######## block 1 ########
Block 1, register map, names as in the netlist:
Other sequential cells in the stronger grey, the rest of the logic in the fainter grey.
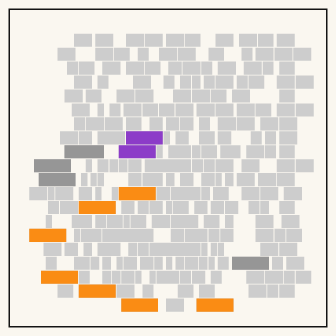
Block 1, pin placement:
Pins as bars across the die edge, other pins in grey.
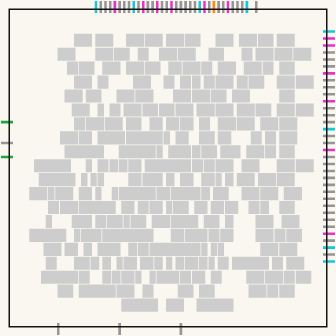
<file path="src/rtl/axis_tx_arbiter_if.sv">
// Byte-wide AXI-Stream channel used for both arbiter requesters and the shared TX output.
interface axis_tx_arbiter_if #(
  parameter int AXI_WIDTH   = 8,
  parameter int TUSER_WIDTH = 12
) ();
  logic [AXI_WIDTH-1:0]   tdata;
  logic [TUSER_WIDTH-1:0] tuser;
  logic                   tlast;
  logic                   tvalid;
  logic                   tready;

  modport master (output tdata, output tuser, output tlast, output tvalid, input tready);
  modport slave  (input tdata, input tuser, input tlast, input tvalid, output tready);
endinterface

</file>
<file path="src/rtl/axis_tx_arbiter.sv">
// Packet-level round-robin arbiter sharing one AXI-Stream TX path between two sources,
// with a maximum packet length after which the rest of the source packet is dropped.
module axis_tx_arbiter #(
  parameter int AXI_WIDTH     = 8,
  parameter int TUSER_WIDTH   = 12,
  parameter int MAX_PKT_BYTES = 64
) (
  input  logic              axis_aclk,
  input  logic              axis_aresetn,
  axis_tx_arbiter_if.slave  s00_axis,
  axis_tx_arbiter_if.slave  s01_axis,
  axis_tx_arbiter_if.master m00_axis,
  output logic [1:0]        grant,
  output logic              trunc_err
);

  localparam int               CNT_W    = $clog2(MAX_PKT_BYTES + 1);
  localparam logic [CNT_W-1:0] CNT_ZERO = {CNT_W{1'b0}};
  localparam logic [CNT_W-1:0] CNT_ONE  = CNT_W'(32'd1);
  localparam logic [CNT_W-1:0] CNT_LAST = CNT_W'(MAX_PKT_BYTES - 1);
  localparam logic [CNT_W-1:0] CNT_SAT  = CNT_W'(MAX_PKT_BYTES);

  typedef enum logic [1:0] {
    ST_IDLE  = 2'd0,
    ST_GNT0  = 2'd1,
    ST_GNT1  = 2'd2,
    ST_DRAIN = 2'd3
  } state_e;

  state_e           state_q, state_d;
  logic             last_grant_q, last_grant_d;
  logic [CNT_W-1:0] cnt_q, cnt_d;
  logic [1:0]       grant_q, grant_d;
  logic             trunc_err_q, trunc_err_d;

  logic [AXI_WIDTH-1:0]   sel_tdata_s;
  logic [TUSER_WIDTH-1:0] sel_tuser_s;
  logic                   sel_tlast_s;
  logic                   sel_tvalid_s;
  logic                   xfer_s;
  logic                   at_limit_s;
  logic                   pick_s01_s;

  // Outside IDLE the owner is always last_grant_q, since it is loaded on grant entry.
  always_comb begin
    if (last_grant_q) begin
      sel_tdata_s  = s01_axis.tdata;
      sel_tuser_s  = s01_axis.tuser;
      sel_tlast_s  = s01_axis.tlast;
      sel_tvalid_s = s01_axis.tvalid;
    end else begin
      sel_tdata_s  = s00_axis.tdata;
      sel_tuser_s  = s00_axis.tuser;
      sel_tlast_s  = s00_axis.tlast;
      sel_tvalid_s = s00_axis.tvalid;
    end
  end

  // Handshake qualifiers shared by the next-state and output logic.
  always_comb begin
    xfer_s     = sel_tvalid_s && m00_axis.tready;
    at_limit_s = (cnt_q == CNT_LAST);
    pick_s01_s = s01_axis.tvalid && (!s00_axis.tvalid || !last_grant_q);
  end

  // Next-state, owner memory, beat counter and truncation pulse.
  always_comb begin
    state_d      = state_q;
    last_grant_d = last_grant_q;
    cnt_d        = cnt_q;
    trunc_err_d  = 1'b0;
    case (state_q)
      ST_IDLE: begin
        if (s00_axis.tvalid || s01_axis.tvalid) begin
          state_d      = pick_s01_s ? ST_GNT1 : ST_GNT0;
          last_grant_d = pick_s01_s;
          cnt_d        = CNT_ZERO;
        end else begin
          state_d = ST_IDLE;
        end
      end
      ST_GNT0, ST_GNT1: begin
        if (xfer_s) begin
          if (cnt_q != CNT_SAT) begin
            cnt_d = cnt_q + CNT_ONE;
          end else begin
            cnt_d = cnt_q;
          end
          if (sel_tlast_s) begin
            state_d = ST_IDLE;
          end else if (at_limit_s) begin
            state_d     = ST_DRAIN;
            trunc_err_d = 1'b1;
          end else begin
            state_d = state_q;
          end
        end else begin
          state_d = state_q;
        end
      end
      ST_DRAIN: begin
        // Drain ready is forced high, so a valid tlast beat is always accepted here.
        if (sel_tvalid_s && sel_tlast_s) begin
          state_d = ST_IDLE;
        end else begin
          state_d = ST_DRAIN;
        end
      end
      default: begin
        state_d = ST_IDLE;
      end
    endcase

    case (state_d)
      ST_GNT0: grant_d = 2'b01;
      ST_GNT1: grant_d = 2'b10;
      default: grant_d = 2'b00;
    endcase
  end

  // Stream outputs and requester readies decoded from the current state.
  always_comb begin
    m00_axis.tdata  = {AXI_WIDTH{1'b0}};
    m00_axis.tuser  = {TUSER_WIDTH{1'b0}};
    m00_axis.tlast  = 1'b0;
    m00_axis.tvalid = 1'b0;
    s00_axis.tready = 1'b0;
    s01_axis.tready = 1'b0;
    case (state_q)
      ST_IDLE: begin
        m00_axis.tvalid = 1'b0;
      end
      ST_GNT0, ST_GNT1: begin
        m00_axis.tdata  = sel_tdata_s;
        m00_axis.tuser  = sel_tuser_s;
        m00_axis.tlast  = sel_tlast_s || at_limit_s;
        m00_axis.tvalid = sel_tvalid_s;
        if (last_grant_q) begin
          s01_axis.tready = m00_axis.tready;
        end else begin
          s00_axis.tready = m00_axis.tready;
        end
      end
      ST_DRAIN: begin
        if (last_grant_q) begin
          s01_axis.tready = 1'b1;
        end else begin
          s00_axis.tready = 1'b1;
        end
      end
      default: begin
        m00_axis.tvalid = 1'b0;
      end
    endcase
  end

  // State and status registers; reset abandons any packet in flight.
  always_ff @(posedge axis_aclk) begin
    if (!axis_aresetn) begin
      state_q      <= ST_IDLE;
      last_grant_q <= 1'b1;
      cnt_q        <= CNT_ZERO;
      grant_q      <= 2'b00;
      trunc_err_q  <= 1'b0;
    end else begin
      state_q      <= state_d;
      last_grant_q <= last_grant_d;
      cnt_q        <= cnt_d;
      grant_q      <= grant_d;
      trunc_err_q  <= trunc_err_d;
    end
  end

  assign grant     = grant_q;
  assign trunc_err = trunc_err_q;

endmodule
</file>
<file path="src/flat_wrapper.sv">
// flat-port wrapper written by rule: the top's interface ports become plain ports
module axis_tx_arbiter_flat 
#(
  parameter int AXI_WIDTH     = 8,
  parameter int TUSER_WIDTH   = 12,
  parameter int MAX_PKT_BYTES = 64
)
  (axis_aclk, axis_aresetn, grant, trunc_err, s00_axis_tdata, s00_axis_tuser, s00_axis_tlast, s00_axis_tvalid, s00_axis_tready, s01_axis_tdata, s01_axis_tuser, s01_axis_tlast, s01_axis_tvalid, s01_axis_tready, m00_axis_tdata, m00_axis_tuser, m00_axis_tlast, m00_axis_tvalid, m00_axis_tready);
  axis_tx_arbiter_if #(.AXI_WIDTH(AXI_WIDTH), .TUSER_WIDTH(TUSER_WIDTH)) s00_axis_i ();
  axis_tx_arbiter_if #(.AXI_WIDTH(AXI_WIDTH), .TUSER_WIDTH(TUSER_WIDTH)) s01_axis_i ();
  axis_tx_arbiter_if #(.AXI_WIDTH(AXI_WIDTH), .TUSER_WIDTH(TUSER_WIDTH)) m00_axis_i ();
  input  logic axis_aclk;
  input  logic axis_aresetn;
  output logic [1:0] grant;
  output logic trunc_err;
  input wire logic [$bits(s00_axis_i.tdata)-1:0] s00_axis_tdata;
  input wire logic [$bits(s00_axis_i.tuser)-1:0] s00_axis_tuser;
  input wire logic [$bits(s00_axis_i.tlast)-1:0] s00_axis_tlast;
  input wire logic [$bits(s00_axis_i.tvalid)-1:0] s00_axis_tvalid;
  output wire logic [$bits(s00_axis_i.tready)-1:0] s00_axis_tready;
  input wire logic [$bits(s01_axis_i.tdata)-1:0] s01_axis_tdata;
  input wire logic [$bits(s01_axis_i.tuser)-1:0] s01_axis_tuser;
  input wire logic [$bits(s01_axis_i.tlast)-1:0] s01_axis_tlast;
  input wire logic [$bits(s01_axis_i.tvalid)-1:0] s01_axis_tvalid;
  output wire logic [$bits(s01_axis_i.tready)-1:0] s01_axis_tready;
  output wire logic [$bits(m00_axis_i.tdata)-1:0] m00_axis_tdata;
  output wire logic [$bits(m00_axis_i.tuser)-1:0] m00_axis_tuser;
  output wire logic [$bits(m00_axis_i.tlast)-1:0] m00_axis_tlast;
  output wire logic [$bits(m00_axis_i.tvalid)-1:0] m00_axis_tvalid;
  input wire logic [$bits(m00_axis_i.tready)-1:0] m00_axis_tready;
  assign s00_axis_i.tdata = s00_axis_tdata;
  assign s00_axis_i.tuser = s00_axis_tuser;
  assign s00_axis_i.tlast = s00_axis_tlast;
  assign s00_axis_i.tvalid = s00_axis_tvalid;
  assign s00_axis_tready = s00_axis_i.tready;
  assign s01_axis_i.tdata = s01_axis_tdata;
  assign s01_axis_i.tuser = s01_axis_tuser;
  assign s01_axis_i.tlast = s01_axis_tlast;
  assign s01_axis_i.tvalid = s01_axis_tvalid;
  assign s01_axis_tready = s01_axis_i.tready;
  assign m00_axis_tdata = m00_axis_i.tdata;
  assign m00_axis_tuser = m00_axis_i.tuser;
  assign m00_axis_tlast = m00_axis_i.tlast;
  assign m00_axis_tvalid = m00_axis_i.tvalid;
  assign m00_axis_i.tready = m00_axis_tready;
  axis_tx_arbiter #(.AXI_WIDTH(AXI_WIDTH), .TUSER_WIDTH(TUSER_WIDTH), .MAX_PKT_BYTES(MAX_PKT_BYTES)) u_core (.axis_aclk(axis_aclk), .axis_aresetn(axis_aresetn), .s00_axis(s00_axis_i), .s01_axis(s01_axis_i), .m00_axis(m00_axis_i), .grant(grant), .trunc_err(trunc_err));
endmodule
</file>
<file path="config.mk">
export PLATFORM = sky130hd
export DESIGN_NAME = axis_tx_arbiter_flat
export DESIGN_NICKNAME = d
export VERILOG_FILES = /design/src/rtl/axis_tx_arbiter_if.sv /design/src/rtl/axis_tx_arbiter.sv /design/src/flat_wrapper.sv
export SDC_FILE = /design/constraint.sdc
export NUM_CORES = 1
export LEC_CHECK = 0
export CAP_MARGIN = 30
export CORE_MARGIN = 2
export CORE_UTILIZATION = 38
export DETAILED_ROUTE_END_ITERATION = 7
export GPL_ROUTABILITY_DRIVEN = 0
export PLACE_DENSITY = 0.81
export REMOVE_ABC_BUFFERS = 1
export SYNTH_ARGS = -nofsm -noshare
export SYNTH_HDL_FRONTEND = slang
export SYNTH_SLANG_ARGS = --single-unit
</file>
<file path="constraint.sdc">
create_clock -name axis_aclk -period 2 [get_ports axis_aclk]
set_input_delay 0.2 -clock axis_aclk [delete_from_list [all_inputs] [get_ports axis_aclk]]
set_output_delay 0.2 -clock axis_aclk [all_outputs]
set_load 0.02 [all_outputs]
</file>
==> flow_metrics.rpt <==
PHYSICAL IMPLEMENTATION REPORT
----------------------------------------------------
[Detailed routing]
  Highest metal layer with signal wires ........................ met4
  DRT Pass-1 Iters ........................ 6
  Met3 wire length ........................ about 360 µm

[Clock network]
  Clk pin slew, worst setup/hold paths ........................ 0.09 ns

[Final timing]
  Worst slew slack as a fraction of its limit ........................ 0.7517
  Hold violation total from the final report ........................ 0
  Final period util ........................ 0.9693

[Setup path]
  Highest fanout seen on the critical path ........................ 5
  Critical Path AT ........................ 2.16 ns

[Hold path]
  Min-Delay Startpoint ........................ u_core.cnt_q[1]$_SDFFE_PN0P_

[Finish]
  Layout overhead on the synthesized area ........................ 69.41%
  Filler-free cell count of the finished design ........................ 278

[Place]
  Placed cells ........................ 274

[Global routing]
  Met1 Resource Use GR ........................ 0.2715
  Met3 track utilization from global routing ........................ 0.04202
  Maximum number of pins on one net before global-route repair ........................ 14
  Global-route layer with the greatest usage ........................ met2

[Run status]
  Run status ........................ finished clean

[Job]
  Number of max-cap violations ........................ 0

[Synth]
  Fraction of synthesized cell area taken by the top area cell type ........................ 0.2059

----------------------------------------------------
Notes on 'register map, names as in the netlist' of block 1 above:
legend:
  purple:
    name_in_the_netlist: `u_core.state_q`
    sequential_cells: 2
  orange:
    name_in_the_netlist: `u_core.cnt_q`
    sequential_cells: 7
not coloured: 4

Notes on 'pin placement' of block 1 above:
legend:
  green:
    port: `grant`
    pins: 2
    direction: output
    edge: left
  cyan:
    port: `m00_axis_tdata`
    pins: 8
    direction: output
    edge: 4 top, 4 right
  orange:
    port: `s00_axis_tready`
    pins: 1
    direction: output
    edge: top
  magenta:
    port: `s01_axis_tuser`
    pins: 12
    direction: input
    edge: 6 right, 6 top
all pins by edge: 34 top, 34 right, 3 bottom, 3 left

cells by family after synthesis:
family / share of synthesized area
buffers and inverters: 0.05347
flip-flops: 0.2059
AND-OR/OR-AND: 0.2000
AND/OR/NAND/NOR: 0.3059
adder cells (fa/ha/maj): 0.03961
multiplexers: 0.1950
area by class of cell:
class                   count  area (µm²)
fillers                   269       962.2
multi-input cells         122       960.9
repair buffers             88       809.5
flip-flops and latches     13       261.5
well taps                  44       55.05
inverters                   7       26.28
clock buffers               3       22.52
clock inverters             1       5.005
power breakdown:
part	switching, mW	internal (mW)
Clock	0.100	0.0745
Combinational	0.393	0.385
Sequential	0.0133	0.275

######## block 2 ########
Block 2, register map, names as in the netlist:
Other sequential cells in the stronger grey, the rest of the logic in the fainter grey.
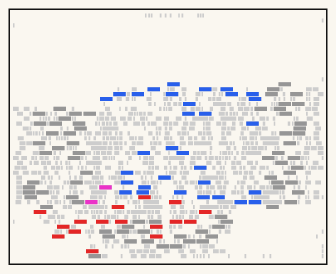
### src/rtl/gcd_pkg.sv
// -----------------------------------------------------------------------------
// gcd_pkg
// Shared definitions for the GCD run controller:
//   - run-sequencer state encoding
//   - register word offsets (byte address bits [7:3])
//   - CTRL / STATUS bit positions
//   - byte-lane merge helper for byte-enabled register writes
// -----------------------------------------------------------------------------
package gcd_pkg;

    typedef enum logic [1:0] {
        ST_IDLE   = 2'd0,
        ST_LAUNCH = 2'd1,
        ST_WAIT   = 2'd2
    } state_e;

    // Register word indices.
    localparam logic [4:0] WORD_CTRL   = 5'd0;
    localparam logic [4:0] WORD_STATUS = 5'd1;
    localparam logic [4:0] WORD_LIM    = 5'd2;
    localparam logic [4:0] WORD_CYCLES = 5'd3;
    localparam logic [4:0] WORD_RUNS   = 5'd4;

    // CTRL bits.
    localparam int CTRL_START  = 0;
    localparam int CTRL_ABORT  = 1;
    localparam int CTRL_IRQ_EN = 2;

    // STATUS bits; [4:1] are the sticky write-1-to-clear flags.
    localparam int STS_BUSY      = 0;
    localparam int STS_DONE      = 1;
    localparam int STS_TIMEOUT   = 2;
    localparam int STS_ABORT     = 3;
    localparam int STS_START_ERR = 4;
    localparam int STS_STATE_LO  = 8;

    // Replace each byte of old_word whose active-low enable is 0 with new_word.
    function automatic logic [63:0] byte_merge(input logic [63:0] old_word,
                                               input logic [63:0] new_word,
                                               input logic [7:0]  wben_n);
        logic [63:0] merged;
        merged = old_word;
        for (int b = 0; b < 8; b++) begin
            if (!wben_n[b]) begin
                merged[8*b +: 8] = new_word[8*b +: 8];
            end else begin
                merged[8*b +: 8] = old_word[8*b +: 8];
            end
        end
        return merged;
    endfunction

endpackage

### src/rtl/gcd_ctrl_regs.sv
// -----------------------------------------------------------------------------
// gcd_ctrl_regs
// Bus-facing register block of the GCD run controller.
//   i_clk, i_reset              : clock, synchronous active-high reset
//   i_cen_n/i_addr/i_wdata/
//   i_wen_n/i_wben_n            : SRAM-style slave bus (active-low strobes)
//   o_rdata                     : registered read data
//   i_state/i_cycles/i_runs     : live values from the sequencer (read-only)
//   i_set_*                     : one-cycle set requests for sticky flags
//   o_start_req/o_abort_req     : decoded CTRL write-1 pulses (combinational)
//   o_lim                       : timeout limit
//   o_irq                       : registered interrupt level
// -----------------------------------------------------------------------------
module gcd_ctrl_regs #(
    parameter int TIMEOUT_W = 32,
    parameter int RUNCNT_W  = 16
) (
    input  logic                 i_clk,
    input  logic                 i_reset,
    input  logic                 i_cen_n,
    input  logic [7:0]           i_addr,
    input  logic [63:0]          i_wdata,
    input  logic                 i_wen_n,
    input  logic [7:0]           i_wben_n,
    output logic [63:0]          o_rdata,
    input  logic [1:0]           i_state,
    input  logic [TIMEOUT_W-1:0] i_cycles,
    input  logic [RUNCNT_W-1:0]  i_runs,
    input  logic                 i_set_done,
    input  logic                 i_set_timeout,
    input  logic                 i_set_abort,
    input  logic                 i_set_start_err,
    output logic                 o_start_req,
    output logic                 o_abort_req,
    output logic [TIMEOUT_W-1:0] o_lim,
    output logic                 o_irq
);
    import gcd_pkg::*;

    logic                 r_irq_en;
    logic [TIMEOUT_W-1:0] r_lim;
    logic                 r_done_s;
    logic                 r_timeout_s;
    logic                 r_abort_s;
    logic                 r_start_err;
    logic                 r_irq;
    logic [63:0]          r_rdata;

    logic                 w_wr;
    logic                 w_rd;
    logic [4:0]           w_word;
    logic                 w_ctrl_wr;
    logic                 w_status_wr;
    logic [3:0]           w_w1c;
    logic [63:0]          w_lim_merged;
    logic [63:0]          w_rd_word;
    logic                 w_unused;

    // Bus decode: strobes, CTRL pulses (byte 0 only), W1C mask, merged LIM.
    always_comb begin
        w_wr         = !i_cen_n && !i_wen_n;
        w_rd         = !i_cen_n &&  i_wen_n;
        w_word       = i_addr[7:3];
        w_ctrl_wr    = w_wr && (w_word == WORD_CTRL)   && !i_wben_n[0];
        w_status_wr  = w_wr && (w_word == WORD_STATUS) && !i_wben_n[0];
        if (w_status_wr) begin
            w_w1c = i_wdata[STS_START_ERR:STS_DONE];
        end else begin
            w_w1c = 4'b0000;
        end
        w_lim_merged = byte_merge(64'(r_lim), i_wdata, i_wben_n);
        o_start_req  = w_ctrl_wr && i_wdata[CTRL_START];
        o_abort_req  = w_ctrl_wr && i_wdata[CTRL_ABORT];
    end

    // Read mux: unmapped words return zero.
    always_comb begin
        w_rd_word = 64'd0;
        case (w_word)
            WORD_CTRL: begin
                w_rd_word[CTRL_IRQ_EN] = r_irq_en;
            end
            WORD_STATUS: begin
                w_rd_word[STS_BUSY]      = (i_state != ST_IDLE);
                w_rd_word[STS_DONE]      = r_done_s;
                w_rd_word[STS_TIMEOUT]   = r_timeout_s;
                w_rd_word[STS_ABORT]     = r_abort_s;
                w_rd_word[STS_START_ERR] = r_start_err;
                w_rd_word[STS_STATE_LO +: 2] = i_state;
            end
            WORD_LIM:    w_rd_word = 64'(r_lim);
            WORD_CYCLES: w_rd_word = 64'(i_cycles);
            WORD_RUNS:   w_rd_word = 64'(i_runs);
            default:     w_rd_word = 64'd0;
        endcase
    end

    // Register state: config, sticky flags (set beats clear), IRQ, read data.
    always_ff @(posedge i_clk) begin
        if (i_reset) begin
            r_irq_en    <= 1'b0;
            r_lim       <= {TIMEOUT_W{1'b0}};
            r_done_s    <= 1'b0;
            r_timeout_s <= 1'b0;
            r_abort_s   <= 1'b0;
            r_start_err <= 1'b0;
            r_irq       <= 1'b0;
            r_rdata     <= 64'd0;
        end else begin
            if (w_ctrl_wr) begin
                r_irq_en <= i_wdata[CTRL_IRQ_EN];
            end
            if (w_wr && (w_word == WORD_LIM)) begin
                r_lim <= w_lim_merged[TIMEOUT_W-1:0];
            end
            r_done_s    <= i_set_done      | (r_done_s    & ~w_w1c[0]);
            r_timeout_s <= i_set_timeout   | (r_timeout_s & ~w_w1c[1]);
            r_abort_s   <= i_set_abort     | (r_abort_s   & ~w_w1c[2]);
            r_start_err <= i_set_start_err | (r_start_err & ~w_w1c[3]);
            r_irq       <= r_irq_en & (r_done_s | r_timeout_s | r_abort_s);
            if (w_rd) begin
                r_rdata <= w_rd_word;
            end
        end
    end

    // Address bits [2:0] select nothing; upper merged bits beyond the limit width are dropped.
    assign w_unused = ^{i_addr[2:0], w_lim_merged};

    assign o_rdata = r_rdata;
    assign o_lim   = r_lim;
    assign o_irq   = r_irq;

endmodule

### src/rtl/gcd_run_ctrl.sv
// -----------------------------------------------------------------------------
// gcd_run_ctrl
// Run controller for the GCD accelerator: launches the core, detects
// completion on the rising edge of DONE, enforces an optional timeout, handles
// abort, and keeps cycle/run counters. Registers live in gcd_ctrl_regs.
//   CLK, RESET          : clock, synchronous active-high reset
//   SRAM_*              : SRAM-style slave bus, registered read data
//   GCD_START/GCD_CLR   : one-cycle launch / clear pulses to the core
//   DONE                : core completion level
//   ARGS_LOCKED         : high while a run is in flight
//   IRQ                 : registered interrupt level
// -----------------------------------------------------------------------------
module gcd_run_ctrl #(
    parameter int TIMEOUT_W = 32,
    parameter int RUNCNT_W  = 16
) (
    input  logic        CLK,
    input  logic        RESET,
    input  logic        SRAM_CEn,
    input  logic [7:0]  SRAM_ADDR,
    input  logic [63:0] SRAM_WDATA,
    input  logic        SRAM_WEn,
    input  logic [7:0]  SRAM_WBEn,
    output logic [63:0] SRAM_RDATA,
    output logic        GCD_START,
    output logic        GCD_CLR,
    input  logic        DONE,
    output logic        ARGS_LOCKED,
    output logic        IRQ
);
    import gcd_pkg::*;

    localparam logic [TIMEOUT_W-1:0] CYC_ONE = {{(TIMEOUT_W-1){1'b0}}, 1'b1};
    localparam logic [RUNCNT_W-1:0]  RUN_ONE = {{(RUNCNT_W-1){1'b0}}, 1'b1};

    state_e               r_state;
    state_e               w_state_nxt;
    logic                 r_done_q;
    logic                 r_abort_pend;
    logic                 r_gcd_start;
    logic                 r_gcd_clr;
    logic [TIMEOUT_W-1:0] r_cycles;
    logic [RUNCNT_W-1:0]  r_runs;

    logic                 w_start_req;
    logic                 w_abort_req;
    logic [TIMEOUT_W-1:0] w_lim;
    logic                 w_done_rise;
    logic                 w_abort;
    logic                 w_timeout;
    logic                 w_launch;
    logic                 w_clr;
    logic                 w_set_done;
    logic                 w_set_timeout;
    logic                 w_set_abort;
    logic                 w_set_start_err;
    logic                 w_cyc_clear;
    logic                 w_cyc_inc;
    logic                 w_run_inc;

    gcd_ctrl_regs #(
        .TIMEOUT_W (TIMEOUT_W),
        .RUNCNT_W  (RUNCNT_W)
    ) u_regs (
        .i_clk           (CLK),
        .i_reset         (RESET),
        .i_cen_n         (SRAM_CEn),
        .i_addr          (SRAM_ADDR),
        .i_wdata         (SRAM_WDATA),
        .i_wen_n         (SRAM_WEn),
        .i_wben_n        (SRAM_WBEn),
        .o_rdata         (SRAM_RDATA),
        .i_state         (r_state),
        .i_cycles        (r_cycles),
        .i_runs          (r_runs),
        .i_set_done      (w_set_done),
        .i_set_timeout   (w_set_timeout),
        .i_set_abort     (w_set_abort),
        .i_set_start_err (w_set_start_err),
        .o_start_req     (w_start_req),
        .o_abort_req     (w_abort_req),
        .o_lim           (w_lim),
        .o_irq           (IRQ)
    );

    // Next-state and action decode; WAIT exit priority is done > abort > timeout.
    always_comb begin
        w_state_nxt     = r_state;
        w_launch        = 1'b0;
        w_clr           = 1'b0;
        w_set_done      = 1'b0;
        w_set_timeout   = 1'b0;
        w_set_abort     = 1'b0;
        w_set_start_err = 1'b0;
        w_cyc_clear     = 1'b0;
        w_cyc_inc       = 1'b0;
        w_run_inc       = 1'b0;
        w_done_rise     = DONE && !r_done_q;
        // An abort written during LAUNCH is held one cycle and acts in the first WAIT cycle.
        w_abort         = w_abort_req || r_abort_pend;
        w_timeout       = (w_lim != {TIMEOUT_W{1'b0}}) && (r_cycles == (w_lim - CYC_ONE));
        case (r_state)
            ST_IDLE: begin
                if (w_start_req) begin
                    w_state_nxt = ST_LAUNCH;
                    w_launch    = 1'b1;
                end else begin
                    w_state_nxt = ST_IDLE;
                end
            end
            ST_LAUNCH: begin
                w_state_nxt     = ST_WAIT;
                w_cyc_clear     = 1'b1;
                w_set_start_err = w_start_req;
            end
            ST_WAIT: begin
                w_set_start_err = w_start_req;
                if (w_done_rise) begin
                    // The completion cycle itself is not counted.
                    w_state_nxt = ST_IDLE;
                    w_set_done  = 1'b1;
                    w_run_inc   = 1'b1;
                end else begin
                    w_cyc_inc = 1'b1;
                    if (w_abort) begin
                        w_state_nxt = ST_IDLE;
                        w_set_abort = 1'b1;
                        w_clr       = 1'b1;
                    end else if (w_timeout) begin
                        w_state_nxt   = ST_IDLE;
                        w_set_timeout = 1'b1;
                        w_clr         = 1'b1;
                    end else begin
                        w_state_nxt = ST_WAIT;
                    end
                end
            end
            default: begin
                w_state_nxt = ST_IDLE;
            end
        endcase
    end

    // Sequencer state register.
    always_ff @(posedge CLK) begin
        if (RESET) begin
            r_state <= ST_IDLE;
        end else begin
            r_state <= w_state_nxt;
        end
    end

    // Output pulses, DONE history, pending abort and counters.
    always_ff @(posedge CLK) begin
        if (RESET) begin
            r_done_q     <= 1'b0;
            r_abort_pend <= 1'b0;
            r_gcd_start  <= 1'b0;
            r_gcd_clr    <= 1'b0;
            r_cycles     <= {TIMEOUT_W{1'b0}};
            r_runs       <= {RUNCNT_W{1'b0}};
        end else begin
            r_done_q     <= DONE;
            r_abort_pend <= (r_state == ST_LAUNCH) && w_abort_req;
            r_gcd_start  <= w_launch;
            r_gcd_clr    <= w_clr;
            if (w_cyc_clear) begin
                r_cycles <= {TIMEOUT_W{1'b0}};
            end else if (w_cyc_inc && (r_cycles != {TIMEOUT_W{1'b1}})) begin
                r_cycles <= r_cycles + CYC_ONE;
            end
            if (w_run_inc) begin
                r_runs <= r_runs + RUN_ONE;
            end
        end
    end

    assign GCD_START   = r_gcd_start;
    assign GCD_CLR     = r_gcd_clr;
    assign ARGS_LOCKED = (r_state != ST_IDLE);

endmodule

### config.mk
export PLATFORM = sky130hd
export DESIGN_NAME = gcd_run_ctrl
export DESIGN_NICKNAME = d
export VERILOG_FILES = /design/src/rtl/gcd_pkg.sv /design/src/rtl/gcd_ctrl_regs.sv /design/src/rtl/gcd_run_ctrl.sv
export SDC_FILE = /design/constraint.sdc
export NUM_CORES = 1
export LEC_CHECK = 0
export CAP_MARGIN = 15
export CORE_ASPECT_RATIO = 0.8
export CORE_UTILIZATION = 29
export DETAILED_ROUTE_END_ITERATION = 7
export PLACE_DENSITY = 0.62
export SYNTH_ARGS = -nofsm -noshare
export SYNTH_HDL_FRONTEND = slang
export SYNTH_SLANG_ARGS = --single-unit
### constraint.sdc
create_clock -name CLK -period 3.6 [get_ports CLK]
set_clock_uncertainty 0.1 [all_clocks]
set_input_delay 0.9 -clock CLK [delete_from_list [all_inputs] [get_ports CLK]]
set_output_delay 0.9 -clock CLK [all_outputs]
set_load 0.005 [all_outputs]
==> flow_metrics.rpt <==
PHYSICAL IMPLEMENTATION REPORT
----------------------------------------------------
[Setup path]
  Cells on worst reg2reg path ........................ 9
  Cell class contributing the biggest share of worst-path delay ........................ simple AND/OR/NAND/NOR gates
  Launch instance of the worst register-to-register path ........................ u_regs.o_lim[0]$_SDFFE_PP0P_

[Global routing]
  Antenna violations before repair ........................ 0
  Met1 Resource Use GR ........................ 0.2349
  Global-route layer with the greatest usage ........................ met1
  Maximum number of pins on one net before global-route repair ........................ 63
  Met2 usage ........................ 0.2239

[Final timing]
  Worst slew slack as a fraction of its limit ........................ 0.4857
  Number of endpoints failing setup at the final stage ........................ 0
  Hold violation total from the final report ........................ 0
  Post-layout min period ........................ 3.120 ns

[Finish]
  Sequential cell count of the final layout ........................ approximately 120
  Multi-input comb cells ........................ 688
  Layout overhead on the synthesized area ........................ 23.30%
  Most frequent logic cells in the routed design ........................ sky130_fd_sc_hd__dfxtp_1, sky130_fd_sc_hd__nor2_1, sky130_fd_sc_hd__nand2_1, sky130_fd_sc_hd__clkdlybuf4s50_1, sky130_fd_sc_hd__a21oi_1
  Proportion of cell area occupied by multi-input gates ........................ 0.4744

[Detailed routing]
  Overall routed net length ........................ 18970 µm
  DRT Pass-1 Iters ........................ 5
  Met3 wire length ........................ 1189 µm

[Pwr]
  Share of power burned in the clock network ........................ 0.546
  Total power ........................ 3.446 mW
  Total power density per cell area ........................ 402.2 mW/mm²

[Synth]
  Main combinational cell family by area after synthesis ........................ simple AND/OR/NAND/NOR gates
  Share of cell area taken by muxes after synthesis ........................ 0.05060
  Post-synth seq share ........................ 0.3573
  Async set or reset register ratio after synthesis ........................ 0
  Top area cells in the synthesized netlist ........................ sky130_fd_sc_hd__dfxtp_1, sky130_fd_sc_hd__nor2_1, sky130_fd_sc_hd__xor2_1, sky130_fd_sc_hd__nand2_1, sky130_fd_sc_hd__mux2i_1
  Most used DFF post-synth ........................ sky130_fd_sc_hd__dfxtp_1
  Fraction of synthesized cell area taken by the top area cell type ........................ 0.3573

[Place]
  Worst slack, placed ........................ 0.3512 ns
  Input/output buffers ........................ slightly above 80
  Final HPWL DP ........................ between 10000 and 15000 µm

[Clock network]
  Clk pin slew, worst setup/hold paths ........................ 0.06 ns
  Root Driver ........................ sky130_fd_sc_hd__clkbuf_16
  Htree depth ........................ 4

[Die]
  Std-Cell Core Area ........................ 0.02346 mm²
  Total die size ........................ 0.02459 mm²
  Number of cell rows ........................ approximately 50

[Job]
  Number of max-cap violations ........................ 0

[Run status]
  Run status ........................ finished clean

[Hold path]
  Min-delay worst type ........................ reg -> reg

----------------------------------------------------
## Picture notes: 'register map, names as in the netlist' of block 2
legend:
  blue:
    name_in_the_netlist: `r_cycles`
    sequential_cells: 32
  red:
    name_in_the_netlist: `r_runs`
    sequential_cells: 16
  magenta:
    name_in_the_netlist: `r_state`
    sequential_cells: 2

-- flip-flops by register name, summed over array words and instances (netlist names), 2 cells and up --
signal          flops
r_runs             16
u_regs.o_lim       32
r_state             2
r_cycles           32
u_regs.o_rdata     32
-- through the flow --
stage,hold slack [ns],util,instance area (µm²)
final,0.3698,0.3652,8567
after global routing,0.3937,0.3652,8567
after CTS,0.3700,0.3652,8567
after detailed placement,0.3565,0.3378,7925
after global placement,0.3586,0.3378,7925
after floorplan,0.3375,-,7064

######## block 3 ########
[src/rtl/mem_lsu.sv]
// MEM stage load/store unit: drives a req/ready/rvalid data-memory port, lane-aligns
// store data, extracts and extends load data, and stalls upstream while an access is open.
module mem_lsu (
    input  logic        i_clk,
    input  logic        i_rst,
    input  logic        i_vld,
    input  logic        i_mem_read,
    input  logic        i_mem_write,
    input  logic [2:0]  i_opsel,
    input  logic [31:0] i_dmem_addr,
    input  logic [31:0] i_dmem_wdata,
    input  logic [31:0] i_res,
    input  logic [4:0]  i_rd_waddr,
    input  logic        i_rd_wen,
    input  logic        i_mem_reg,
    output logic        o_stall,
    output logic        o_dmem_req,
    output logic        o_dmem_wen,
    output logic [31:0] o_dmem_addr,
    output logic [31:0] o_dmem_wdata,
    output logic [3:0]  o_dmem_mask,
    input  logic        i_dmem_ready,
    input  logic        i_dmem_rvalid,
    input  logic [31:0] i_dmem_rdata,
    output logic        o_vld,
    output logic [4:0]  o_rd_waddr,
    output logic        o_rd_wen,
    output logic [31:0] o_wb_data,
    output logic        o_misaligned
);

    typedef enum logic [1:0] {IDLE, REQ, WAIT} state_t;

    state_t state_reg, state_next;

    logic        mem_op;
    logic        misaligned;
    logic        latch;
    logic [31:0] st_wdata;
    logic [3:0]  st_mask;

    // Request fields captured at issue so REQ/WAIT no longer depend on the inputs' lanes.
    logic        lat_wen_reg;
    logic [31:0] lat_addr_reg;
    logic [31:0] lat_wdata_reg;
    logic [3:0]  lat_mask_reg;
    logic [1:0]  lat_off_reg;
    logic [2:0]  lat_opsel_reg;
    logic [4:0]  lat_rd_waddr_reg;
    logic        lat_rd_wen_reg;
    logic        lat_mem_reg_reg;

    logic        vld_reg, vld_next;
    logic [4:0]  rd_waddr_reg, rd_waddr_next;
    logic        rd_wen_reg, rd_wen_next;
    logic [31:0] wb_data_reg, wb_data_next;
    logic        mis_reg, mis_next;

    logic [31:0] shifted;
    logic [31:0] load_ext;

    assign mem_op     = i_vld & (i_mem_read | i_mem_write);
    assign misaligned = ((i_opsel[1:0] == 2'b01) & i_dmem_addr[0]) |
                        ((i_opsel[1:0] == 2'b10) & (i_dmem_addr[1:0] != 2'b00));

    // Byte lane gi: replicate the narrow store datum across lanes, enable only the addressed bytes.
    genvar gi;
    generate
        for (gi = 0; gi < 4; gi++) begin : g_lane
            assign st_wdata[8*gi +: 8] = (i_opsel[1:0] == 2'b00) ? i_dmem_wdata[7:0] :
                                         (i_opsel[1:0] == 2'b01) ? i_dmem_wdata[8*(gi%2) +: 8] :
                                                                   i_dmem_wdata[8*gi +: 8];
            assign st_mask[gi] = ~i_mem_write |
                                 ((i_opsel[1:0] == 2'b00) ? (i_dmem_addr[1:0] == 2'(gi)) :
                                  (i_opsel[1:0] == 2'b01) ? (i_dmem_addr[1] == 1'(gi/2)) :
                                                            1'b1);
        end
    endgenerate

    assign shifted = i_dmem_rdata >> {lat_off_reg, 3'b000};

    always_comb begin
        load_ext = shifted;
        case (lat_opsel_reg)
            3'b000:  load_ext = {{24{shifted[7]}}, shifted[7:0]};
            3'b001:  load_ext = {{16{shifted[15]}}, shifted[15:0]};
            3'b100:  load_ext = {24'd0, shifted[7:0]};
            3'b101:  load_ext = {16'd0, shifted[15:0]};
            default: load_ext = shifted;
        endcase
    end

    always_comb begin
        state_next    = state_reg;
        o_stall       = 1'b0;
        o_dmem_req    = 1'b0;
        o_dmem_wen    = i_mem_write;
        o_dmem_addr   = {i_dmem_addr[31:2], 2'b00};
        o_dmem_wdata  = st_wdata;
        o_dmem_mask   = st_mask;
        latch         = 1'b0;
        vld_next      = 1'b0;
        rd_wen_next   = 1'b0;
        mis_next      = 1'b0;
        rd_waddr_next = rd_waddr_reg;
        wb_data_next  = wb_data_reg;
        case (state_reg)
            IDLE: begin
                if (mem_op && !misaligned) begin
                    o_dmem_req = 1'b1;
                    latch      = 1'b1;
                    if (i_dmem_ready && i_mem_write) begin
                        vld_next      = 1'b1;
                        rd_wen_next   = i_rd_wen;
                        rd_waddr_next = i_rd_waddr;
                        wb_data_next  = i_res;
                    end else begin
                        o_stall    = 1'b1;
                        state_next = i_dmem_ready ? WAIT : REQ;
                    end
                end else if (mem_op) begin
                    vld_next      = 1'b1;
                    mis_next      = 1'b1;
                    rd_waddr_next = i_rd_waddr;
                end else if (i_vld) begin
                    vld_next      = 1'b1;
                    rd_wen_next   = i_rd_wen;
                    rd_waddr_next = i_rd_waddr;
                    wb_data_next  = i_res;
                end
            end
            REQ: begin
                o_dmem_req   = 1'b1;
                o_dmem_wen   = lat_wen_reg;
                o_dmem_addr  = lat_addr_reg;
                o_dmem_wdata = lat_wdata_reg;
                o_dmem_mask  = lat_mask_reg;
                if (i_dmem_ready && lat_wen_reg) begin
                    vld_next      = 1'b1;
                    rd_wen_next   = lat_rd_wen_reg;
                    rd_waddr_next = lat_rd_waddr_reg;
                    wb_data_next  = i_res;
                    state_next    = IDLE;
                end else begin
                    o_stall = 1'b1;
                    if (i_dmem_ready) state_next = WAIT;
                end
            end
            WAIT: begin
                o_dmem_wen   = lat_wen_reg;
                o_dmem_addr  = lat_addr_reg;
                o_dmem_wdata = lat_wdata_reg;
                o_dmem_mask  = lat_mask_reg;
                if (i_dmem_rvalid) begin
                    vld_next      = 1'b1;
                    rd_wen_next   = lat_rd_wen_reg;
                    rd_waddr_next = lat_rd_waddr_reg;
                    wb_data_next  = lat_mem_reg_reg ? load_ext : i_res;
                    state_next    = IDLE;
                end else begin
                    o_stall = 1'b1;
                end
            end
            default: state_next = IDLE;
        endcase
        // Reset abandons any access, so nothing may be requested or stalled while it is held.
        if (i_rst) begin
            o_stall    = 1'b0;
            o_dmem_req = 1'b0;
        end
    end

    always_ff @(posedge i_clk) begin
        if (i_rst) begin
            state_reg    <= IDLE;
            vld_reg      <= 1'b0;
            rd_waddr_reg <= 5'd0;
            rd_wen_reg   <= 1'b0;
            wb_data_reg  <= 32'd0;
            mis_reg      <= 1'b0;
        end else begin
            state_reg    <= state_next;
            vld_reg      <= vld_next;
            rd_waddr_reg <= rd_waddr_next;
            rd_wen_reg   <= rd_wen_next;
            wb_data_reg  <= wb_data_next;
            mis_reg      <= mis_next;
        end
    end

    always_ff @(posedge i_clk) begin
        if (latch) begin
            lat_wen_reg      <= i_mem_write;
            lat_addr_reg     <= {i_dmem_addr[31:2], 2'b00};
            lat_wdata_reg    <= st_wdata;
            lat_mask_reg     <= st_mask;
            lat_off_reg      <= i_dmem_addr[1:0];
            lat_opsel_reg    <= i_opsel;
            lat_rd_waddr_reg <= i_rd_waddr;
            lat_rd_wen_reg   <= i_rd_wen;
            lat_mem_reg_reg  <= i_mem_reg;
        end
    end

    assign o_vld        = vld_reg;
    assign o_rd_waddr   = rd_waddr_reg;
    assign o_rd_wen     = rd_wen_reg;
    assign o_wb_data    = wb_data_reg;
    assign o_misaligned = mis_reg;

endmodule

[config.mk]
export PLATFORM = sky130hd
export DESIGN_NAME = mem_lsu
export DESIGN_NICKNAME = d
export VERILOG_FILES = /design/src/rtl/mem_lsu.sv
export SDC_FILE = /design/constraint.sdc
export NUM_CORES = 1
export LEC_CHECK = 0
export ABC_AREA = 1
export CAP_MARGIN = 20
export CORE_ASPECT_RATIO = 1.5
export CORE_MARGIN = 2
export CORE_UTILIZATION = 25
export DETAILED_ROUTE_END_ITERATION = 7
export SKIP_LAST_GASP = 1
export SYNTH_ARGS = -nofsm -noshare
export SYNTH_HDL_FRONTEND = slang
export SYNTH_SLANG_ARGS = --single-unit
[constraint.sdc]
create_clock -name i_clk -period 4.9 [get_ports i_clk]
set_input_delay 0.49 -clock i_clk [delete_from_list [all_inputs] [get_ports i_clk]]
set_output_delay 0.49 -clock i_clk [all_outputs]
set_load 0.005 [all_outputs]
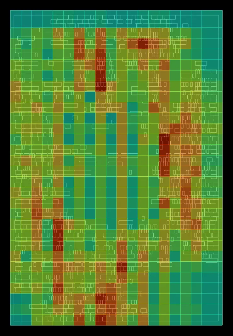
Block 3: routing congestion
Overall Global Routing Usage: 0.1627
global-route layer with the greatest usage: met2
met3 track utilization from global routing: 0.04613
final core area utilization: 0.3819
met2 usage: 0.2873

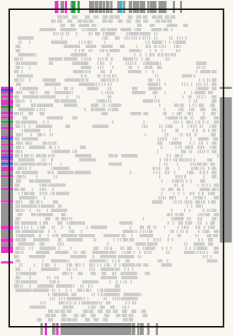
Block 3: pin placement
Pins as bars across the die edge, other pins in grey.
legend:
  cyan:
    port: `o_rd_wen`
    pins: 1
    direction: output
    edge: top
  magenta:
    port: `i_dmem_addr`
    pins: 32
    direction: input
    edge: 27 left, 3 top, 2 bottom
  green:
    port: `i_rd_waddr`
    pins: 5
    direction: input
    edge: 3 top, 2 left
  blue:
    port: `o_dmem_mask`
    pins: 4
    direction: output
    edge: left
all pins by edge: 80 left, 70 right, 61 bottom, 45 top

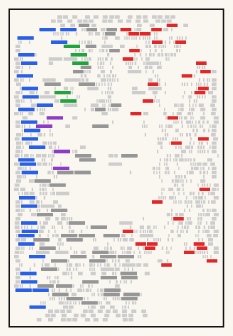
Block 3: register map, names as in the netlist
Other sequential cells in the stronger grey, the rest of the logic in the fainter grey.
legend:
  purple:
    name_in_the_netlist: `lat_mask_reg`
    sequential_cells: 4
    where: left middle
  red:
    name_in_the_netlist: `o_wb_data`
    sequential_cells: 32
  green:
    name_in_the_netlist: `lat_rd_waddr_reg`
    sequential_cells: 5
  blue:
    name_in_the_netlist: `lat_addr_reg`
    sequential_cells: 30
    where: a vertical strip on the left

==> flow_metrics.rpt <==
PHYSICAL IMPLEMENTATION REPORT
----------------------------------------------------
[Die]
  Number of cell rows ........................ 73

[Synth]
  Post-synthesis xor/xnor area fraction ........................ 0
  Post-synth area from yosys stat ........................ approximately 0.0067 mm²
  Most instantiated library cell after synthesis ........................ sky130_fd_sc_hd__nand2_1

[Clock network]
  Worst-Skew Late Latency ........................ 0.43 ns
  Clk pin slew, worst setup/hold paths ........................ around 0.06 ns

[Pwr]
  Seq pwr ........................ 1.50 mW
  Cell-internal power ........................ about 3.4 mW

[Detailed routing]
  Highest metal layer with signal wires ........................ met5
  DR vias ........................ 6624
  Number of vias per cell ........................ between 4 and 5
  Met3 wire length ........................ 1723 µm

[Finish]
  Register area ........................ 0.003213 mm²
  Repair and plain buffers ........................ roughly 260
  Tally of filler cells in the layout ........................ between 2000 and 3000
  Ant diodes ........................ 0
  Fraction of standard cell area that is sequential ........................ 0.3187
  Most frequent logic cell in the layout ........................ sky130_fd_sc_hd__nand2_1
  Combinational gate area ........................ 0.002868 mm²

[Global routing]
  Via count of the first global-routing pass ........................ ~6600
  Maximum number of pins on one net before global-route repair ........................ just over 80
  Antenna violations before repair ........................ 1

[Place]
  Placed cells ........................ between 1000 and 1500
  Input/output buffers ........................ 253

[Setup path]
  Biggest cell delay along the critical path ........................ 0.83 ns
  Required time at the worst-slack endpoint ........................ 4.41 ns
  Critical Path End Type ........................ output pin
  Buffering stage count on the worst path with inverters included ........................ 2

[Final timing]
  Max-slew violations ........................ 0
  Post-layout min period ........................ 3.480 ns

[Run status]
  Run status ........................ finished clean

----------------------------------------------------
-- worst reg2reg max path: stages, from the launching register on --
cell	delay, ns
sky130_fd_sc_hd__dfxtp_1	0.33
sky130_fd_sc_hd__inv_1	0.11
sky130_fd_sc_hd__ha_1	0.23
sky130_fd_sc_hd__nand2_1	0.41
sky130_fd_sc_hd__inv_1	0.81
sky130_fd_sc_hd__buf_4	0.35
sky130_fd_sc_hd__nand2_1	0.07
sky130_fd_sc_hd__o21bai_1	0.18
sky130_fd_sc_hd__inv_1	0.06
sky130_fd_sc_hd__nor2_1	0.08
sky130_fd_sc_hd__nor2_1	0.07

######## block 4 ########
File: src/rtl/cache_pkg.sv
// Width-independent helpers shared by the multi-port read-protected cache.
// raddr_i / rdata_o pack port p at [p*W +: W], so port 0 sits in the LSBs.
package cache_pkg;

   function automatic int tag_width(input int addr_w, input int idx_w);
      return addr_w - idx_w;
   endfunction

endpackage

File: src/rtl/cache_rd_port.sv
// One read port: tag compare against the selected entry, consume request,
// and the one-cycle response registers.
module cache_rd_port #(
   parameter int TAG_W           = 6,
   parameter int DATA_WIDTH      = 16,
   parameter int CONSUME_ON_READ = 1
) (
   input  logic                  clk,
   input  logic                  reset,
   input  logic                  rreq,
   input  logic [TAG_W-1:0]      rtag,
   input  logic                  e_valid,
   input  logic [TAG_W-1:0]      e_tag,
   input  logic [DATA_WIDTH-1:0] e_data,
   output logic                  consume,
   output logic                  rvalid,
   output logic                  rhit,
   output logic [DATA_WIDTH-1:0] rdata
);

   logic                  hit;
   logic                  rvalid_q, rhit_q;
   logic [DATA_WIDTH-1:0] rdata_q;

   assign hit     = rreq & e_valid & (e_tag == rtag);
   assign consume = hit & (CONSUME_ON_READ != 0);

   always_ff @(posedge clk) begin
      if (reset) begin
         rvalid_q <= 1'b0;
         rhit_q   <= 1'b0;
         rdata_q  <= '0;
      end else begin
         rvalid_q <= rreq;
         rhit_q   <= hit;
         rdata_q  <= hit ? e_data : '0;
      end
   end

   // A response still in flight when reset rises is dropped, not shown.
   assign rvalid = rvalid_q & ~reset;
   assign rhit   = rhit_q & ~reset;
   assign rdata  = reset ? '0 : rdata_q;

endmodule

File: src/rtl/cache_mp_rp.sv
// Direct-mapped tagged result store: one write port, NUM_RD_PORTS read ports,
// pending entries are write-protected until a read port consumes them.
module cache_mp_rp
   import cache_pkg::*;
#(
   parameter int IDX_BITS        = 2,
   parameter int DATA_WIDTH      = 16,
   parameter int ADDR_WIDTH      = 8,
   parameter int NUM_RD_PORTS    = 2,
   parameter int CONSUME_ON_READ = 1
) (
   input  logic                               clk,
   input  logic                               reset,
   input  logic                               flush_i,
   input  logic                               wvalid_i,
   input  logic [ADDR_WIDTH-1:0]              waddr_i,
   input  logic [DATA_WIDTH-1:0]              wdata_i,
   output logic                               wready_o,
   input  logic [NUM_RD_PORTS-1:0]            rreq_i,
   input  logic [NUM_RD_PORTS*ADDR_WIDTH-1:0] raddr_i,
   output logic [NUM_RD_PORTS-1:0]            rvalid_o,
   output logic [NUM_RD_PORTS-1:0]            rhit_o,
   output logic [NUM_RD_PORTS*DATA_WIDTH-1:0] rdata_o,
   output logic [IDX_BITS:0]                  occupancy_o
);

   localparam int NUM_ENTRIES = 2**IDX_BITS;
   localparam int TAG_W       = tag_width(ADDR_WIDTH, IDX_BITS);

   typedef struct packed {
      logic [DATA_WIDTH-1:0] data;
      logic [TAG_W-1:0]      stored_tag;
   } entry_t;

   entry_t                                     mem [NUM_ENTRIES];
   logic [NUM_ENTRIES-1:0]                     valid, pending, pending_nxt, consume_vec;
   logic [NUM_RD_PORTS-1:0]                    consume;
   logic [NUM_RD_PORTS-1:0][IDX_BITS-1:0]      ridx;
   logic [IDX_BITS:0]                          occ_nxt;
   logic [IDX_BITS-1:0]                        widx;
   logic [TAG_W-1:0]                           wtag;
   logic                                       wr_fire;

   assign widx     = waddr_i[IDX_BITS-1:0];
   assign wtag     = waddr_i[ADDR_WIDTH-1:IDX_BITS];
   // Deliberately no path from rreq_i: a same-cycle consume cannot unblock.
   assign wready_o = ~reset & ~flush_i & ~(valid[widx] & pending[widx]);
   assign wr_fire  = wvalid_i & wready_o;

   for (genvar p = 0; p < NUM_RD_PORTS; p++) begin : g_rd
      logic [ADDR_WIDTH-1:0] ra;
      assign ra      = raddr_i[p*ADDR_WIDTH +: ADDR_WIDTH];
      assign ridx[p] = ra[IDX_BITS-1:0];

      cache_rd_port #(
         .TAG_W          (TAG_W),
         .DATA_WIDTH     (DATA_WIDTH),
         .CONSUME_ON_READ(CONSUME_ON_READ)
      ) u_rd (
         .clk    (clk),
         .reset  (reset),
         .rreq   (rreq_i[p]),
         .rtag   (ra[ADDR_WIDTH-1:IDX_BITS]),
         .e_valid(valid[ridx[p]]),
         .e_tag  (mem[ridx[p]].stored_tag),
         .e_data (mem[ridx[p]].data),
         .consume(consume[p]),
         .rvalid (rvalid_o[p]),
         .rhit   (rhit_o[p]),
         .rdata  (rdata_o[p*DATA_WIDTH +: DATA_WIDTH])
      );
   end

   // Several ports hitting one entry collapse into a single clear; a write
   // to the same index is applied afterwards so its pending bit wins.
   always_comb begin
      consume_vec = '0;
      for (int p = 0; p < NUM_RD_PORTS; p++)
         if (consume[p]) consume_vec[ridx[p]] = 1'b1;
      pending_nxt = pending & ~consume_vec;
      if (wr_fire) pending_nxt[widx] = (CONSUME_ON_READ != 0);
      if (flush_i) pending_nxt = '0;
      occ_nxt = '0;
      for (int i = 0; i < NUM_ENTRIES; i++)
         occ_nxt = occ_nxt + {{IDX_BITS{1'b0}}, pending_nxt[i]};
   end

   always_ff @(posedge clk) begin
      if (reset) begin
         valid       <= '0;
         pending     <= '0;
         occupancy_o <= '0;
      end else begin
         if (flush_i)      valid       <= '0;
         else if (wr_fire) valid[widx] <= 1'b1;
         pending     <= pending_nxt;
         occupancy_o <= occ_nxt;
      end
   end

   always_ff @(posedge clk) begin
      if (wr_fire) mem[widx] <= '{data: wdata_i, stored_tag: wtag};
   end

endmodule

File: config.mk
export PLATFORM = sky130hd
export DESIGN_NAME = cache_mp_rp
export DESIGN_NICKNAME = d
export VERILOG_FILES = /design/src/rtl/cache_pkg.sv /design/src/rtl/cache_rd_port.sv /design/src/rtl/cache_mp_rp.sv
export SDC_FILE = /design/constraint.sdc
export NUM_CORES = 1
export LEC_CHECK = 0
export CORE_MARGIN = 2
export CORE_UTILIZATION = 40
export DETAILED_ROUTE_END_ITERATION = 10
export HOLD_SLACK_MARGIN = 0.02
export SKIP_CTS_REPAIR_TIMING = 1
export SYNTH_ARGS = -nofsm -noshare
export SYNTH_HDL_FRONTEND = slang
export SYNTH_SLANG_ARGS = --single-unit
export TNS_END_PERCENT = 10
File: constraint.sdc
create_clock -name clk -period 4.7 [get_ports clk]
set_input_delay 0.94 -clock clk [delete_from_list [all_inputs] [get_ports clk]]
set_output_delay 0.94 -clock clk [all_outputs]
set_load 0.01 [all_outputs]
==> flow_metrics.rpt <==
PHYSICAL IMPLEMENTATION REPORT
----------------------------------------------------
[Clock network]
  Root Driver ........................ sky130_fd_sc_hd__clkbuf_16

[Detailed routing]
  DR iter-0 viols ........................ 219
  Number of vias per cell ........................ approximately 5.2
  Routed metal-1 wire length ........................ 5330 µm
  DRT Pass-1 Iters ........................ 4
  DRC viols ........................ 0

[Synth]
  Fraction of synthesized cell area taken by the top area cell type ........................ 0.4524
  Warnings, synthesis ........................ 0
  AND-OR/OR-AND share of the synthesized area ........................ 0.02207
  Yosys top cell by area ........................ sky130_fd_sc_hd__edfxtp_1
  Post-synth area from yosys stat ........................ 0.005841 mm²
  Most used DFF post-synth ........................ sky130_fd_sc_hd__edfxtp_1
  Async set or reset register ratio after synthesis ........................ 0
  Flip-flops with a built-in enable ........................ 88

[Pwr]
  Total power ........................ about 2.7 mW

[Setup path]
  Critical Path AT ........................ 4.39 ns

[Finish]
  Combinational gate area ........................ 0.002115 mm²
  Multi-input comb cells ........................ 213
  Repair and plain buffers ........................ approximately 110
  Most frequent logic cell in the layout ........................ sky130_fd_sc_hd__edfxtp_1
  Filler-free cell count of the finished design ........................ around 680
  Ant diodes ........................ 0

[Die]
  Die Width ........................ 124.8 µm
  Die y size ........................ 124.8 µm

[Global routing]
  Sum of overflow across all layers after global routing ........................ 0
  Met2 usage ........................ 0.2903

[Final timing]
  Max-slew violations ........................ 0
  Setup tns final ........................ 0 ns
  Final period util ........................ 0.8706
  Setup repair after global routing missed its margin ........................ no
  Hold WS ........................ 0.5320 ns

[Run status]
  Run status ........................ finished clean

----------------------------------------------------
## final timing paths
kind	slack [ns]	from	endpoint	depth (start not counted)
min	0.53	valid[3]$_SDFFE_PP0P_	valid[3]$_SDFFE_PP0P_	1
max reg2reg	1.29	mem[3][3]$_DFFE_PP_	occupancy_o[1]$_SDFF_PP0_	10
max	0.61	raddr_i[1]	occupancy_o[1]$_SDFF_PP0_	11
min reg2reg	0.53	valid[3]$_SDFFE_PP0P_	valid[3]$_SDFFE_PP0P_	1
## power by group
group | switching [mW] | internal, mW
registers | 0.00478 | 1.28
clock network | 0.462 | 0.816
logic | 0.0901 | 0.0927
total | 0.557 | 2.18
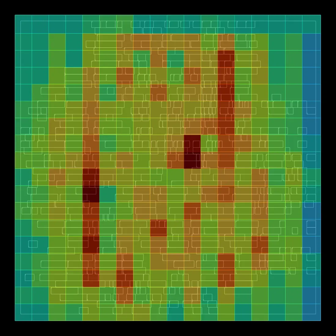
Block 4: routing congestion
routed length per instance: 19.32 µm
final core area utilization: 0.5214
Overall Global Routing Usage: 0.1777
met3 track utilization from global routing: 0.04725

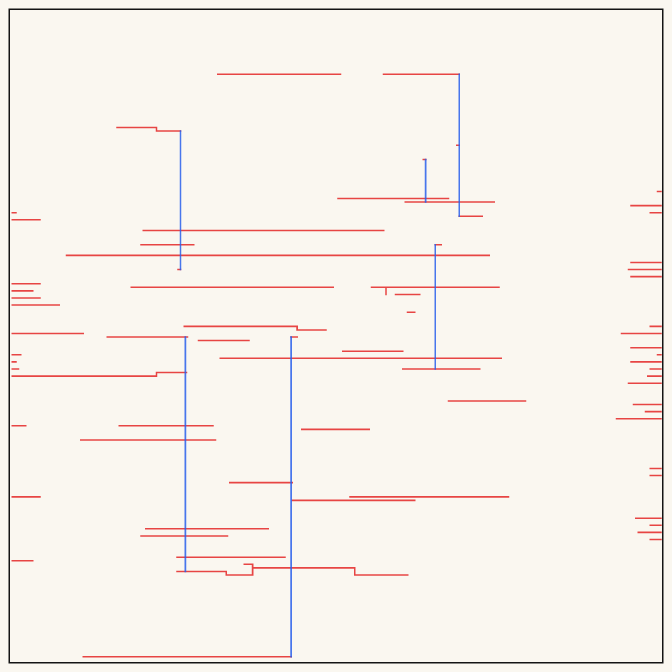
Block 4: wiring by layer
Two of the layers only.
legend:
  red:
    layer: M3
    wire_length: 909 µm
  blue:
    layer: M4
    wire_length: 192 µm


######## block 5 ########
Block 5, met3 routing:
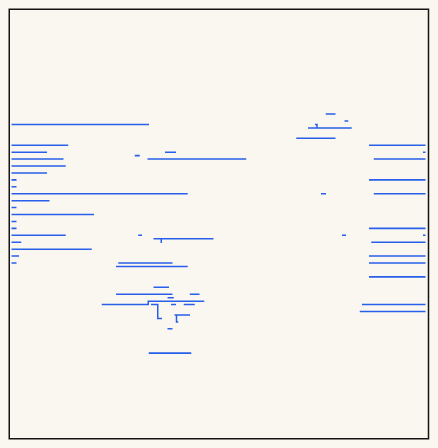
<file path="config.mk">
export PLATFORM = sky130hd
export DESIGN_NAME = mips16_mc_control
export DESIGN_NICKNAME = d
export VERILOG_FILES = /design/src/rtl/mips16_pkg.sv /design/src/rtl/mips16_mc_control.sv
export SDC_FILE = /design/constraint.sdc
export NUM_CORES = 1
export LEC_CHECK = 0
export ABC_CLOCK_PERIOD_IN_PS = 2500
export CORE_AREA = 10 10 72 74
export DETAILED_ROUTE_END_ITERATION = 7
export DIE_AREA = 0 0 82 84
export PLACE_DENSITY = 0.84
export SETUP_SLACK_MARGIN = 0.05
export SYNTH_ARGS = -nofsm -noshare
export SYNTH_HDL_FRONTEND = slang
export SYNTH_SLANG_ARGS = --single-unit
</file>
<file path="constraint.sdc">
create_clock -name clk -period 2.5 [get_ports clk]
set_input_delay 0.5 -clock clk [delete_from_list [all_inputs] [get_ports clk]]
set_output_delay 0.5 -clock clk [all_outputs]
set_load 0.01 [all_outputs]
</file>
<file path="src/rtl/mips16_pkg.sv">
// Shared encodings for the mips16 multicycle control path: opcodes, datapath
// mux selects, ALUOp codes, control-FSM states and the bundled control word.
package mips16_pkg;

  localparam logic [5:0] OP_R    = 6'b000000;
  localparam logic [5:0] OP_J    = 6'b000010;
  localparam logic [5:0] OP_JAL  = 6'b000011;
  localparam logic [5:0] OP_BEQ  = 6'b000100;
  localparam logic [5:0] OP_BNE  = 6'b000101;
  localparam logic [5:0] OP_ADDI = 6'b001000;
  localparam logic [5:0] OP_SLTI = 6'b001010;
  localparam logic [5:0] OP_ANDI = 6'b001100;
  localparam logic [5:0] OP_ORI  = 6'b001101;
  localparam logic [5:0] OP_LI   = 6'b001111;
  localparam logic [5:0] OP_LW   = 6'b100011;
  localparam logic [5:0] OP_SW   = 6'b101011;
  localparam logic [5:0] FN_JR   = 6'b001000;

  typedef enum logic [2:0] {
    ALU_ADD  = 3'b000,
    ALU_SUB  = 3'b001,
    ALU_AND  = 3'b010,
    ALU_OR   = 3'b011,
    ALU_SLT  = 3'b101,
    ALU_FUNC = 3'b110
  } alu_op_e;

  typedef enum logic [1:0] {PC_ALU = 2'b00, PC_ALUOUT = 2'b01, PC_JUMP = 2'b10, PC_REGA = 2'b11} pc_src_e;
  typedef enum logic [1:0] {RD_RT = 2'b00, RD_RD = 2'b01, RD_RA = 2'b10} reg_dst_e;
  typedef enum logic [1:0] {MR_ALUOUT = 2'b00, MR_MDR = 2'b01, MR_PC = 2'b10} mem_to_reg_e;
  typedef enum logic [1:0] {SA_PC = 2'b00, SA_REGA = 2'b01, SA_ZERO = 2'b10} src_a_e;
  typedef enum logic [1:0] {SB_REGB = 2'b00, SB_ONE = 2'b01, SB_SEXT = 2'b10, SB_ZEXT = 2'b11} src_b_e;

  typedef enum logic [3:0] {
    S_RESET, S_FETCH, S_DECODE, S_EXEC_R, S_WB_R, S_EXEC_I, S_WB_I, S_MEM_ADDR,
    S_MEM_RD, S_MEM_WB, S_MEM_WR, S_BRANCH, S_JUMP, S_JR, S_JAL
  } state_e;

  typedef struct packed {
    logic        pc_write;
    logic        pc_write_cond;
    logic        branch_ne;
    pc_src_e     pc_src;
    logic        i_or_d;
    logic        mem_read;
    logic        mem_write;
    logic        ir_write;
    logic        reg_write;
    reg_dst_e    reg_dst;
    mem_to_reg_e mem_to_reg;
    src_a_e      alu_src_a;
    src_b_e      alu_src_b;
    alu_op_e     alu_op;
    logic        instr_done;
    logic        illegal_op;
  } ctrl_t;

endpackage

</file>
<file path="src/rtl/mips16_mc_control.sv">
// Multicycle main control FSM for the mips16 datapath: sequences each
// instruction, drives datapath enables/selects and counts retired instructions.
module mips16_mc_control
  import mips16_pkg::*;
#(
  parameter int CNT_W = 16
) (
  input  logic             clk,
  input  logic             rst,
  input  logic [5:0]       opcode,
  input  logic [5:0]       func,
  input  logic             mem_ready,
  output logic             pc_write,
  output logic             pc_write_cond,
  output logic             branch_ne,
  output logic [1:0]       pc_src,
  output logic             i_or_d,
  output logic             mem_read,
  output logic             mem_write,
  output logic             ir_write,
  output logic             reg_write,
  output logic [1:0]       reg_dst,
  output logic [1:0]       mem_to_reg,
  output logic [1:0]       alu_src_a,
  output logic [1:0]       alu_src_b,
  output logic [2:0]       alu_op,
  output logic             instr_done,
  output logic             illegal_op,
  output logic [CNT_W-1:0] instr_count
);

  state_e           state_q, state_d;
  logic [CNT_W-1:0] count_q, count_d;
  ctrl_t            ctl;

  always_comb begin
    // NOTE: default first so every path assigns state_d; no latch is inferred.
    state_d = state_q;
    unique case (state_q)
      S_RESET:  state_d = S_FETCH;
      S_FETCH:  if (mem_ready) state_d = S_DECODE;
      S_DECODE: begin
        case (opcode)
          OP_R:                                  state_d = (func == FN_JR) ? S_JR : S_EXEC_R;
          OP_ADDI, OP_SLTI, OP_ANDI, OP_ORI, OP_LI: state_d = S_EXEC_I;
          OP_LW, OP_SW:                          state_d = S_MEM_ADDR;
          OP_BEQ, OP_BNE:                        state_d = S_BRANCH;
          OP_J:                                  state_d = S_JUMP;
          OP_JAL:                                state_d = S_JAL;
          default:                               state_d = S_FETCH;
        endcase
      end
      S_EXEC_R:   state_d = S_WB_R;
      S_EXEC_I:   state_d = S_WB_I;
      S_MEM_ADDR: state_d = (opcode == OP_LW) ? S_MEM_RD : S_MEM_WR;
      S_MEM_RD:   if (mem_ready) state_d = S_MEM_WB;
      S_MEM_WR:   if (mem_ready) state_d = S_FETCH;
      S_WB_R, S_WB_I, S_MEM_WB, S_BRANCH, S_JUMP, S_JR, S_JAL: state_d = S_FETCH;
      default:    state_d = S_RESET;
    endcase
  end

  // NOTE: outputs are decoded combinationally from state so that rst can squash
  // any write enable in the very cycle it is asserted.
  always_comb begin
    ctl = '0;
    case (state_q)
      S_FETCH: begin
        ctl.mem_read  = 1'b1;
        ctl.alu_src_b = SB_ONE;
        ctl.ir_write  = mem_ready;
        ctl.pc_write  = mem_ready;
      end
      S_DECODE: begin
        ctl.alu_src_b  = SB_SEXT;
        ctl.illegal_op = !(opcode inside {OP_R, OP_J, OP_JAL, OP_BEQ, OP_BNE, OP_ADDI, OP_SLTI,
                                          OP_ANDI, OP_ORI, OP_LI, OP_LW, OP_SW});
      end
      S_EXEC_R: begin
        ctl.alu_src_a = SA_REGA;
        ctl.alu_op    = ALU_FUNC;
      end
      S_EXEC_I: begin
        case (opcode)
          OP_ADDI: begin ctl.alu_src_a = SA_REGA; ctl.alu_src_b = SB_SEXT; ctl.alu_op = ALU_ADD; end
          OP_SLTI: begin ctl.alu_src_a = SA_REGA; ctl.alu_src_b = SB_SEXT; ctl.alu_op = ALU_SLT; end
          OP_ANDI: begin ctl.alu_src_a = SA_REGA; ctl.alu_src_b = SB_ZEXT; ctl.alu_op = ALU_AND; end
          OP_ORI:  begin ctl.alu_src_a = SA_REGA; ctl.alu_src_b = SB_ZEXT; ctl.alu_op = ALU_OR;  end
          default: begin ctl.alu_src_a = SA_ZERO; ctl.alu_src_b = SB_SEXT; ctl.alu_op = ALU_ADD; end
        endcase
      end
      S_WB_R: begin
        ctl.reg_write  = 1'b1;
        ctl.reg_dst    = RD_RD;
        ctl.instr_done = 1'b1;
      end
      S_WB_I: begin
        ctl.reg_write  = 1'b1;
        ctl.instr_done = 1'b1;
      end
      S_MEM_ADDR: begin
        ctl.alu_src_a = SA_REGA;
        ctl.alu_src_b = SB_SEXT;
      end
      S_MEM_RD: begin
        ctl.mem_read = 1'b1;
        ctl.i_or_d   = 1'b1;
      end
      S_MEM_WB: begin
        ctl.reg_write  = 1'b1;
        ctl.mem_to_reg = MR_MDR;
        ctl.instr_done = 1'b1;
      end
      S_MEM_WR: begin
        ctl.mem_write  = 1'b1;
        ctl.i_or_d     = 1'b1;
        ctl.instr_done = mem_ready;
      end
      S_BRANCH: begin
        ctl.alu_src_a     = SA_REGA;
        ctl.alu_op        = ALU_SUB;
        ctl.pc_write_cond = 1'b1;
        ctl.pc_src        = PC_ALUOUT;
        ctl.branch_ne     = (opcode == OP_BNE);
        ctl.instr_done    = 1'b1;
      end
      S_JUMP: begin
        ctl.pc_write   = 1'b1;
        ctl.pc_src     = PC_JUMP;
        ctl.instr_done = 1'b1;
      end
      S_JR: begin
        ctl.pc_write   = 1'b1;
        ctl.pc_src     = PC_REGA;
        ctl.instr_done = 1'b1;
      end
      S_JAL: begin
        ctl.pc_write   = 1'b1;
        ctl.pc_src     = PC_JUMP;
        ctl.reg_write  = 1'b1;
        ctl.reg_dst    = RD_RA;
        ctl.mem_to_reg = MR_PC;
        ctl.instr_done = 1'b1;
      end
      default: ctl = '0;
    endcase
    if (rst) ctl = '0;
  end

  assign count_d = count_q + {{(CNT_W-1){1'b0}}, ctl.instr_done};

  // NOTE: non-blocking assignments for all state so every flop samples pre-edge values.
  always_ff @(posedge clk) begin
    if (rst) begin
      state_q <= S_RESET;
      count_q <= '0;
    end else begin
      state_q <= state_d;
      count_q <= count_d;
    end
  end

  assign pc_write      = ctl.pc_write;
  assign pc_write_cond = ctl.pc_write_cond;
  assign branch_ne     = ctl.branch_ne;
  assign pc_src        = ctl.pc_src;
  assign i_or_d        = ctl.i_or_d;
  assign mem_read      = ctl.mem_read;
  assign mem_write     = ctl.mem_write;
  assign ir_write      = ctl.ir_write;
  assign reg_write     = ctl.reg_write;
  assign reg_dst       = ctl.reg_dst;
  assign mem_to_reg    = ctl.mem_to_reg;
  assign alu_src_a     = ctl.alu_src_a;
  assign alu_src_b     = ctl.alu_src_b;
  assign alu_op        = ctl.alu_op;
  assign instr_done    = ctl.instr_done;
  assign illegal_op    = ctl.illegal_op;
  assign instr_count   = count_q;

endmodule

</file>
==> flow_metrics.rpt <==
PHYSICAL IMPLEMENTATION REPORT
----------------------------------------------------
[Run status]
  Run status ........................ finished clean

[Setup path]
  Required time at the worst-slack endpoint ........................ 2.00 ns

[Detailed routing]
  DRT Pass-1 Iters ........................ 6
  Overall routed net length ........................ 5093 µm

[Clock network]
  Cts-stage hold buffer count ........................ 0
  Longest Clk Path Bufs ........................ 2

[Pwr]
  Leak ........................ between 1 and 1.5 nW
  Sequential fraction of design power ........................ 0.461

[Final timing]
  Final period util ........................ 0.9631
  Hold WS ........................ between 0.5 and 0.6 ns
  Hold violation total from the final report ........................ 0

[Global routing]
  Met3 track utilization from global routing ........................ 0.04418
  Sum of overflow across all layers after global routing ........................ 0
  Global-route wire length before repair ........................ 7803 µm

[Die]
  Die Width ........................ 82 µm
  Number of cell rows ........................ 23

[Finish]
  Final cell area excluding filler cells ........................ 0.002475 mm²
  Tally of filler cells in the layout ........................ 358

[Place]
  Post-DP Area ........................ 0.002311 mm²

----------------------------------------------------
About 'met3 routing' of block 5:
longest straight run: 34.3 µm
nets with wire on the layer: 48
main direction: horizontal
share of all routed wire: 8.2%
wire length on this layer: 416 µm

[cell type report]
cell class | count | area [µm²] | share of cell area
clock buffer | 3 | 41.29 | 0.01668
timing repair buffer | 100 | 845.8 | 0.3418
multi-input combinational | 156 | 1099 | 0.4439
sequential | 20 | 402.9 | 0.1628
tap | 50 | 62.56 | 0.02528
inverter | 6 | 23.77 | 0.009606
[what timing repair did]
| action | in CTS | in global routing |
|---|---|---|
| pin swaps | 6 | 9 |
| buffers inserted | 2 | 3 |
| endpoints found under the setup margin | 28 | 16 |
| gates resized | 56 | 24 |

######## block 6 ########
===== src/rtl/muldiv_seq_if.sv =====
// muldiv_seq_if
//   Request/response bundle between the execute stage and the multi-cycle
//   multiply/divide sequencer.
//   master (execute stage): drives start, flush, alucode, op1, op2, rd_in;
//                           observes ready, busy, result_valid, result, rd_out.
//   slave  (muldiv_seq)   : the reverse directions.
interface muldiv_seq_if #(
    parameter int XLEN = 32
) ();
    logic            start;
    logic            flush;
    logic [5:0]      alucode;
    logic [XLEN-1:0] op1;
    logic [XLEN-1:0] op2;
    logic [4:0]      rd_in;
    logic            ready;
    logic            busy;
    logic            result_valid;
    logic [XLEN-1:0] result;
    logic [4:0]      rd_out;

    modport master (
        output start, flush, alucode, op1, op2, rd_in,
        input  ready, busy, result_valid, result, rd_out
    );

    modport slave (
        input  start, flush, alucode, op1, op2, rd_in,
        output ready, busy, result_valid, result, rd_out
    );
endinterface


===== src/rtl/muldiv_seq.sv =====
// muldiv_seq
//   Multi-cycle sequencer for the RV32M multiply/divide operations. Accepts
//   one operation, runs XLEN iterations of a shared shift-add / restoring
//   subtract datapath on operand magnitudes, applies sign correction and
//   returns the result tagged with its destination register.
//   Ports:
//     clk    - clock, rising edge
//     rst_n  - synchronous active-low reset
//     bus    - muldiv_seq_if.slave: start/flush/alucode/op1/op2/rd_in in,
//              ready/busy/result_valid/result/rd_out out
module muldiv_seq #(
    parameter int XLEN = 32
) (
    input  logic         clk,
    input  logic         rst_n,
    muldiv_seq_if.slave  bus
);
    // Operation codes, matching the ALU_* encoding of define.vh.
    localparam logic [5:0] ALU_MUL    = 6'd28;
    localparam logic [5:0] ALU_MULH   = 6'd29;
    localparam logic [5:0] ALU_MULHSU = 6'd30;
    localparam logic [5:0] ALU_MULHU  = 6'd31;
    localparam logic [5:0] ALU_DIV    = 6'd32;
    localparam logic [5:0] ALU_DIVU   = 6'd33;
    localparam logic [5:0] ALU_REM    = 6'd34;
    localparam logic [5:0] ALU_REMU   = 6'd35;

    localparam logic [1:0] IDLE = 2'd0;
    localparam logic [1:0] CALC = 2'd1;
    localparam logic [1:0] FIX  = 2'd2;
    localparam logic [1:0] DONE = 2'd3;

    localparam int              CNTW = $clog2(XLEN);
    localparam logic [CNTW-1:0] LAST = CNTW'(XLEN - 1);
    localparam logic [XLEN-1:0] SMIN = {1'b1, {(XLEN-1){1'b0}}};

    logic [1:0]      state;
    logic [CNTW-1:0] cnt;
    logic [5:0]      op_q;
    logic            div_q;
    logic            neg_q;
    logic [XLEN-1:0] m_q;      // multiplicand (mul) or divisor (div)
    logic [XLEN-1:0] hi_q;     // product high half / partial remainder
    logic [XLEN-1:0] lo_q;     // multiplier being shifted out / quotient
    logic [4:0]      tag_q;
    logic [XLEN-1:0] result_q;
    logic [4:0]      rd_q;
    logic            valid_q;

    // Operation decode on the incoming request
    logic            is_md, is_div, a_sgn, b_sgn;
    logic            a_neg, b_neg, neg_in;
    logic [XLEN-1:0] abs_a, abs_b;
    logic            div_zero, div_ovf, special;
    logic [XLEN-1:0] spec_res;

    always_comb begin
        is_md  = 1'b0;
        is_div = 1'b0;
        a_sgn  = 1'b0;
        b_sgn  = 1'b0;
        case (bus.alucode)
            ALU_MUL, ALU_MULH: begin
                is_md = 1'b1;
                a_sgn = 1'b1;
                b_sgn = 1'b1;
            end
            ALU_MULHSU: begin
                is_md = 1'b1;
                a_sgn = 1'b1;
            end
            ALU_MULHU: is_md = 1'b1;
            ALU_DIV, ALU_REM: begin
                is_md  = 1'b1;
                is_div = 1'b1;
                a_sgn  = 1'b1;
                b_sgn  = 1'b1;
            end
            ALU_DIVU, ALU_REMU: begin
                is_md  = 1'b1;
                is_div = 1'b1;
            end
            default: ;
        endcase
    end

    always_comb begin
        a_neg  = a_sgn & bus.op1[XLEN-1];
        b_neg  = b_sgn & bus.op2[XLEN-1];
        abs_a  = a_neg ? -bus.op1 : bus.op1;
        abs_b  = b_neg ? -bus.op2 : bus.op2;
        // Remainder follows the dividend sign; everything else follows the
        // sign disagreement of the two operands.
        neg_in = (bus.alucode == ALU_REM) ? a_neg : (a_neg ^ b_neg);

        div_zero = is_div && (bus.op2 == '0);
        div_ovf  = is_div && a_sgn && (bus.op1 == SMIN) && (bus.op2 == '1);
        special  = div_zero || div_ovf;

        if (div_zero)
            spec_res = (bus.alucode == ALU_DIV || bus.alucode == ALU_DIVU) ? '1 : bus.op1;
        else
            spec_res = (bus.alucode == ALU_REM) ? '0 : SMIN;
    end

    // One iteration of the shared datapath
    logic [XLEN:0]   msum;
    logic [XLEN:0]   dshift;
    logic [XLEN:0]   ddiff;
    logic [XLEN-1:0] step_hi, step_lo;

    always_comb begin
        msum   = {1'b0, hi_q} + (lo_q[0] ? {1'b0, m_q} : '0);
        dshift = {hi_q, lo_q[XLEN-1]};
        // Partial remainder stays below the divisor, so bit XLEN of the
        // difference is exactly the borrow.
        ddiff  = dshift - {1'b0, m_q};
        if (div_q) begin
            step_hi = ddiff[XLEN] ? dshift[XLEN-1:0] : ddiff[XLEN-1:0];
            step_lo = {lo_q[XLEN-2:0], ~ddiff[XLEN]};
        end else begin
            step_hi = msum[XLEN:1];
            step_lo = {msum[0], lo_q[XLEN-1:1]};
        end
    end

    // Sign correction and result selection
    logic [2*XLEN-1:0] prod_s;
    logic [XLEN-1:0]   quo_s, rem_s, fix_res;

    always_comb begin
        prod_s = neg_q ? -{hi_q, lo_q} : {hi_q, lo_q};
        quo_s  = neg_q ? -lo_q : lo_q;
        rem_s  = neg_q ? -hi_q : hi_q;
        if (div_q)
            fix_res = (op_q == ALU_DIV || op_q == ALU_DIVU) ? quo_s : rem_s;
        else
            fix_res = (op_q == ALU_MUL) ? prod_s[XLEN-1:0] : prod_s[2*XLEN-1:XLEN];
    end

    always_ff @(posedge clk) begin
        if (!rst_n) begin
            state    <= IDLE;
            cnt      <= '0;
            op_q     <= '0;
            div_q    <= 1'b0;
            neg_q    <= 1'b0;
            m_q      <= '0;
            hi_q     <= '0;
            lo_q     <= '0;
            tag_q    <= '0;
            result_q <= '0;
            rd_q     <= '0;
            valid_q  <= 1'b0;
        end else begin
            valid_q <= 1'b0;
            case (state)
                IDLE: begin
                    if (bus.start && !bus.flush && is_md) begin
                        op_q  <= bus.alucode;
                        div_q <= is_div;
                        neg_q <= neg_in;
                        tag_q <= bus.rd_in;
                        cnt   <= '0;
                        if (special) begin
                            result_q <= spec_res;
                            rd_q     <= bus.rd_in;
                            valid_q  <= 1'b1;
                            state    <= DONE;
                        end else begin
                            hi_q  <= '0;
                            lo_q  <= is_div ? abs_a : abs_b;
                            m_q   <= is_div ? abs_b : abs_a;
                            state <= CALC;
                        end
                    end
                end
                CALC: begin
                    if (bus.flush) begin
                        state <= IDLE;
                    end else begin
                        hi_q <= step_hi;
                        lo_q <= step_lo;
                        cnt  <= cnt + 1'b1;
                        if (cnt == LAST)
                            state <= FIX;
                    end
                end
                FIX: begin
                    if (bus.flush) begin
                        state <= IDLE;
                    end else begin
                        result_q <= fix_res;
                        rd_q     <= tag_q;
                        valid_q  <= 1'b1;
                        state    <= DONE;
                    end
                end
                default: state <= IDLE;  // DONE
            endcase
        end
    end

    assign bus.ready        = (state == IDLE);
    assign bus.busy         = (state != IDLE);
    assign bus.result_valid = valid_q;
    assign bus.result       = result_q;
    assign bus.rd_out       = rd_q;
endmodule

===== src/flat_wrapper.sv =====
// flat-port wrapper written by rule: the top's interface ports become plain ports
module muldiv_seq_flat 
#(
    parameter int XLEN = 32
)
  (clk, rst_n, bus_start, bus_flush, bus_alucode, bus_op1, bus_op2, bus_rd_in, bus_ready, bus_busy, bus_result_valid, bus_result, bus_rd_out);
  muldiv_seq_if #(.XLEN(XLEN)) bus_i ();
  input  logic clk;
  input  logic rst_n;
  input wire logic [$bits(bus_i.start)-1:0] bus_start;
  input wire logic [$bits(bus_i.flush)-1:0] bus_flush;
  input wire logic [$bits(bus_i.alucode)-1:0] bus_alucode;
  input wire logic [$bits(bus_i.op1)-1:0] bus_op1;
  input wire logic [$bits(bus_i.op2)-1:0] bus_op2;
  input wire logic [$bits(bus_i.rd_in)-1:0] bus_rd_in;
  output wire logic [$bits(bus_i.ready)-1:0] bus_ready;
  output wire logic [$bits(bus_i.busy)-1:0] bus_busy;
  output wire logic [$bits(bus_i.result_valid)-1:0] bus_result_valid;
  output wire logic [$bits(bus_i.result)-1:0] bus_result;
  output wire logic [$bits(bus_i.rd_out)-1:0] bus_rd_out;
  assign bus_i.start = bus_start;
  assign bus_i.flush = bus_flush;
  assign bus_i.alucode = bus_alucode;
  assign bus_i.op1 = bus_op1;
  assign bus_i.op2 = bus_op2;
  assign bus_i.rd_in = bus_rd_in;
  assign bus_ready = bus_i.ready;
  assign bus_busy = bus_i.busy;
  assign bus_result_valid = bus_i.result_valid;
  assign bus_result = bus_i.result;
  assign bus_rd_out = bus_i.rd_out;
  muldiv_seq #(.XLEN(XLEN)) u_core (.clk(clk), .rst_n(rst_n), .bus(bus_i));
endmodule

===== config.mk =====
export PLATFORM = sky130hd
export DESIGN_NAME = muldiv_seq_flat
export DESIGN_NICKNAME = d
export VERILOG_FILES = /design/src/rtl/muldiv_seq_if.sv /design/src/rtl/muldiv_seq.sv /design/src/flat_wrapper.sv
export SDC_FILE = /design/constraint.sdc
export NUM_CORES = 1
export LEC_CHECK = 0
export CAP_MARGIN = 10
export CORE_MARGIN = 2
export CORE_UTILIZATION = 60
export CTS_BUF_LIST = sky130_fd_sc_hd__clkbuf_16
export DETAILED_ROUTE_END_ITERATION = 10
export GPL_TIMING_DRIVEN = 0
export HOLD_SLACK_MARGIN = 0.05
export PLACE_DENSITY = 0.83
export SKIP_CTS_REPAIR_TIMING = 1
export SLEW_MARGIN = 20
export SYNTH_ARGS = -nofsm -noshare
export SYNTH_HDL_FRONTEND = slang
export SYNTH_SLANG_ARGS = --single-unit

===== constraint.sdc =====
create_clock -name clk -period 4.7 [get_ports clk]
set_clock_uncertainty 0.2 [all_clocks]
set_input_delay 0.705 -clock clk [delete_from_list [all_inputs] [get_ports clk]]
set_output_delay 0.705 -clock clk [all_outputs]
set_load 0.01 [all_outputs]

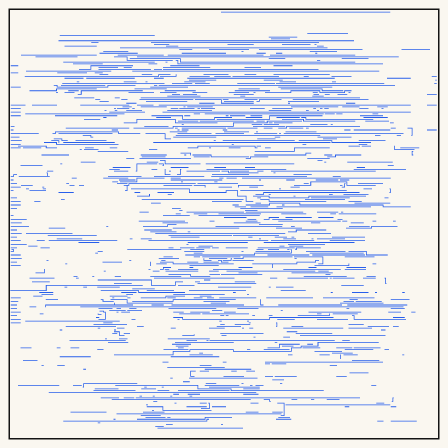
Block 6: met3 routing
longest straight run: 123 µm
main direction: horizontal
share of all routed wire: 14%

==> flow_metrics.rpt <==
PHYSICAL IMPLEMENTATION REPORT
----------------------------------------------------
[Place]
  Post-DP Area ........................ 0.01676 mm²
  Input/output buffers ........................ 117
  Placed cells ........................ between 2000 and 3000

[Setup path]
  Cell class contributing the biggest share of worst-path delay ........................ simple AND/OR/NAND/NOR gates
  Critical Path End Type ........................ register
  Buffering stage count on the worst path with inverters included ........................ 2
  Cell breakdown of the critical path ........................ clkdlybuf4s50_1, or4_1, or4_1, nor4_4, nand3_1, o21ai_2, a21o_1, nor2_1, clkbuf_1, o211ai_1, a21oi_1

[Synth]
  Nets in the synthesized netlist ........................ 2316
  Async set or reset register ratio after synthesis ........................ 0
  Share of synthesized cell area in full adder, half adder and majority cells ........................ 0.06120
  Yosys top cell by area ........................ sky130_fd_sc_hd__dfxtp_1
  Area of the mapped netlist ........................ 0.01517 mm²
  Number of synthesized register bits ........................ 154
  Post-synthesis cell count ........................ 2164

[Pwr]
  Share of power burned in the clock network ........................ 0.396

[Finish]
  Signal buffers share of area ........................ 0.1043
  CLK BUF ........................ 17
  Ant diodes ........................ 1
  Combinational gate area ........................ 0.01127 mm²
  Share of layout cells above drive strength 1 ........................ 0.04280
  Net count reported at finish ........................ 2452

[Global routing]
  Maximum number of pins on one net before global-route repair ........................ 20
  Overall Global Routing Usage ........................ 0.5053
  Met2 usage ........................ 0.7523
  Via count of the first global-routing pass ........................ approximately 17000

[Die]
  Number of tap cells inserted ........................ 330
  Init Core Util ........................ 0.6059
  Total die size ........................ 0.02657 mm²

[Clock network]
  CTS buffer count ........................ 17
  Htree depth ........................ 4

[Detailed routing]
  Highest metal layer with signal wires ........................ met5
  Overall routed net length ........................ 68660 µm
  DR vias ........................ 18710
  Remaining number of nets flagged by the antenna check after routing ........................ 0
  DRC viols ........................ 0

[Final timing]
  Post-layout min period ........................ 4.638 ns
  Max-slew violations ........................ 0

[Run status]
  Run status ........................ finished clean

[Job]
  Number of max-cap violations ........................ 0

----------------------------------------------------
per-stage QoR:
step | power (mW) | TNS [ns]
after floorplan | 1.892 | 0
after global placement | 2.211 | -33.29
after detailed placement | 2.222 | -39.54
after CTS | 3.658 | -5.829
after global routing | 3.799 | -0.03463
final | 3.743 | 0
power groups by stage:
stage	combinational [mW]	clock [mW]	sequential, mW
3_5_place_dp	0.850	0	1.37
4_1_cts	0.856	1.46	1.34
6_report	0.917	1.48	1.34
3_3_place_gp	0.840	0	1.37
5_1_grt	0.949	1.51	1.34
2_1_floorplan	0.528	0	1.36

######## block 7 ########
## src/rtl/stomp_arb_pkg.sv

```systemverilog
// Shared phase encoding and default frame constants for the match sequencer / hit arbiter.
package stomp_arb_pkg;

  typedef enum logic [2:0] {
    IDLE      = 3'd0,
    COUNTDOWN = 3'd1,
    ACTIVE    = 3'd2,
    RESPAWN   = 3'd3,
    HALT      = 3'd4
  } arb_phase_t;

  localparam int unsigned DEF_COUNTDOWN_FRAMES = 180;
  localparam int unsigned DEF_RESPAWN_FRAMES   = 60;
  localparam int unsigned DEF_INVULN_FRAMES    = 90;
  localparam int unsigned DEF_CNT_W            = 8;

endpackage

```

## src/rtl/frame_down_counter.sv

```systemverilog
// Loadable down-counter that saturates at zero; load has priority over the decrement.
module frame_down_counter #(
  parameter int unsigned CNT_W = 8
) (
  input  logic             clk,
  input  logic             rst_n,
  input  logic             load,
  input  logic [CNT_W-1:0] load_val,
  input  logic             en,
  output logic [CNT_W-1:0] count,
  output logic             is_one,
  output logic             is_zero
);

  logic [CNT_W-1:0] cnt_q;
  logic [CNT_W-1:0] cnt_d;

  always_comb begin
    cnt_d = cnt_q;
    if (load) begin
      cnt_d = load_val;
    end else if (en && (cnt_q != '0)) begin
      cnt_d = cnt_q - CNT_W'(1);
    end
  end

  always_ff @(posedge clk or negedge rst_n) begin
    if (!rst_n) begin
      cnt_q <= '0;
    end else begin
      cnt_q <= cnt_d;
    end
  end

  assign count   = cnt_q;
  assign is_one  = (cnt_q == CNT_W'(1));
  assign is_zero = (cnt_q == '0);

endmodule

```

## src/rtl/stomp_arbiter.sv

```systemverilog
// Match sequencer and stomp-hit arbiter: countdown, start pulse, edge-detected hits with
// tie fairness, respawn freeze and per-character invulnerability windows.
module stomp_arbiter
  import stomp_arb_pkg::*;
#(
  parameter int unsigned COUNTDOWN_FRAMES = DEF_COUNTDOWN_FRAMES,
  parameter int unsigned RESPAWN_FRAMES   = DEF_RESPAWN_FRAMES,
  parameter int unsigned INVULN_FRAMES    = DEF_INVULN_FRAMES,
  parameter int unsigned CNT_W            = DEF_CNT_W
) (
  input  logic             frame_clk,
  input  logic             Reset_n,
  input  logic             start_req,
  input  logic             c1_contact,
  input  logic             c2_contact,
  input  logic             game_over,
  output logic             start_game,
  output logic             hit_c1,
  output logic             hit_c2,
  output logic [2:0]       phase,
  output logic [CNT_W-1:0] countdown,
  output logic             c1_invuln,
  output logic             c2_invuln,
  output logic             freeze
);

  arb_phase_t phase_q, phase_d;
  logic prio_q, prio_d;  // 0: character1 wins the next tie
  logic start_q, c1_q, c2_q;
  logic start_game_q, start_game_d;
  logic hit_c1_q, hit_c1_d;
  logic hit_c2_q, hit_c2_d;

  logic             main_load, inv1_load, inv2_load;
  logic [CNT_W-1:0] main_val, inv_val;
  logic [CNT_W-1:0] main_cnt, inv1_cnt, inv2_cnt;
  logic             main_one, main_zero, inv1_one, inv1_zero, inv2_one, inv2_zero;
  logic             main_en, inv_en;
  logic             start_rise, c1_valid, c2_valid;
  logic             unused_flags;

  assign start_rise = start_req & ~start_q;
  assign c1_valid   = c1_contact & ~c1_q & inv2_zero;
  assign c2_valid   = c2_contact & ~c2_q & inv1_zero;
  assign main_en    = (phase_q == COUNTDOWN) || (phase_q == RESPAWN);
  assign inv_en     = (phase_q != IDLE);

  always_comb begin
    phase_d      = phase_q;
    prio_d       = prio_q;
    start_game_d = 1'b0;
    hit_c1_d     = 1'b0;
    hit_c2_d     = 1'b0;
    main_load    = 1'b0;
    main_val     = '0;
    inv1_load    = 1'b0;
    inv2_load    = 1'b0;
    inv_val      = CNT_W'(INVULN_FRAMES);

    case (phase_q)
      IDLE: begin
        if (start_rise) begin
          phase_d   = COUNTDOWN;
          main_load = 1'b1;
          main_val  = CNT_W'(COUNTDOWN_FRAMES);
        end
      end
      COUNTDOWN: begin
        if (main_one) begin
          phase_d      = ACTIVE;
          start_game_d = 1'b1;
        end
      end
      ACTIVE: begin
        if (game_over) begin
          phase_d = HALT;
        end else if (c1_valid && c2_valid) begin
          hit_c1_d = ~prio_q;
          hit_c2_d = prio_q;
          prio_d   = ~prio_q;
        end else begin
          hit_c1_d = c1_valid;
          hit_c2_d = c2_valid;
        end
      end
      RESPAWN: begin
        if (game_over) begin
          phase_d = HALT;
        end else if (main_one) begin
          phase_d = ACTIVE;
        end
      end
      HALT:    phase_d = HALT;
      default: phase_d = IDLE;
    endcase

    if (hit_c1_d || hit_c2_d) begin
      phase_d   = RESPAWN;
      main_load = 1'b1;
      main_val  = CNT_W'(RESPAWN_FRAMES);
      inv2_load = hit_c1_d;
      inv1_load = hit_c2_d;
    end

    // Entering or sitting in HALT wipes every window.
    if (phase_d == HALT) begin
      main_load = 1'b1;
      main_val  = '0;
      inv1_load = 1'b1;
      inv2_load = 1'b1;
      inv_val   = '0;
    end
  end

  always_ff @(posedge frame_clk or negedge Reset_n) begin
    if (!Reset_n) begin
      phase_q      <= IDLE;
      prio_q       <= 1'b0;
      start_q      <= 1'b0;
      c1_q         <= 1'b0;
      c2_q         <= 1'b0;
      start_game_q <= 1'b0;
      hit_c1_q     <= 1'b0;
      hit_c2_q     <= 1'b0;
    end else begin
      phase_q      <= phase_d;
      prio_q       <= prio_d;
      start_q      <= start_req;
      c1_q         <= c1_contact;
      c2_q         <= c2_contact;
      start_game_q <= start_game_d;
      hit_c1_q     <= hit_c1_d;
      hit_c2_q     <= hit_c2_d;
    end
  end

  // Countdown and respawn never overlap, so they share one counter.
  frame_down_counter #(.CNT_W(CNT_W)) u_main_cnt (
    .clk(frame_clk), .rst_n(Reset_n), .load(main_load), .load_val(main_val),
    .en(main_en), .count(main_cnt), .is_one(main_one), .is_zero(main_zero)
  );

  frame_down_counter #(.CNT_W(CNT_W)) u_inv1_cnt (
    .clk(frame_clk), .rst_n(Reset_n), .load(inv1_load), .load_val(inv_val),
    .en(inv_en), .count(inv1_cnt), .is_one(inv1_one), .is_zero(inv1_zero)
  );

  frame_down_counter #(.CNT_W(CNT_W)) u_inv2_cnt (
    .clk(frame_clk), .rst_n(Reset_n), .load(inv2_load), .load_val(inv_val),
    .en(inv_en), .count(inv2_cnt), .is_one(inv2_one), .is_zero(inv2_zero)
  );

  assign unused_flags = ^{main_zero, inv1_one, inv2_one, inv1_cnt, inv2_cnt};

  assign start_game = start_game_q;
  assign hit_c1     = hit_c1_q;
  assign hit_c2     = hit_c2_q;
  assign phase      = phase_q;
  assign countdown  = (phase_q == COUNTDOWN) ? main_cnt : '0;
  assign c1_invuln  = ~inv1_zero;
  assign c2_invuln  = ~inv2_zero;
  assign freeze     = (phase_q != ACTIVE);

endmodule
```

## config.mk

```make
export PLATFORM = sky130hd
export DESIGN_NAME = stomp_arbiter
export DESIGN_NICKNAME = d
export VERILOG_FILES = /design/src/rtl/stomp_arb_pkg.sv /design/src/rtl/frame_down_counter.sv /design/src/rtl/stomp_arbiter.sv
export SDC_FILE = /design/constraint.sdc
export NUM_CORES = 1
export LEC_CHECK = 0
export ABC_AREA = 0
export CAP_MARGIN = 20
export CORE_ASPECT_RATIO = 1.25
export CORE_MARGIN = 5
export CORE_UTILIZATION = 45
export CTS_CLUSTER_SIZE = 30
export DETAILED_ROUTE_END_ITERATION = 8
export GPL_ROUTABILITY_DRIVEN = 1
export PLACE_DENSITY = 0.68
export REMOVE_ABC_BUFFERS = 1
export SLEW_MARGIN = 20
export SYNTH_ARGS = -nofsm -noshare
export SYNTH_HDL_FRONTEND = slang
export SYNTH_HIERARCHICAL = 1
export SYNTH_SLANG_ARGS = --single-unit
```

## constraint.sdc

```tcl
create_clock -name frame_clk -period 2.6 [get_ports frame_clk]
set_clock_uncertainty 0.2 [all_clocks]
set_input_delay 0.52 -clock frame_clk [delete_from_list [all_inputs] [get_ports frame_clk]]
set_output_delay 0.52 -clock frame_clk [all_outputs]
set_load 0.005 [all_outputs]
```

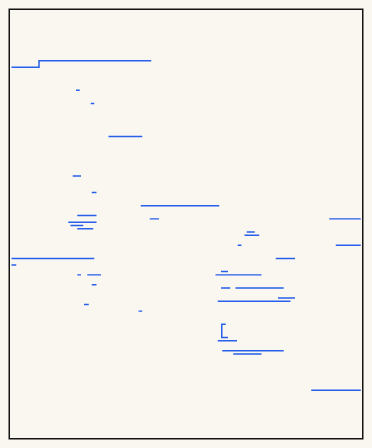
Block 7: met3 routing
main direction: horizontal
share of all routed wire: 3.4%
longest straight run: 23.0 µm
wire length on this layer: 188 µm
nets with wire on the layer: 24

==> flow_metrics.rpt <==
PHYSICAL IMPLEMENTATION REPORT
----------------------------------------------------
[Detailed routing]
  DR iter-0 viols ........................ between 100 and 150
  DRT Pass-1 Iters ........................ 4
  Routed metal-1 wire length ........................ 2098 µm
  Number of vias per cell ........................ 5.532
  Routed length per instance ........................ 14.30 µm
  Highest metal layer with signal wires ........................ met4
  Overall routed net length ........................ between 5000 and 6000 µm

[Clock network]
  Longest Clk Path Bufs ........................ 2

[Die]
  Std-Cell Core Area ........................ 0.004765 mm²
  I/O pin count ........................ 23
  Die y size ........................ between 80 and 90 µm

[Final timing]
  Number of endpoints failing setup at the final stage ........................ 1
  Final period util ........................ 1.002
  Hold WS ........................ 0.3606 ns
  Setup repair after global routing missed its margin ........................ yes
  Highest clock rate ........................ 383.8 MHz
  Slack of the critical path ........................ -0.005801 ns

[Setup path]
  Critical Path End Type ........................ register
  Cell breakdown of the critical path ........................ inv_2, ha_4, or3b_4, nor2_4, nand3b_1, buf_6, a211oi_4, nand2b_4, buf_6, nand2b_4, a21oi_2, a211o_1
  Required time at the worst-slack endpoint ........................ 2.57 ns
  Critical Path Start Type ........................ register
  Cell class contributing the biggest share of worst-path delay ........................ simple AND/OR/NAND/NOR gates
  Worst Path Class, Setup ........................ reg -> reg
  Highest fanout seen on the critical path ........................ 4

[Hold path]
  Min-delay worst type ........................ reg -> reg
  Endpoint, Worst Hold ........................ prio_q$_DFFE_PN0P_

[Place]
  Final HPWL DP ........................ about 4100 µm

[Finish]
  Layout overhead on the synthesized area ........................ 41.81%
  Number of non-clock inverters ........................ 13
  Final cell area excluding filler cells ........................ 0.003132 mm²
  Most frequent logic cells in the routed design ........................ sky130_fd_sc_hd__buf_4, sky130_fd_sc_hd__dfrtp_1, sky130_fd_sc_hd__clkdlybuf4s50_1, sky130_fd_sc_hd__nor2_1, sky130_fd_sc_hd__nand2_1
  Filler-free cell count of the finished design ........................ 389
  Register area ........................ approximately 850 µm²
  Share of layout cells above drive strength 1 ........................ 0.3222
  Sequential cell count of the final layout ........................ 34

[Job]
  Number of OpenROAD warnings ........................ 31

[Pwr]
  Combinational share of power ........................ 0.591
  Top Consumer ........................ combinational cells

[Run status]
  Violations in the final reports ........................ setup timing
  Run status ........................ finished with violations

[Global routing]
  Overall Global Routing Usage ........................ 0.1825
  Via count of the first global-routing pass ........................ roughly 2100
  Antenna violations before repair ........................ 0

[Synth]
  Warnings, synthesis ........................ 6

----------------------------------------------------
-- flip-flops by register name, indices dropped and copies added (netlist names) --
| signal | count |
|---|---|
| u_inv1_cnt/count | 8 |
| u_inv2_cnt/count | 8 |
| u_main_cnt/count | 8 |
| phase | 3 |
| c1_q | 1 |
| c2_q | 1 |
| hit_c1 | 1 |
| hit_c2 | 1 |
| prio_q | 1 |
| start_game | 1 |
| start_q | 1 |
-- timing repair --
action | CTS | global route
endpoints found under the setup margin | 20 | 29
buffers inserted | 6 | 6
pin swaps | 3 | 10
resized | 17 | 14

######## block 8 ########
<file path="config.mk">
export PLATFORM = sky130hd
export DESIGN_NAME = harness_chk_table
export DESIGN_NICKNAME = d
export VERILOG_FILES = /design/src/rtl/test_harness_ctrl_pkg.sv /design/src/rtl/harness_chk_table.sv
export SDC_FILE = /design/constraint.sdc
export NUM_CORES = 1
export LEC_CHECK = 0
export ABC_AREA = 0
export CAP_MARGIN = 20
export CORE_UTILIZATION = 40
export CTS_BUF_LIST = sky130_fd_sc_hd__clkbuf_4 sky130_fd_sc_hd__clkbuf_8
export DETAILED_ROUTE_END_ITERATION = 10
export GPL_TIMING_DRIVEN = 0
export PLACE_DENSITY = 0.73
export SLEW_MARGIN = 25
export SYNTH_ARGS = -nofsm -noshare
export SYNTH_HDL_FRONTEND = slang
export SYNTH_SLANG_ARGS = --single-unit
export TNS_END_PERCENT = 20
</file>
<file path="constraint.sdc">
create_clock -name clk -period 5.4 [get_ports clk]
set_input_delay 1.35 -clock clk [delete_from_list [all_inputs] [get_ports clk]]
set_output_delay 1.35 -clock clk [all_outputs]
set_load 0.02 [all_outputs]
</file>
<file path="src/rtl/test_harness_ctrl_pkg.sv">
// Shared types and defaults for the CPU test harness controller.
// Holds the FSM state encoding and default sizing constants.
package test_harness_ctrl_pkg;

  localparam int DEF_DATA_W   = 32;
  localparam int DEF_ADDR_W   = 10;
  localparam int DEF_NCHK     = 4;
  localparam int DEF_HOLD_CYC = 10;
  localparam int DEF_RUN_CYC  = 100;

  localparam int REG_W = 5;

  typedef enum logic [2:0] {
    S_IDLE,
    S_LOAD,
    S_HOLD,
    S_RUN,
    S_CHECK,
    S_DONE
  } state_t;

endpackage

</file>
<file path="src/rtl/harness_chk_table.sv">
// Register-check table: NCHK entries of {enable, register, value}.
// One write port; one combinational indexed read port.
module harness_chk_table
  import test_harness_ctrl_pkg::*;
#(
  parameter int DATA_W = DEF_DATA_W,
  parameter int NCHK   = DEF_NCHK,
  parameter int IDX_W  = 2
) (
  input  logic              clk,
  input  logic              rst,
  input  logic              i_we,
  input  logic [IDX_W-1:0]  i_widx,
  input  logic              i_wen,
  input  logic [REG_W-1:0]  i_wreg,
  input  logic [DATA_W-1:0] i_wval,
  input  logic [IDX_W-1:0]  i_ridx,
  output logic              o_ren,
  output logic [REG_W-1:0]  o_rreg,
  output logic [DATA_W-1:0] o_rval
);

  logic [NCHK-1:0]   r_en;
  logic [REG_W-1:0]  r_reg [NCHK];
  logic [DATA_W-1:0] r_val [NCHK];

  logic w_wr_ok;
  assign w_wr_ok = i_we && (int'(i_widx) < NCHK);

  // Enable bits are cleared by reset so a fresh run checks nothing.
  always_ff @(posedge clk) begin
    if (rst) begin
      r_en <= '0;
    end else if (w_wr_ok) begin
      r_en[i_widx] <= i_wen;
    end
  end

  // Payload storage needs no reset; it is qualified by the enable bit.
  always_ff @(posedge clk) begin
    if (w_wr_ok) begin
      r_reg[i_widx] <= i_wreg;
      r_val[i_widx] <= i_wval;
    end
  end

  assign o_ren  = r_en[i_ridx];
  assign o_rreg = r_reg[i_ridx];
  assign o_rval = r_val[i_ridx];

endmodule

</file>
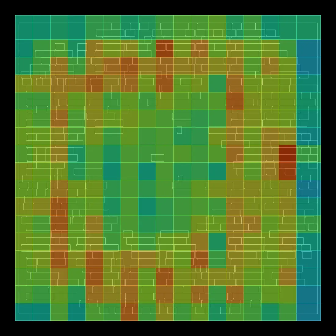
Block 8: routing congestion
met3 track utilization from global routing: 0.05418
Overall Global Routing Usage: 0.1364
routed length per instance: 17.87 µm
met1 Resource Use GR: 0.1683

==> flow_metrics.rpt <==
PHYSICAL IMPLEMENTATION REPORT
----------------------------------------------------
[Run status]
  Run status ........................ finished clean

[Final timing]
  Hold violation total from the final report ........................ 0
  Slack of the critical path ........................ 1.181 ns
  Setup tns final ........................ 0 ns
  Hold WS ........................ 0.4762 ns

[Global routing]
  Met2 usage ........................ 0.2177

[Synth]
  Most instantiated library cell after synthesis ........................ sky130_fd_sc_hd__edfxtp_1
  Top area cells in the synthesized netlist ........................ sky130_fd_sc_hd__edfxtp_1, sky130_fd_sc_hd__mux4_2, sky130_fd_sc_hd__dfxtp_1, sky130_fd_sc_hd__buf_12, sky130_fd_sc_hd__mux2i_1
  Async set or reset register ratio after synthesis ........................ 0
  Average footprint of a synthesized cell ........................ about 26 µm²

[Setup path]
  Launch instance of the worst register-to-register path ........................ r_en[2]$_SDFFE_PP0P_
  Cell class contributing the biggest share of worst-path delay ........................ buffers and inverters
  Endpoint of the lowest-slack register-to-register path ........................ r_en[2]$_SDFFE_PP0P_

[Pwr]
  Net Sw Power ........................ 506.6 µW

[Finish]
  Ant diodes ........................ 0
  Clock-cell share ........................ 0.05926

[Die]
  Std-Cell Core Area ........................ 0.01340 mm²
  Die y size ........................ 119.9 µm

[Hold path]
  Min-Delay Startpoint ........................ r_en[1]$_SDFFE_PP0P_

[Detailed routing]
  Overall routed net length ........................ 9061 µm

[Job]
  Number of OpenROAD warnings ........................ 26

----------------------------------------------------
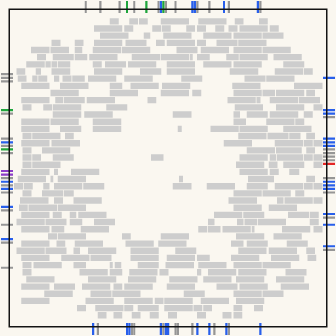
Block 8: pin placement
Pins as bars across the die edge, other pins in grey.
legend:
  blue:
    port: `o_rval`
    pins: 32
    direction: output
    edge: 12 right, 10 bottom, 5 top, 5 left
  purple:
    port: `i_ridx`
    pins: 2
    direction: input
    edge: left
  red:
    port: `i_we`
    pins: 1
    direction: input
    edge: right
  green:
    port: `o_rreg`
    pins: 5
    direction: output
    edge: 3 top, 2 left
all pins by edge: 23 left, 22 right, 19 top, 19 bottom

-- layout by cell type, fill, tap and decap left out, drive strengths merged --
cell	instances
and3	1
and3b	2
buf	15
bufinv	4
clkbuf	19
clkdlybuf4s50	80
clkinv	7
clkinvlp	3
dfxtp	4
edfxtp	148
mux2i	4
mux4	38
nand2b	5
nor3b	1
-- cells by family after synthesis --
logic type / count (synthesis) / synth area share
muxes: 42 / 0.1611
DFF: 152 / 0.8137
buffers and inverters: 8 / 0.01395
and+or+nand+nor: 9 / 0.01125

######## block 9 ########
Block 9, met3 routing:
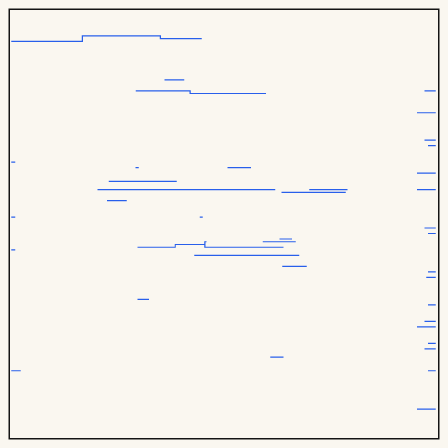
### src/rtl/color_scan_sequencer_pkg.sv
// Shared encodings for the colour sensor scan controller.
// Filter select codes match the sensor S2/S3 pin mapping.
// The helper function sizes counters from parameters.
`timescale 1ns/1ps
package color_pkg;

  // Sensor S2/S3 photodiode filter select
  typedef enum logic [1:0] {
    FILT_RED   = 2'd0,
    FILT_BLUE  = 2'd1,
    FILT_CLEAR = 2'd2,
    FILT_GREEN = 2'd3
  } filt_e;

  // Reported dominant colour
  typedef enum logic [1:0] {
    COL_NONE  = 2'd0,
    COL_RED   = 2'd1,
    COL_GREEN = 2'd2,
    COL_BLUE  = 2'd3
  } color_e;

  // Scan controller states
  typedef enum logic [1:0] {
    ST_IDLE   = 2'd0,
    ST_SETTLE = 2'd1,
    ST_GATE   = 2'd2,
    ST_DECIDE = 2'd3
  } state_e;

  // Channel currently being measured
  typedef enum logic [1:0] {
    CH_R = 2'd0,
    CH_G = 2'd1,
    CH_B = 2'd2
  } ch_e;

  function automatic int max_int(input int a, input int b);
    return (a > b) ? a : b;
  endfunction

endpackage

### src/rtl/color_scan_sequencer_cs_edge_sync.sv
// Purpose: bring an asynchronous pulse train into the clock domain and flag rising edges.
// Latency: 2-3 clocks from input rise to o_rise (two sync flops plus one history flop).
// Backpressure: none; at most one edge per clock is reported, faster inputs under-count.
`timescale 1ns/1ps
module cs_edge_sync (
  input  logic i_clk,
  input  logic i_rst_n,
  input  logic i_async,
  output logic o_rise
);

  logic r_meta;
  logic r_sync;
  logic r_prev;

  // Two-flop synchronizer followed by a one-flop history for edge detection
  always_ff @(posedge i_clk or negedge i_rst_n) begin
    if (!i_rst_n) begin
      r_meta <= 1'b0;
      r_sync <= 1'b0;
      r_prev <= 1'b0;
    end else begin
      r_meta <= i_async;
      r_sync <= r_meta;
      r_prev <= r_sync;
    end
  end

  assign o_rise = r_sync & ~r_prev;

endmodule

### src/rtl/color_scan_sequencer.sv
// Purpose: sequence R->G->B filters, count sensor edges per gate window, report counts and dominant colour.
// Latency: done pulses 3*(SETTLE_CYCLES+GATE_CYCLES)+1 clocks after start is accepted.
// Backpressure: start is only honoured in IDLE; requests while busy are dropped, not queued.
`timescale 1ns/1ps
module color_scan_sequencer
  import color_pkg::*;
#(
  parameter int GATE_CYCLES   = 500,
  parameter int SETTLE_CYCLES = 2,
  parameter int CNT_W         = 10,
  parameter int MIN_COUNT     = 4
) (
  input  logic             clk_1MHz,
  input  logic             rst_n,
  input  logic             start,
  input  logic             continuous,
  input  logic             cs_out,
  output logic [1:0]       filter,
  output logic             busy,
  output logic             done,
  output logic [1:0]       color,
  output logic [CNT_W-1:0] red_cnt,
  output logic [CNT_W-1:0] green_cnt,
  output logic [CNT_W-1:0] blue_cnt
);

  localparam int CYC_MAX = max_int(GATE_CYCLES, SETTLE_CYCLES);
  localparam int CYC_W   = (CYC_MAX > 1) ? $clog2(CYC_MAX) : 1;
  localparam logic [CYC_W-1:0] GATE_LAST   = CYC_W'(GATE_CYCLES - 1);
  localparam logic [CYC_W-1:0] SETTLE_LAST = CYC_W'(SETTLE_CYCLES - 1);
  localparam logic [CNT_W:0]   MIN_C       = (CNT_W + 1)'(MIN_COUNT);

  state_e           r_state;
  ch_e              r_ch;
  filt_e            r_filter;
  color_e           r_color;
  logic [CYC_W-1:0] r_cyc;
  logic [CNT_W-1:0] r_work;
  logic [CNT_W-1:0] r_sh_red;
  logic [CNT_W-1:0] r_sh_green;
  logic [CNT_W-1:0] r_sh_blue;
  logic [CNT_W-1:0] r_red_cnt;
  logic [CNT_W-1:0] r_green_cnt;
  logic [CNT_W-1:0] r_blue_cnt;
  logic             r_busy;
  logic             r_done;

  logic             w_rise;
  logic [CNT_W-1:0] w_work_nxt;
  color_e           w_color;

  cs_edge_sync u_edge_sync (
    .i_clk   (clk_1MHz),
    .i_rst_n (rst_n),
    .i_async (cs_out),
    .o_rise  (w_rise)
  );

  // Working count including this cycle's edge, held at all-ones once full
  always_comb begin
    w_work_nxt = r_work;
    if (w_rise && !(&r_work)) begin
      w_work_nxt = r_work + CNT_W'(1);
    end
  end

  // Dominant colour from the shadow counts; ties favour red, then blue, then green
  always_comb begin
    w_color = COL_NONE;
    if (({1'b0, r_sh_red} < MIN_C) && ({1'b0, r_sh_green} < MIN_C) &&
        ({1'b0, r_sh_blue} < MIN_C)) begin
      w_color = COL_NONE;
    end else if ((r_sh_red >= r_sh_blue) && (r_sh_red >= r_sh_green)) begin
      w_color = COL_RED;
    end else if (r_sh_blue >= r_sh_green) begin
      w_color = COL_BLUE;
    end else begin
      w_color = COL_GREEN;
    end
  end

  // Scan FSM with registered filter/busy/done/results
  always_ff @(posedge clk_1MHz or negedge rst_n) begin
    if (!rst_n) begin
      r_state     <= ST_IDLE;
      r_ch        <= CH_R;
      r_filter    <= FILT_CLEAR;
      r_color     <= COL_NONE;
      r_cyc       <= '0;
      r_work      <= '0;
      r_sh_red    <= '0;
      r_sh_green  <= '0;
      r_sh_blue   <= '0;
      r_red_cnt   <= '0;
      r_green_cnt <= '0;
      r_blue_cnt  <= '0;
      r_busy      <= 1'b0;
      r_done      <= 1'b0;
    end else begin
      r_done <= 1'b0;
      case (r_state)
        ST_IDLE: begin
          if (start) begin
            r_state  <= ST_SETTLE;
            r_ch     <= CH_R;
            r_filter <= FILT_RED;
            r_cyc    <= '0;
            r_work   <= '0;
            r_busy   <= 1'b1;
          end
        end
        ST_SETTLE: begin
          if (r_cyc == SETTLE_LAST) begin
            r_state <= ST_GATE;
            r_cyc   <= '0;
          end else begin
            r_cyc <= r_cyc + CYC_W'(1);
          end
        end
        ST_GATE: begin
          if (r_cyc == GATE_LAST) begin
            r_cyc  <= '0;
            r_work <= '0;
            case (r_ch)
              CH_R: begin
                r_sh_red <= w_work_nxt;
                r_ch     <= CH_G;
                r_filter <= FILT_GREEN;
                r_state  <= ST_SETTLE;
              end
              CH_G: begin
                r_sh_green <= w_work_nxt;
                r_ch       <= CH_B;
                r_filter   <= FILT_BLUE;
                r_state    <= ST_SETTLE;
              end
              default: begin
                r_sh_blue <= w_work_nxt;
                r_state   <= ST_DECIDE;
              end
            endcase
          end else begin
            r_cyc  <= r_cyc + CYC_W'(1);
            r_work <= w_work_nxt;
          end
        end
        ST_DECIDE: begin
          r_red_cnt   <= r_sh_red;
          r_green_cnt <= r_sh_green;
          r_blue_cnt  <= r_sh_blue;
          r_color     <= w_color;
          r_done      <= 1'b1;
          r_cyc       <= '0;
          r_work      <= '0;
          r_ch        <= CH_R;
          if (continuous) begin
            r_state  <= ST_SETTLE;
            r_filter <= FILT_RED;
          end else begin
            r_state  <= ST_IDLE;
            r_filter <= FILT_CLEAR;
            r_busy   <= 1'b0;
          end
        end
        default: begin
          r_state <= ST_IDLE;
        end
      endcase
    end
  end

  assign filter    = r_filter;
  assign busy      = r_busy;
  assign done      = r_done;
  assign color     = r_color;
  assign red_cnt   = r_red_cnt;
  assign green_cnt = r_green_cnt;
  assign blue_cnt  = r_blue_cnt;

endmodule

### config.mk
export PLATFORM = sky130hd
export DESIGN_NAME = color_scan_sequencer
export DESIGN_NICKNAME = d
export VERILOG_FILES = /design/src/rtl/color_scan_sequencer_pkg.sv /design/src/rtl/color_scan_sequencer_cs_edge_sync.sv /design/src/rtl/color_scan_sequencer.sv
export SDC_FILE = /design/constraint.sdc
export NUM_CORES = 1
export LEC_CHECK = 0
export CORE_MARGIN = 2
export CORE_UTILIZATION = 45
export DETAILED_ROUTE_END_ITERATION = 16
export PLACE_DENSITY_LB_ADDON = 0.15
export SLEW_MARGIN = 20
export SYNTH_ARGS = -nofsm -noshare
export SYNTH_HDL_FRONTEND = slang
export SYNTH_HIERARCHICAL = 1
export SYNTH_SLANG_ARGS = --single-unit
### constraint.sdc
create_clock -name clk_1MHz -period 2.15 [get_ports clk_1MHz]
set_clock_uncertainty 0.15 [all_clocks]
set_input_delay 0.3225 -clock clk_1MHz [delete_from_list [all_inputs] [get_ports clk_1MHz]]
set_output_delay 0.3225 -clock clk_1MHz [all_outputs]
set_load 0.02 [all_outputs]
==> flow_metrics.rpt <==
PHYSICAL IMPLEMENTATION REPORT
----------------------------------------------------
[Run status]
  Run status ........................ finished clean

[Global routing]
  Met3 track utilization from global routing ........................ 0.03127
  Global-route layer with the greatest usage ........................ met2
  Via count of the first global-routing pass ........................ 3291
  Global-route wire length before repair ........................ ~17000 µm

[Detailed routing]
  Met3 wire length ........................ 317 µm

[Setup path]
  Critical path's slowest cell ........................ sky130_fd_sc_hd__dfrtp_1
  Critical Path Start Type ........................ register

[Die]
  Die y size ........................ around 110 µm
  Std-Cell Core Area ........................ 0.01023 mm²

[Hold path]
  Endpoint, Worst Hold ........................ u_edge_sync/r_sync$_DFF_PN0_

[Pwr]
  Clock-net power ........................ 1.12 mW
  Net Sw Power ........................ ~820 µW
  Combinational share of power ........................ 0.071

[Synth]
  Most frequent cells after synthesis ........................ sky130_fd_sc_hd__dfrtp_1, sky130_fd_sc_hd__nand2_1, sky130_fd_sc_hd__ha_1, sky130_fd_sc_hd__mux2_2, sky130_fd_sc_hd__o21ai_0
  Main combinational cell family by area after synthesis ........................ simple AND/OR/NAND/NOR gates

[Final timing]
  Setup tns final ........................ 0 ns

[Finish]
  Final cell area excluding filler cells ........................ roughly 0.0056 mm²

[Clock network]
  Longest Clk Path Bufs ........................ 2

----------------------------------------------------
Notes on 'met3 routing' of block 9 above:
nets with wire on the layer: 33
main direction: horizontal
wire length on this layer: 318 µm
share of all routed wire: 3.3%
longest straight run: 43.7 µm

-- layout make-up --
cell class | instances | area share
repair buffers | 63 | 0.1073
clock buffers | 11 | 0.02716
flip-flops and latches | 92 | 0.4132
clock inverters | 5 | 0.006285
multi-input cells | 302 | 0.3973
well taps | 136 | 0.03053
inverters | 27 | 0.01818
-- per-stage QoR --
stage,instances,util,power (mW)
finish,636,0.5448,3.162
CTS,636,0.5445,3.195
global placement,619,0.5253,2.070
floorplan,433,-,1.963
global route,636,0.5448,3.324
detailed placement,619,0.5253,2.078

######## block 10 ########
$ cat config.mk
export PLATFORM = sky130hd
export DESIGN_NAME = ribbon_accumulator
export DESIGN_NICKNAME = d
export VERILOG_FILES = /design/src/rtl/ribbon_accumulator_pkg.sv /design/src/rtl/box_ribbon_pipe.sv /design/src/rtl/ribbon_accumulator.sv
export SDC_FILE = /design/constraint.sdc
export NUM_CORES = 1
export LEC_CHECK = 0
export CELL_PAD_IN_SITES_DETAIL_PLACEMENT = 0
export CELL_PAD_IN_SITES_GLOBAL_PLACEMENT = 2
export CORE_MARGIN = 10
export CORE_UTILIZATION = 35
export CTS_BUF_LIST = sky130_fd_sc_hd__clkbuf_16
export CTS_CLUSTER_DIAMETER = 100
export CTS_CLUSTER_SIZE = 8
export DETAILED_ROUTE_END_ITERATION = 8
export MAX_ROUTING_LAYER = met4
export PLACE_DENSITY = 0.76
export SLEW_MARGIN = 20
export SYNTH_ARGS = -nofsm -noshare
export SYNTH_HDL_FRONTEND = slang
export SYNTH_SLANG_ARGS = --single-unit
export TNS_END_PERCENT = 30
$ cat constraint.sdc
create_clock -name clk -period 9.2 [get_ports clk]
set_clock_uncertainty 0.15 [all_clocks]
set_input_delay 1.84 -clock clk [delete_from_list [all_inputs] [get_ports clk]]
set_output_delay 1.84 -clock clk [all_outputs]
set_load 0.005 [all_outputs]
$ cat src/rtl/ribbon_accumulator_pkg.sv
// Shared definitions for the day-2 part-2 ribbon accumulator.
//   state_e    : top-level control states
//   PIPE_DEPTH : number of pipeline stages carrying a valid bit
package ribbon_accumulator_pkg;

  typedef enum logic [1:0] {
    StAccumulate,
    StDrain,
    StDone
  } state_e;

  localparam int unsigned PIPE_DEPTH = 3;

endpackage

$ cat src/rtl/box_ribbon_pipe.sv
// Two-stage per-box ribbon calculator.
//   S1 registers the smallest-perimeter term 2*(a+b), the partial product l*w and h.
//   S2 registers box = l*w*h + 2*(a+b).
// Ports:
//   clk, reset            : clock, synchronous active-high reset
//   valid                 : box dimensions valid this cycle
//   length/width/height   : box dimensions, unsigned
//   s1_valid              : S1 holds a box
//   box_valid, box        : S2 result and its valid bit
module box_ribbon_pipe #(
  parameter int unsigned SIZE_WIDTH = 8
) (
  input  logic                    clk,
  input  logic                    reset,
  input  logic                    valid,
  input  logic [SIZE_WIDTH-1:0]   length,
  input  logic [SIZE_WIDTH-1:0]   width,
  input  logic [SIZE_WIDTH-1:0]   height,
  output logic                    s1_valid,
  output logic                    box_valid,
  output logic [3*SIZE_WIDTH:0]   box
);

  localparam int unsigned PairWidth  = SIZE_WIDTH + 1;
  localparam int unsigned PerimWidth = SIZE_WIDTH + 2;
  localparam int unsigned LwWidth    = 2 * SIZE_WIDTH;
  localparam int unsigned VolWidth   = 3 * SIZE_WIDTH;
  localparam int unsigned BoxWidth   = 3 * SIZE_WIDTH + 1;

  logic [PairWidth-1:0]  pair_sum;
  logic [LwWidth-1:0]    lw_d, lw_q;
  logic [PerimWidth-1:0] perim_q;
  logic [SIZE_WIDTH-1:0] h_q;
  logic                  s1_valid_q, s2_valid_q;
  logic [VolWidth-1:0]   vol;
  logic [BoxWidth-1:0]   box_d, box_q;

  // Drop the first maximum in l,w,h order; ties give the same sum either way.
  always_comb begin
    if (length >= width && length >= height) begin
      pair_sum = PairWidth'(width) + PairWidth'(height);
    end else if (width >= height) begin
      pair_sum = PairWidth'(length) + PairWidth'(height);
    end else begin
      pair_sum = PairWidth'(length) + PairWidth'(width);
    end
    lw_d  = LwWidth'(length) * LwWidth'(width);
    vol   = VolWidth'(lw_q) * VolWidth'(h_q);
    box_d = BoxWidth'(vol) + BoxWidth'(perim_q);
  end

  always_ff @(posedge clk) begin
    if (reset) begin
      s1_valid_q <= 1'b0;
      s2_valid_q <= 1'b0;
    end else begin
      s1_valid_q <= valid;
      s2_valid_q <= s1_valid_q;
    end
  end

  // Data registers need no reset; the valid bits qualify them.
  always_ff @(posedge clk) begin
    perim_q <= {pair_sum, 1'b0};
    lw_q    <= lw_d;
    h_q     <= height;
    box_q   <= box_d;
  end

  assign s1_valid  = s1_valid_q;
  assign box_valid = s2_valid_q;
  assign box       = box_q;

endmodule

$ cat src/rtl/ribbon_accumulator.sv
// Accumulates the ribbon length of every decoded box and presents the final total
// once end_of_file has been seen and the pipeline has drained.
// Ports:
//   clk, reset                : clock, synchronous active-high reset
//   end_of_file               : input stream finished (held high once set)
//   size_valid                : one-cycle pulse, length/width/height valid
//   length/width/height       : box dimensions, unsigned
//   result_valid              : final total valid, held until reset
//   result                    : running / final total, modulo 2**RESULT_WIDTH
//   overflow                  : sticky, accumulator wrapped at least once
module ribbon_accumulator
  import ribbon_accumulator_pkg::*;
#(
  parameter int unsigned SIZE_WIDTH   = 8,
  parameter int unsigned RESULT_WIDTH = 32
) (
  input  logic                    clk,
  input  logic                    reset,
  input  logic                    end_of_file,
  input  logic                    size_valid,
  input  logic [SIZE_WIDTH-1:0]   length,
  input  logic [SIZE_WIDTH-1:0]   width,
  input  logic [SIZE_WIDTH-1:0]   height,
  output logic                    result_valid,
  output logic [RESULT_WIDTH-1:0] result,
  output logic                    overflow
);

  localparam int unsigned BoxWidth = 3 * SIZE_WIDTH + 1;
  // One bit wider than the wider operand so any wrap shows up above RESULT_WIDTH.
  localparam int unsigned SumWidth =
      ((RESULT_WIDTH > BoxWidth) ? RESULT_WIDTH : BoxWidth) + 1;

  state_e                  state_q, state_d;
  logic                    accept;
  logic                    s1_valid, box_valid, s3_valid_q;
  logic [BoxWidth-1:0]     box;
  logic [PIPE_DEPTH-1:0]   stage_valid;
  logic [SumWidth-1:0]     sum;
  logic [RESULT_WIDTH-1:0] acc_q, acc_d;
  logic                    ovf_q, ovf_d;

  box_ribbon_pipe #(
    .SIZE_WIDTH (SIZE_WIDTH)
  ) u_pipe (
    .clk       (clk),
    .reset     (reset),
    .valid     (accept),
    .length    (length),
    .width     (width),
    .height    (height),
    .s1_valid  (s1_valid),
    .box_valid (box_valid),
    .box       (box)
  );

  assign stage_valid = {s3_valid_q, box_valid, s1_valid};

  // S3: accumulate with wrap; any bit at or above RESULT_WIDTH marks a wrap.
  always_comb begin
    sum   = SumWidth'(acc_q) + SumWidth'(box);
    acc_d = acc_q;
    ovf_d = ovf_q;
    if (box_valid && state_q != StDone) begin
      acc_d = sum[RESULT_WIDTH-1:0];
      if (sum[SumWidth-1:RESULT_WIDTH] != '0) begin
        ovf_d = 1'b1;
      end
    end
  end

  always_ff @(posedge clk) begin
    if (reset) begin
      acc_q      <= '0;
      ovf_q      <= 1'b0;
      s3_valid_q <= 1'b0;
    end else begin
      acc_q      <= acc_d;
      ovf_q      <= ovf_d;
      s3_valid_q <= box_valid;
    end
  end

  // FSM state register.
  always_ff @(posedge clk) begin
    if (reset) begin
      state_q <= StAccumulate;
    end else begin
      state_q <= state_d;
    end
  end

  // FSM next state.
  always_comb begin
    state_d = state_q;
    unique case (state_q)
      StAccumulate: if (end_of_file) state_d = StDrain;
      StDrain:      if (stage_valid == '0) state_d = StDone;
      StDone:       state_d = StDone;
      default:      state_d = StAccumulate;
    endcase
  end

  // FSM outputs; result_valid rises together with the entry into StDone.
  always_comb begin
    accept       = (state_q == StAccumulate) && size_valid && !end_of_file;
    result_valid = (state_q == StDone);
  end

  assign result   = acc_q;
  assign overflow = ovf_q;

endmodule

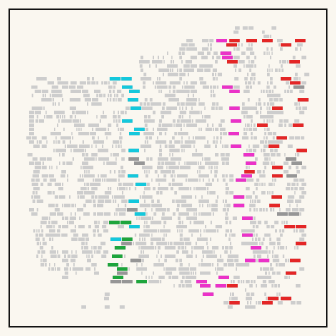
Block 10: register map, names as in the netlist
Other sequential cells in the stronger grey, the rest of the logic in the fainter grey.
legend:
  red:
    name_in_the_netlist: `result`
    sequential_cells: 32
    where: a vertical strip on the right
  green:
    name_in_the_netlist: `u_pipe.perim_q`
    sequential_cells: 9
  magenta:
    name_in_the_netlist: `u_pipe.box`
    sequential_cells: 25
  cyan:
    name_in_the_netlist: `u_pipe.lw_q`
    sequential_cells: 16
not coloured: 14

==> flow_metrics.rpt <==
PHYSICAL IMPLEMENTATION REPORT
----------------------------------------------------
[Synth]
  Average footprint of a synthesized cell ........................ slightly below 9 µm²
  Main combinational cell family by area after synthesis ........................ adder cells
  Area of the mapped netlist ........................ 0.01176 mm²

[Finish]
  Most frequent logic cell in the layout ........................ sky130_fd_sc_hd__inv_1
  Filler-free cell count of the finished design ........................ about 1800
  Tally of filler cells in the layout ........................ 3495

[Die]
  Die Width ........................ roughly 200 µm
  Init Core Util ........................ 0.3524

[Detailed routing]
  Wire length on met2 ........................ approximately 13000 µm
  Routed length per instance ........................ 14.48 µm
  DR vias ........................ 8662
  Routed metal-1 wire length ........................ 12980 µm
  Remaining number of nets flagged by the antenna check after routing ........................ 0

[Setup path]
  Buffering stage count on the worst path with inverters included ........................ 2
  Register-to-register setup slack ........................ 3.88 ns
  Highest fanout seen on the critical path ........................ 12
  Critical path's slowest cell ........................ sky130_fd_sc_hd__clkdlybuf4s50_1

[Place]
  Final HPWL DP ........................ 22520 µm
  Post-DP Area ........................ 0.01286 mm²

[Clock network]
  Setup Fix Bufs, Post-CTS ........................ 0
  Htree depth ........................ 3
  Clk pin slew, worst setup/hold paths ........................ 0.07 ns
  Worst-Skew Late Latency ........................ roughly 0.36 ns
  TritonCTS clock tree ........................ built
  Longest Clk Path Bufs ........................ 2

[Final timing]
  Slack of the critical path ........................ 2.954 ns
  Hold violation total from the final report ........................ 0

[Global routing]
  Met1 Resource Use GR ........................ 0.1659
  Met2 usage ........................ 0.2320

[Run status]
  Run status ........................ finished clean

[Hold path]
  Worst hold stages ........................ 2

----------------------------------------------------
==> layout make-up <==
cell class              instances  area [µm²]  share of cell area
multi-input cells             988        8875              0.6731
flip-flops and latches         96        1922              0.1458
inverters                     233       874.6             0.06633
repair buffers                 64       633.1             0.04802
well taps                     448       560.5             0.04251
clock buffers                   9       225.2             0.01708
clock inverters                 7       95.09            0.007212


## Gallery

Register map, names as in the netlist.
shot_01.png
Other cells in grey.
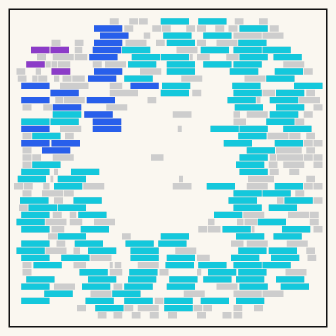
shot_02.png
Other sequential cells in the stronger grey, the rest of the logic in the fainter grey.
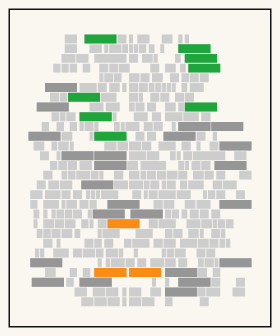
shot_03.png
Other sequential cells in the stronger grey, the rest of the logic in the fainter grey.
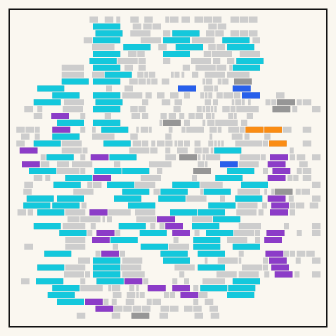
shot_04.png
Other sequential cells in the stronger grey, the rest of the logic in the fainter grey.
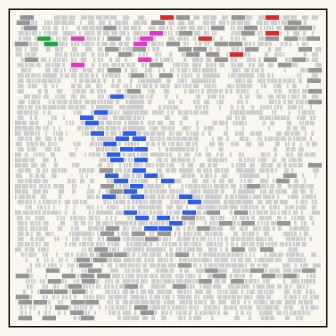
shot_05.png
Other cells in grey.
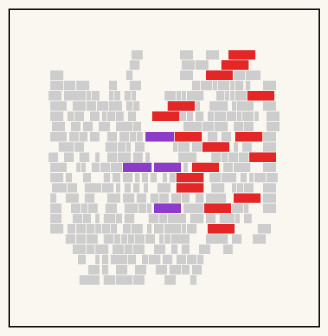
block 8 -> shot_01.png
block 5 -> shot_05.png
block 4 -> shot_03.png
block 7 -> shot_02.png
block 6 -> shot_04.png
- fewest cells: shot_05.png

Key to shot_03.png:
legend:
  purple:
    name_in_the_netlist: `g_rd.u_rd.rdata_q`
    sequential_cells: 32
  cyan:
    name_in_the_netlist: `mem`
    sequential_cells: 88
    where: spread over the die
  blue:
    name_in_the_netlist: `valid`
    sequential_cells: 4
  orange:
    name_in_the_netlist: `occupancy_o`
    sequential_cells: 3
not coloured: 8


==> gallery <==
Routing congestion.
(a)
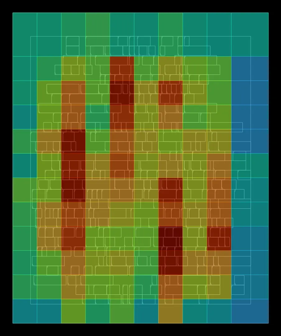
(b)
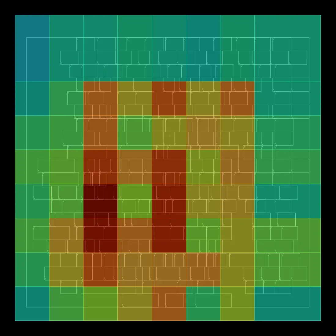
(c)
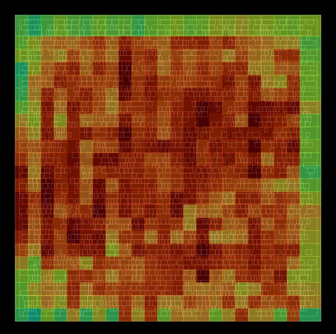
(d)
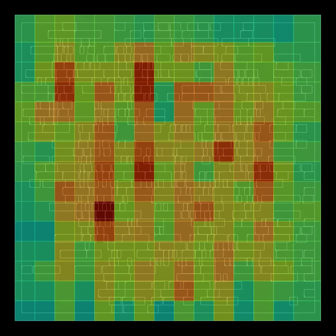
(e)
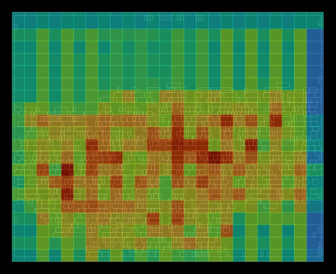
(f)
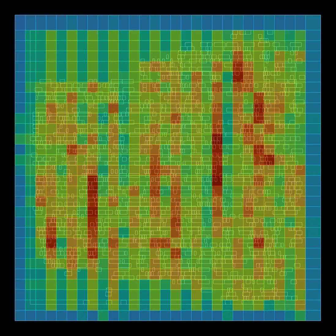
Block 7 is (a).
Block 10 is (f).
Block 1 is (b).
Block 9 is (d).
Block 6 is (c).
Block 2 is (e).

No activity file was given, so power comes from the tool's default toggle rates.
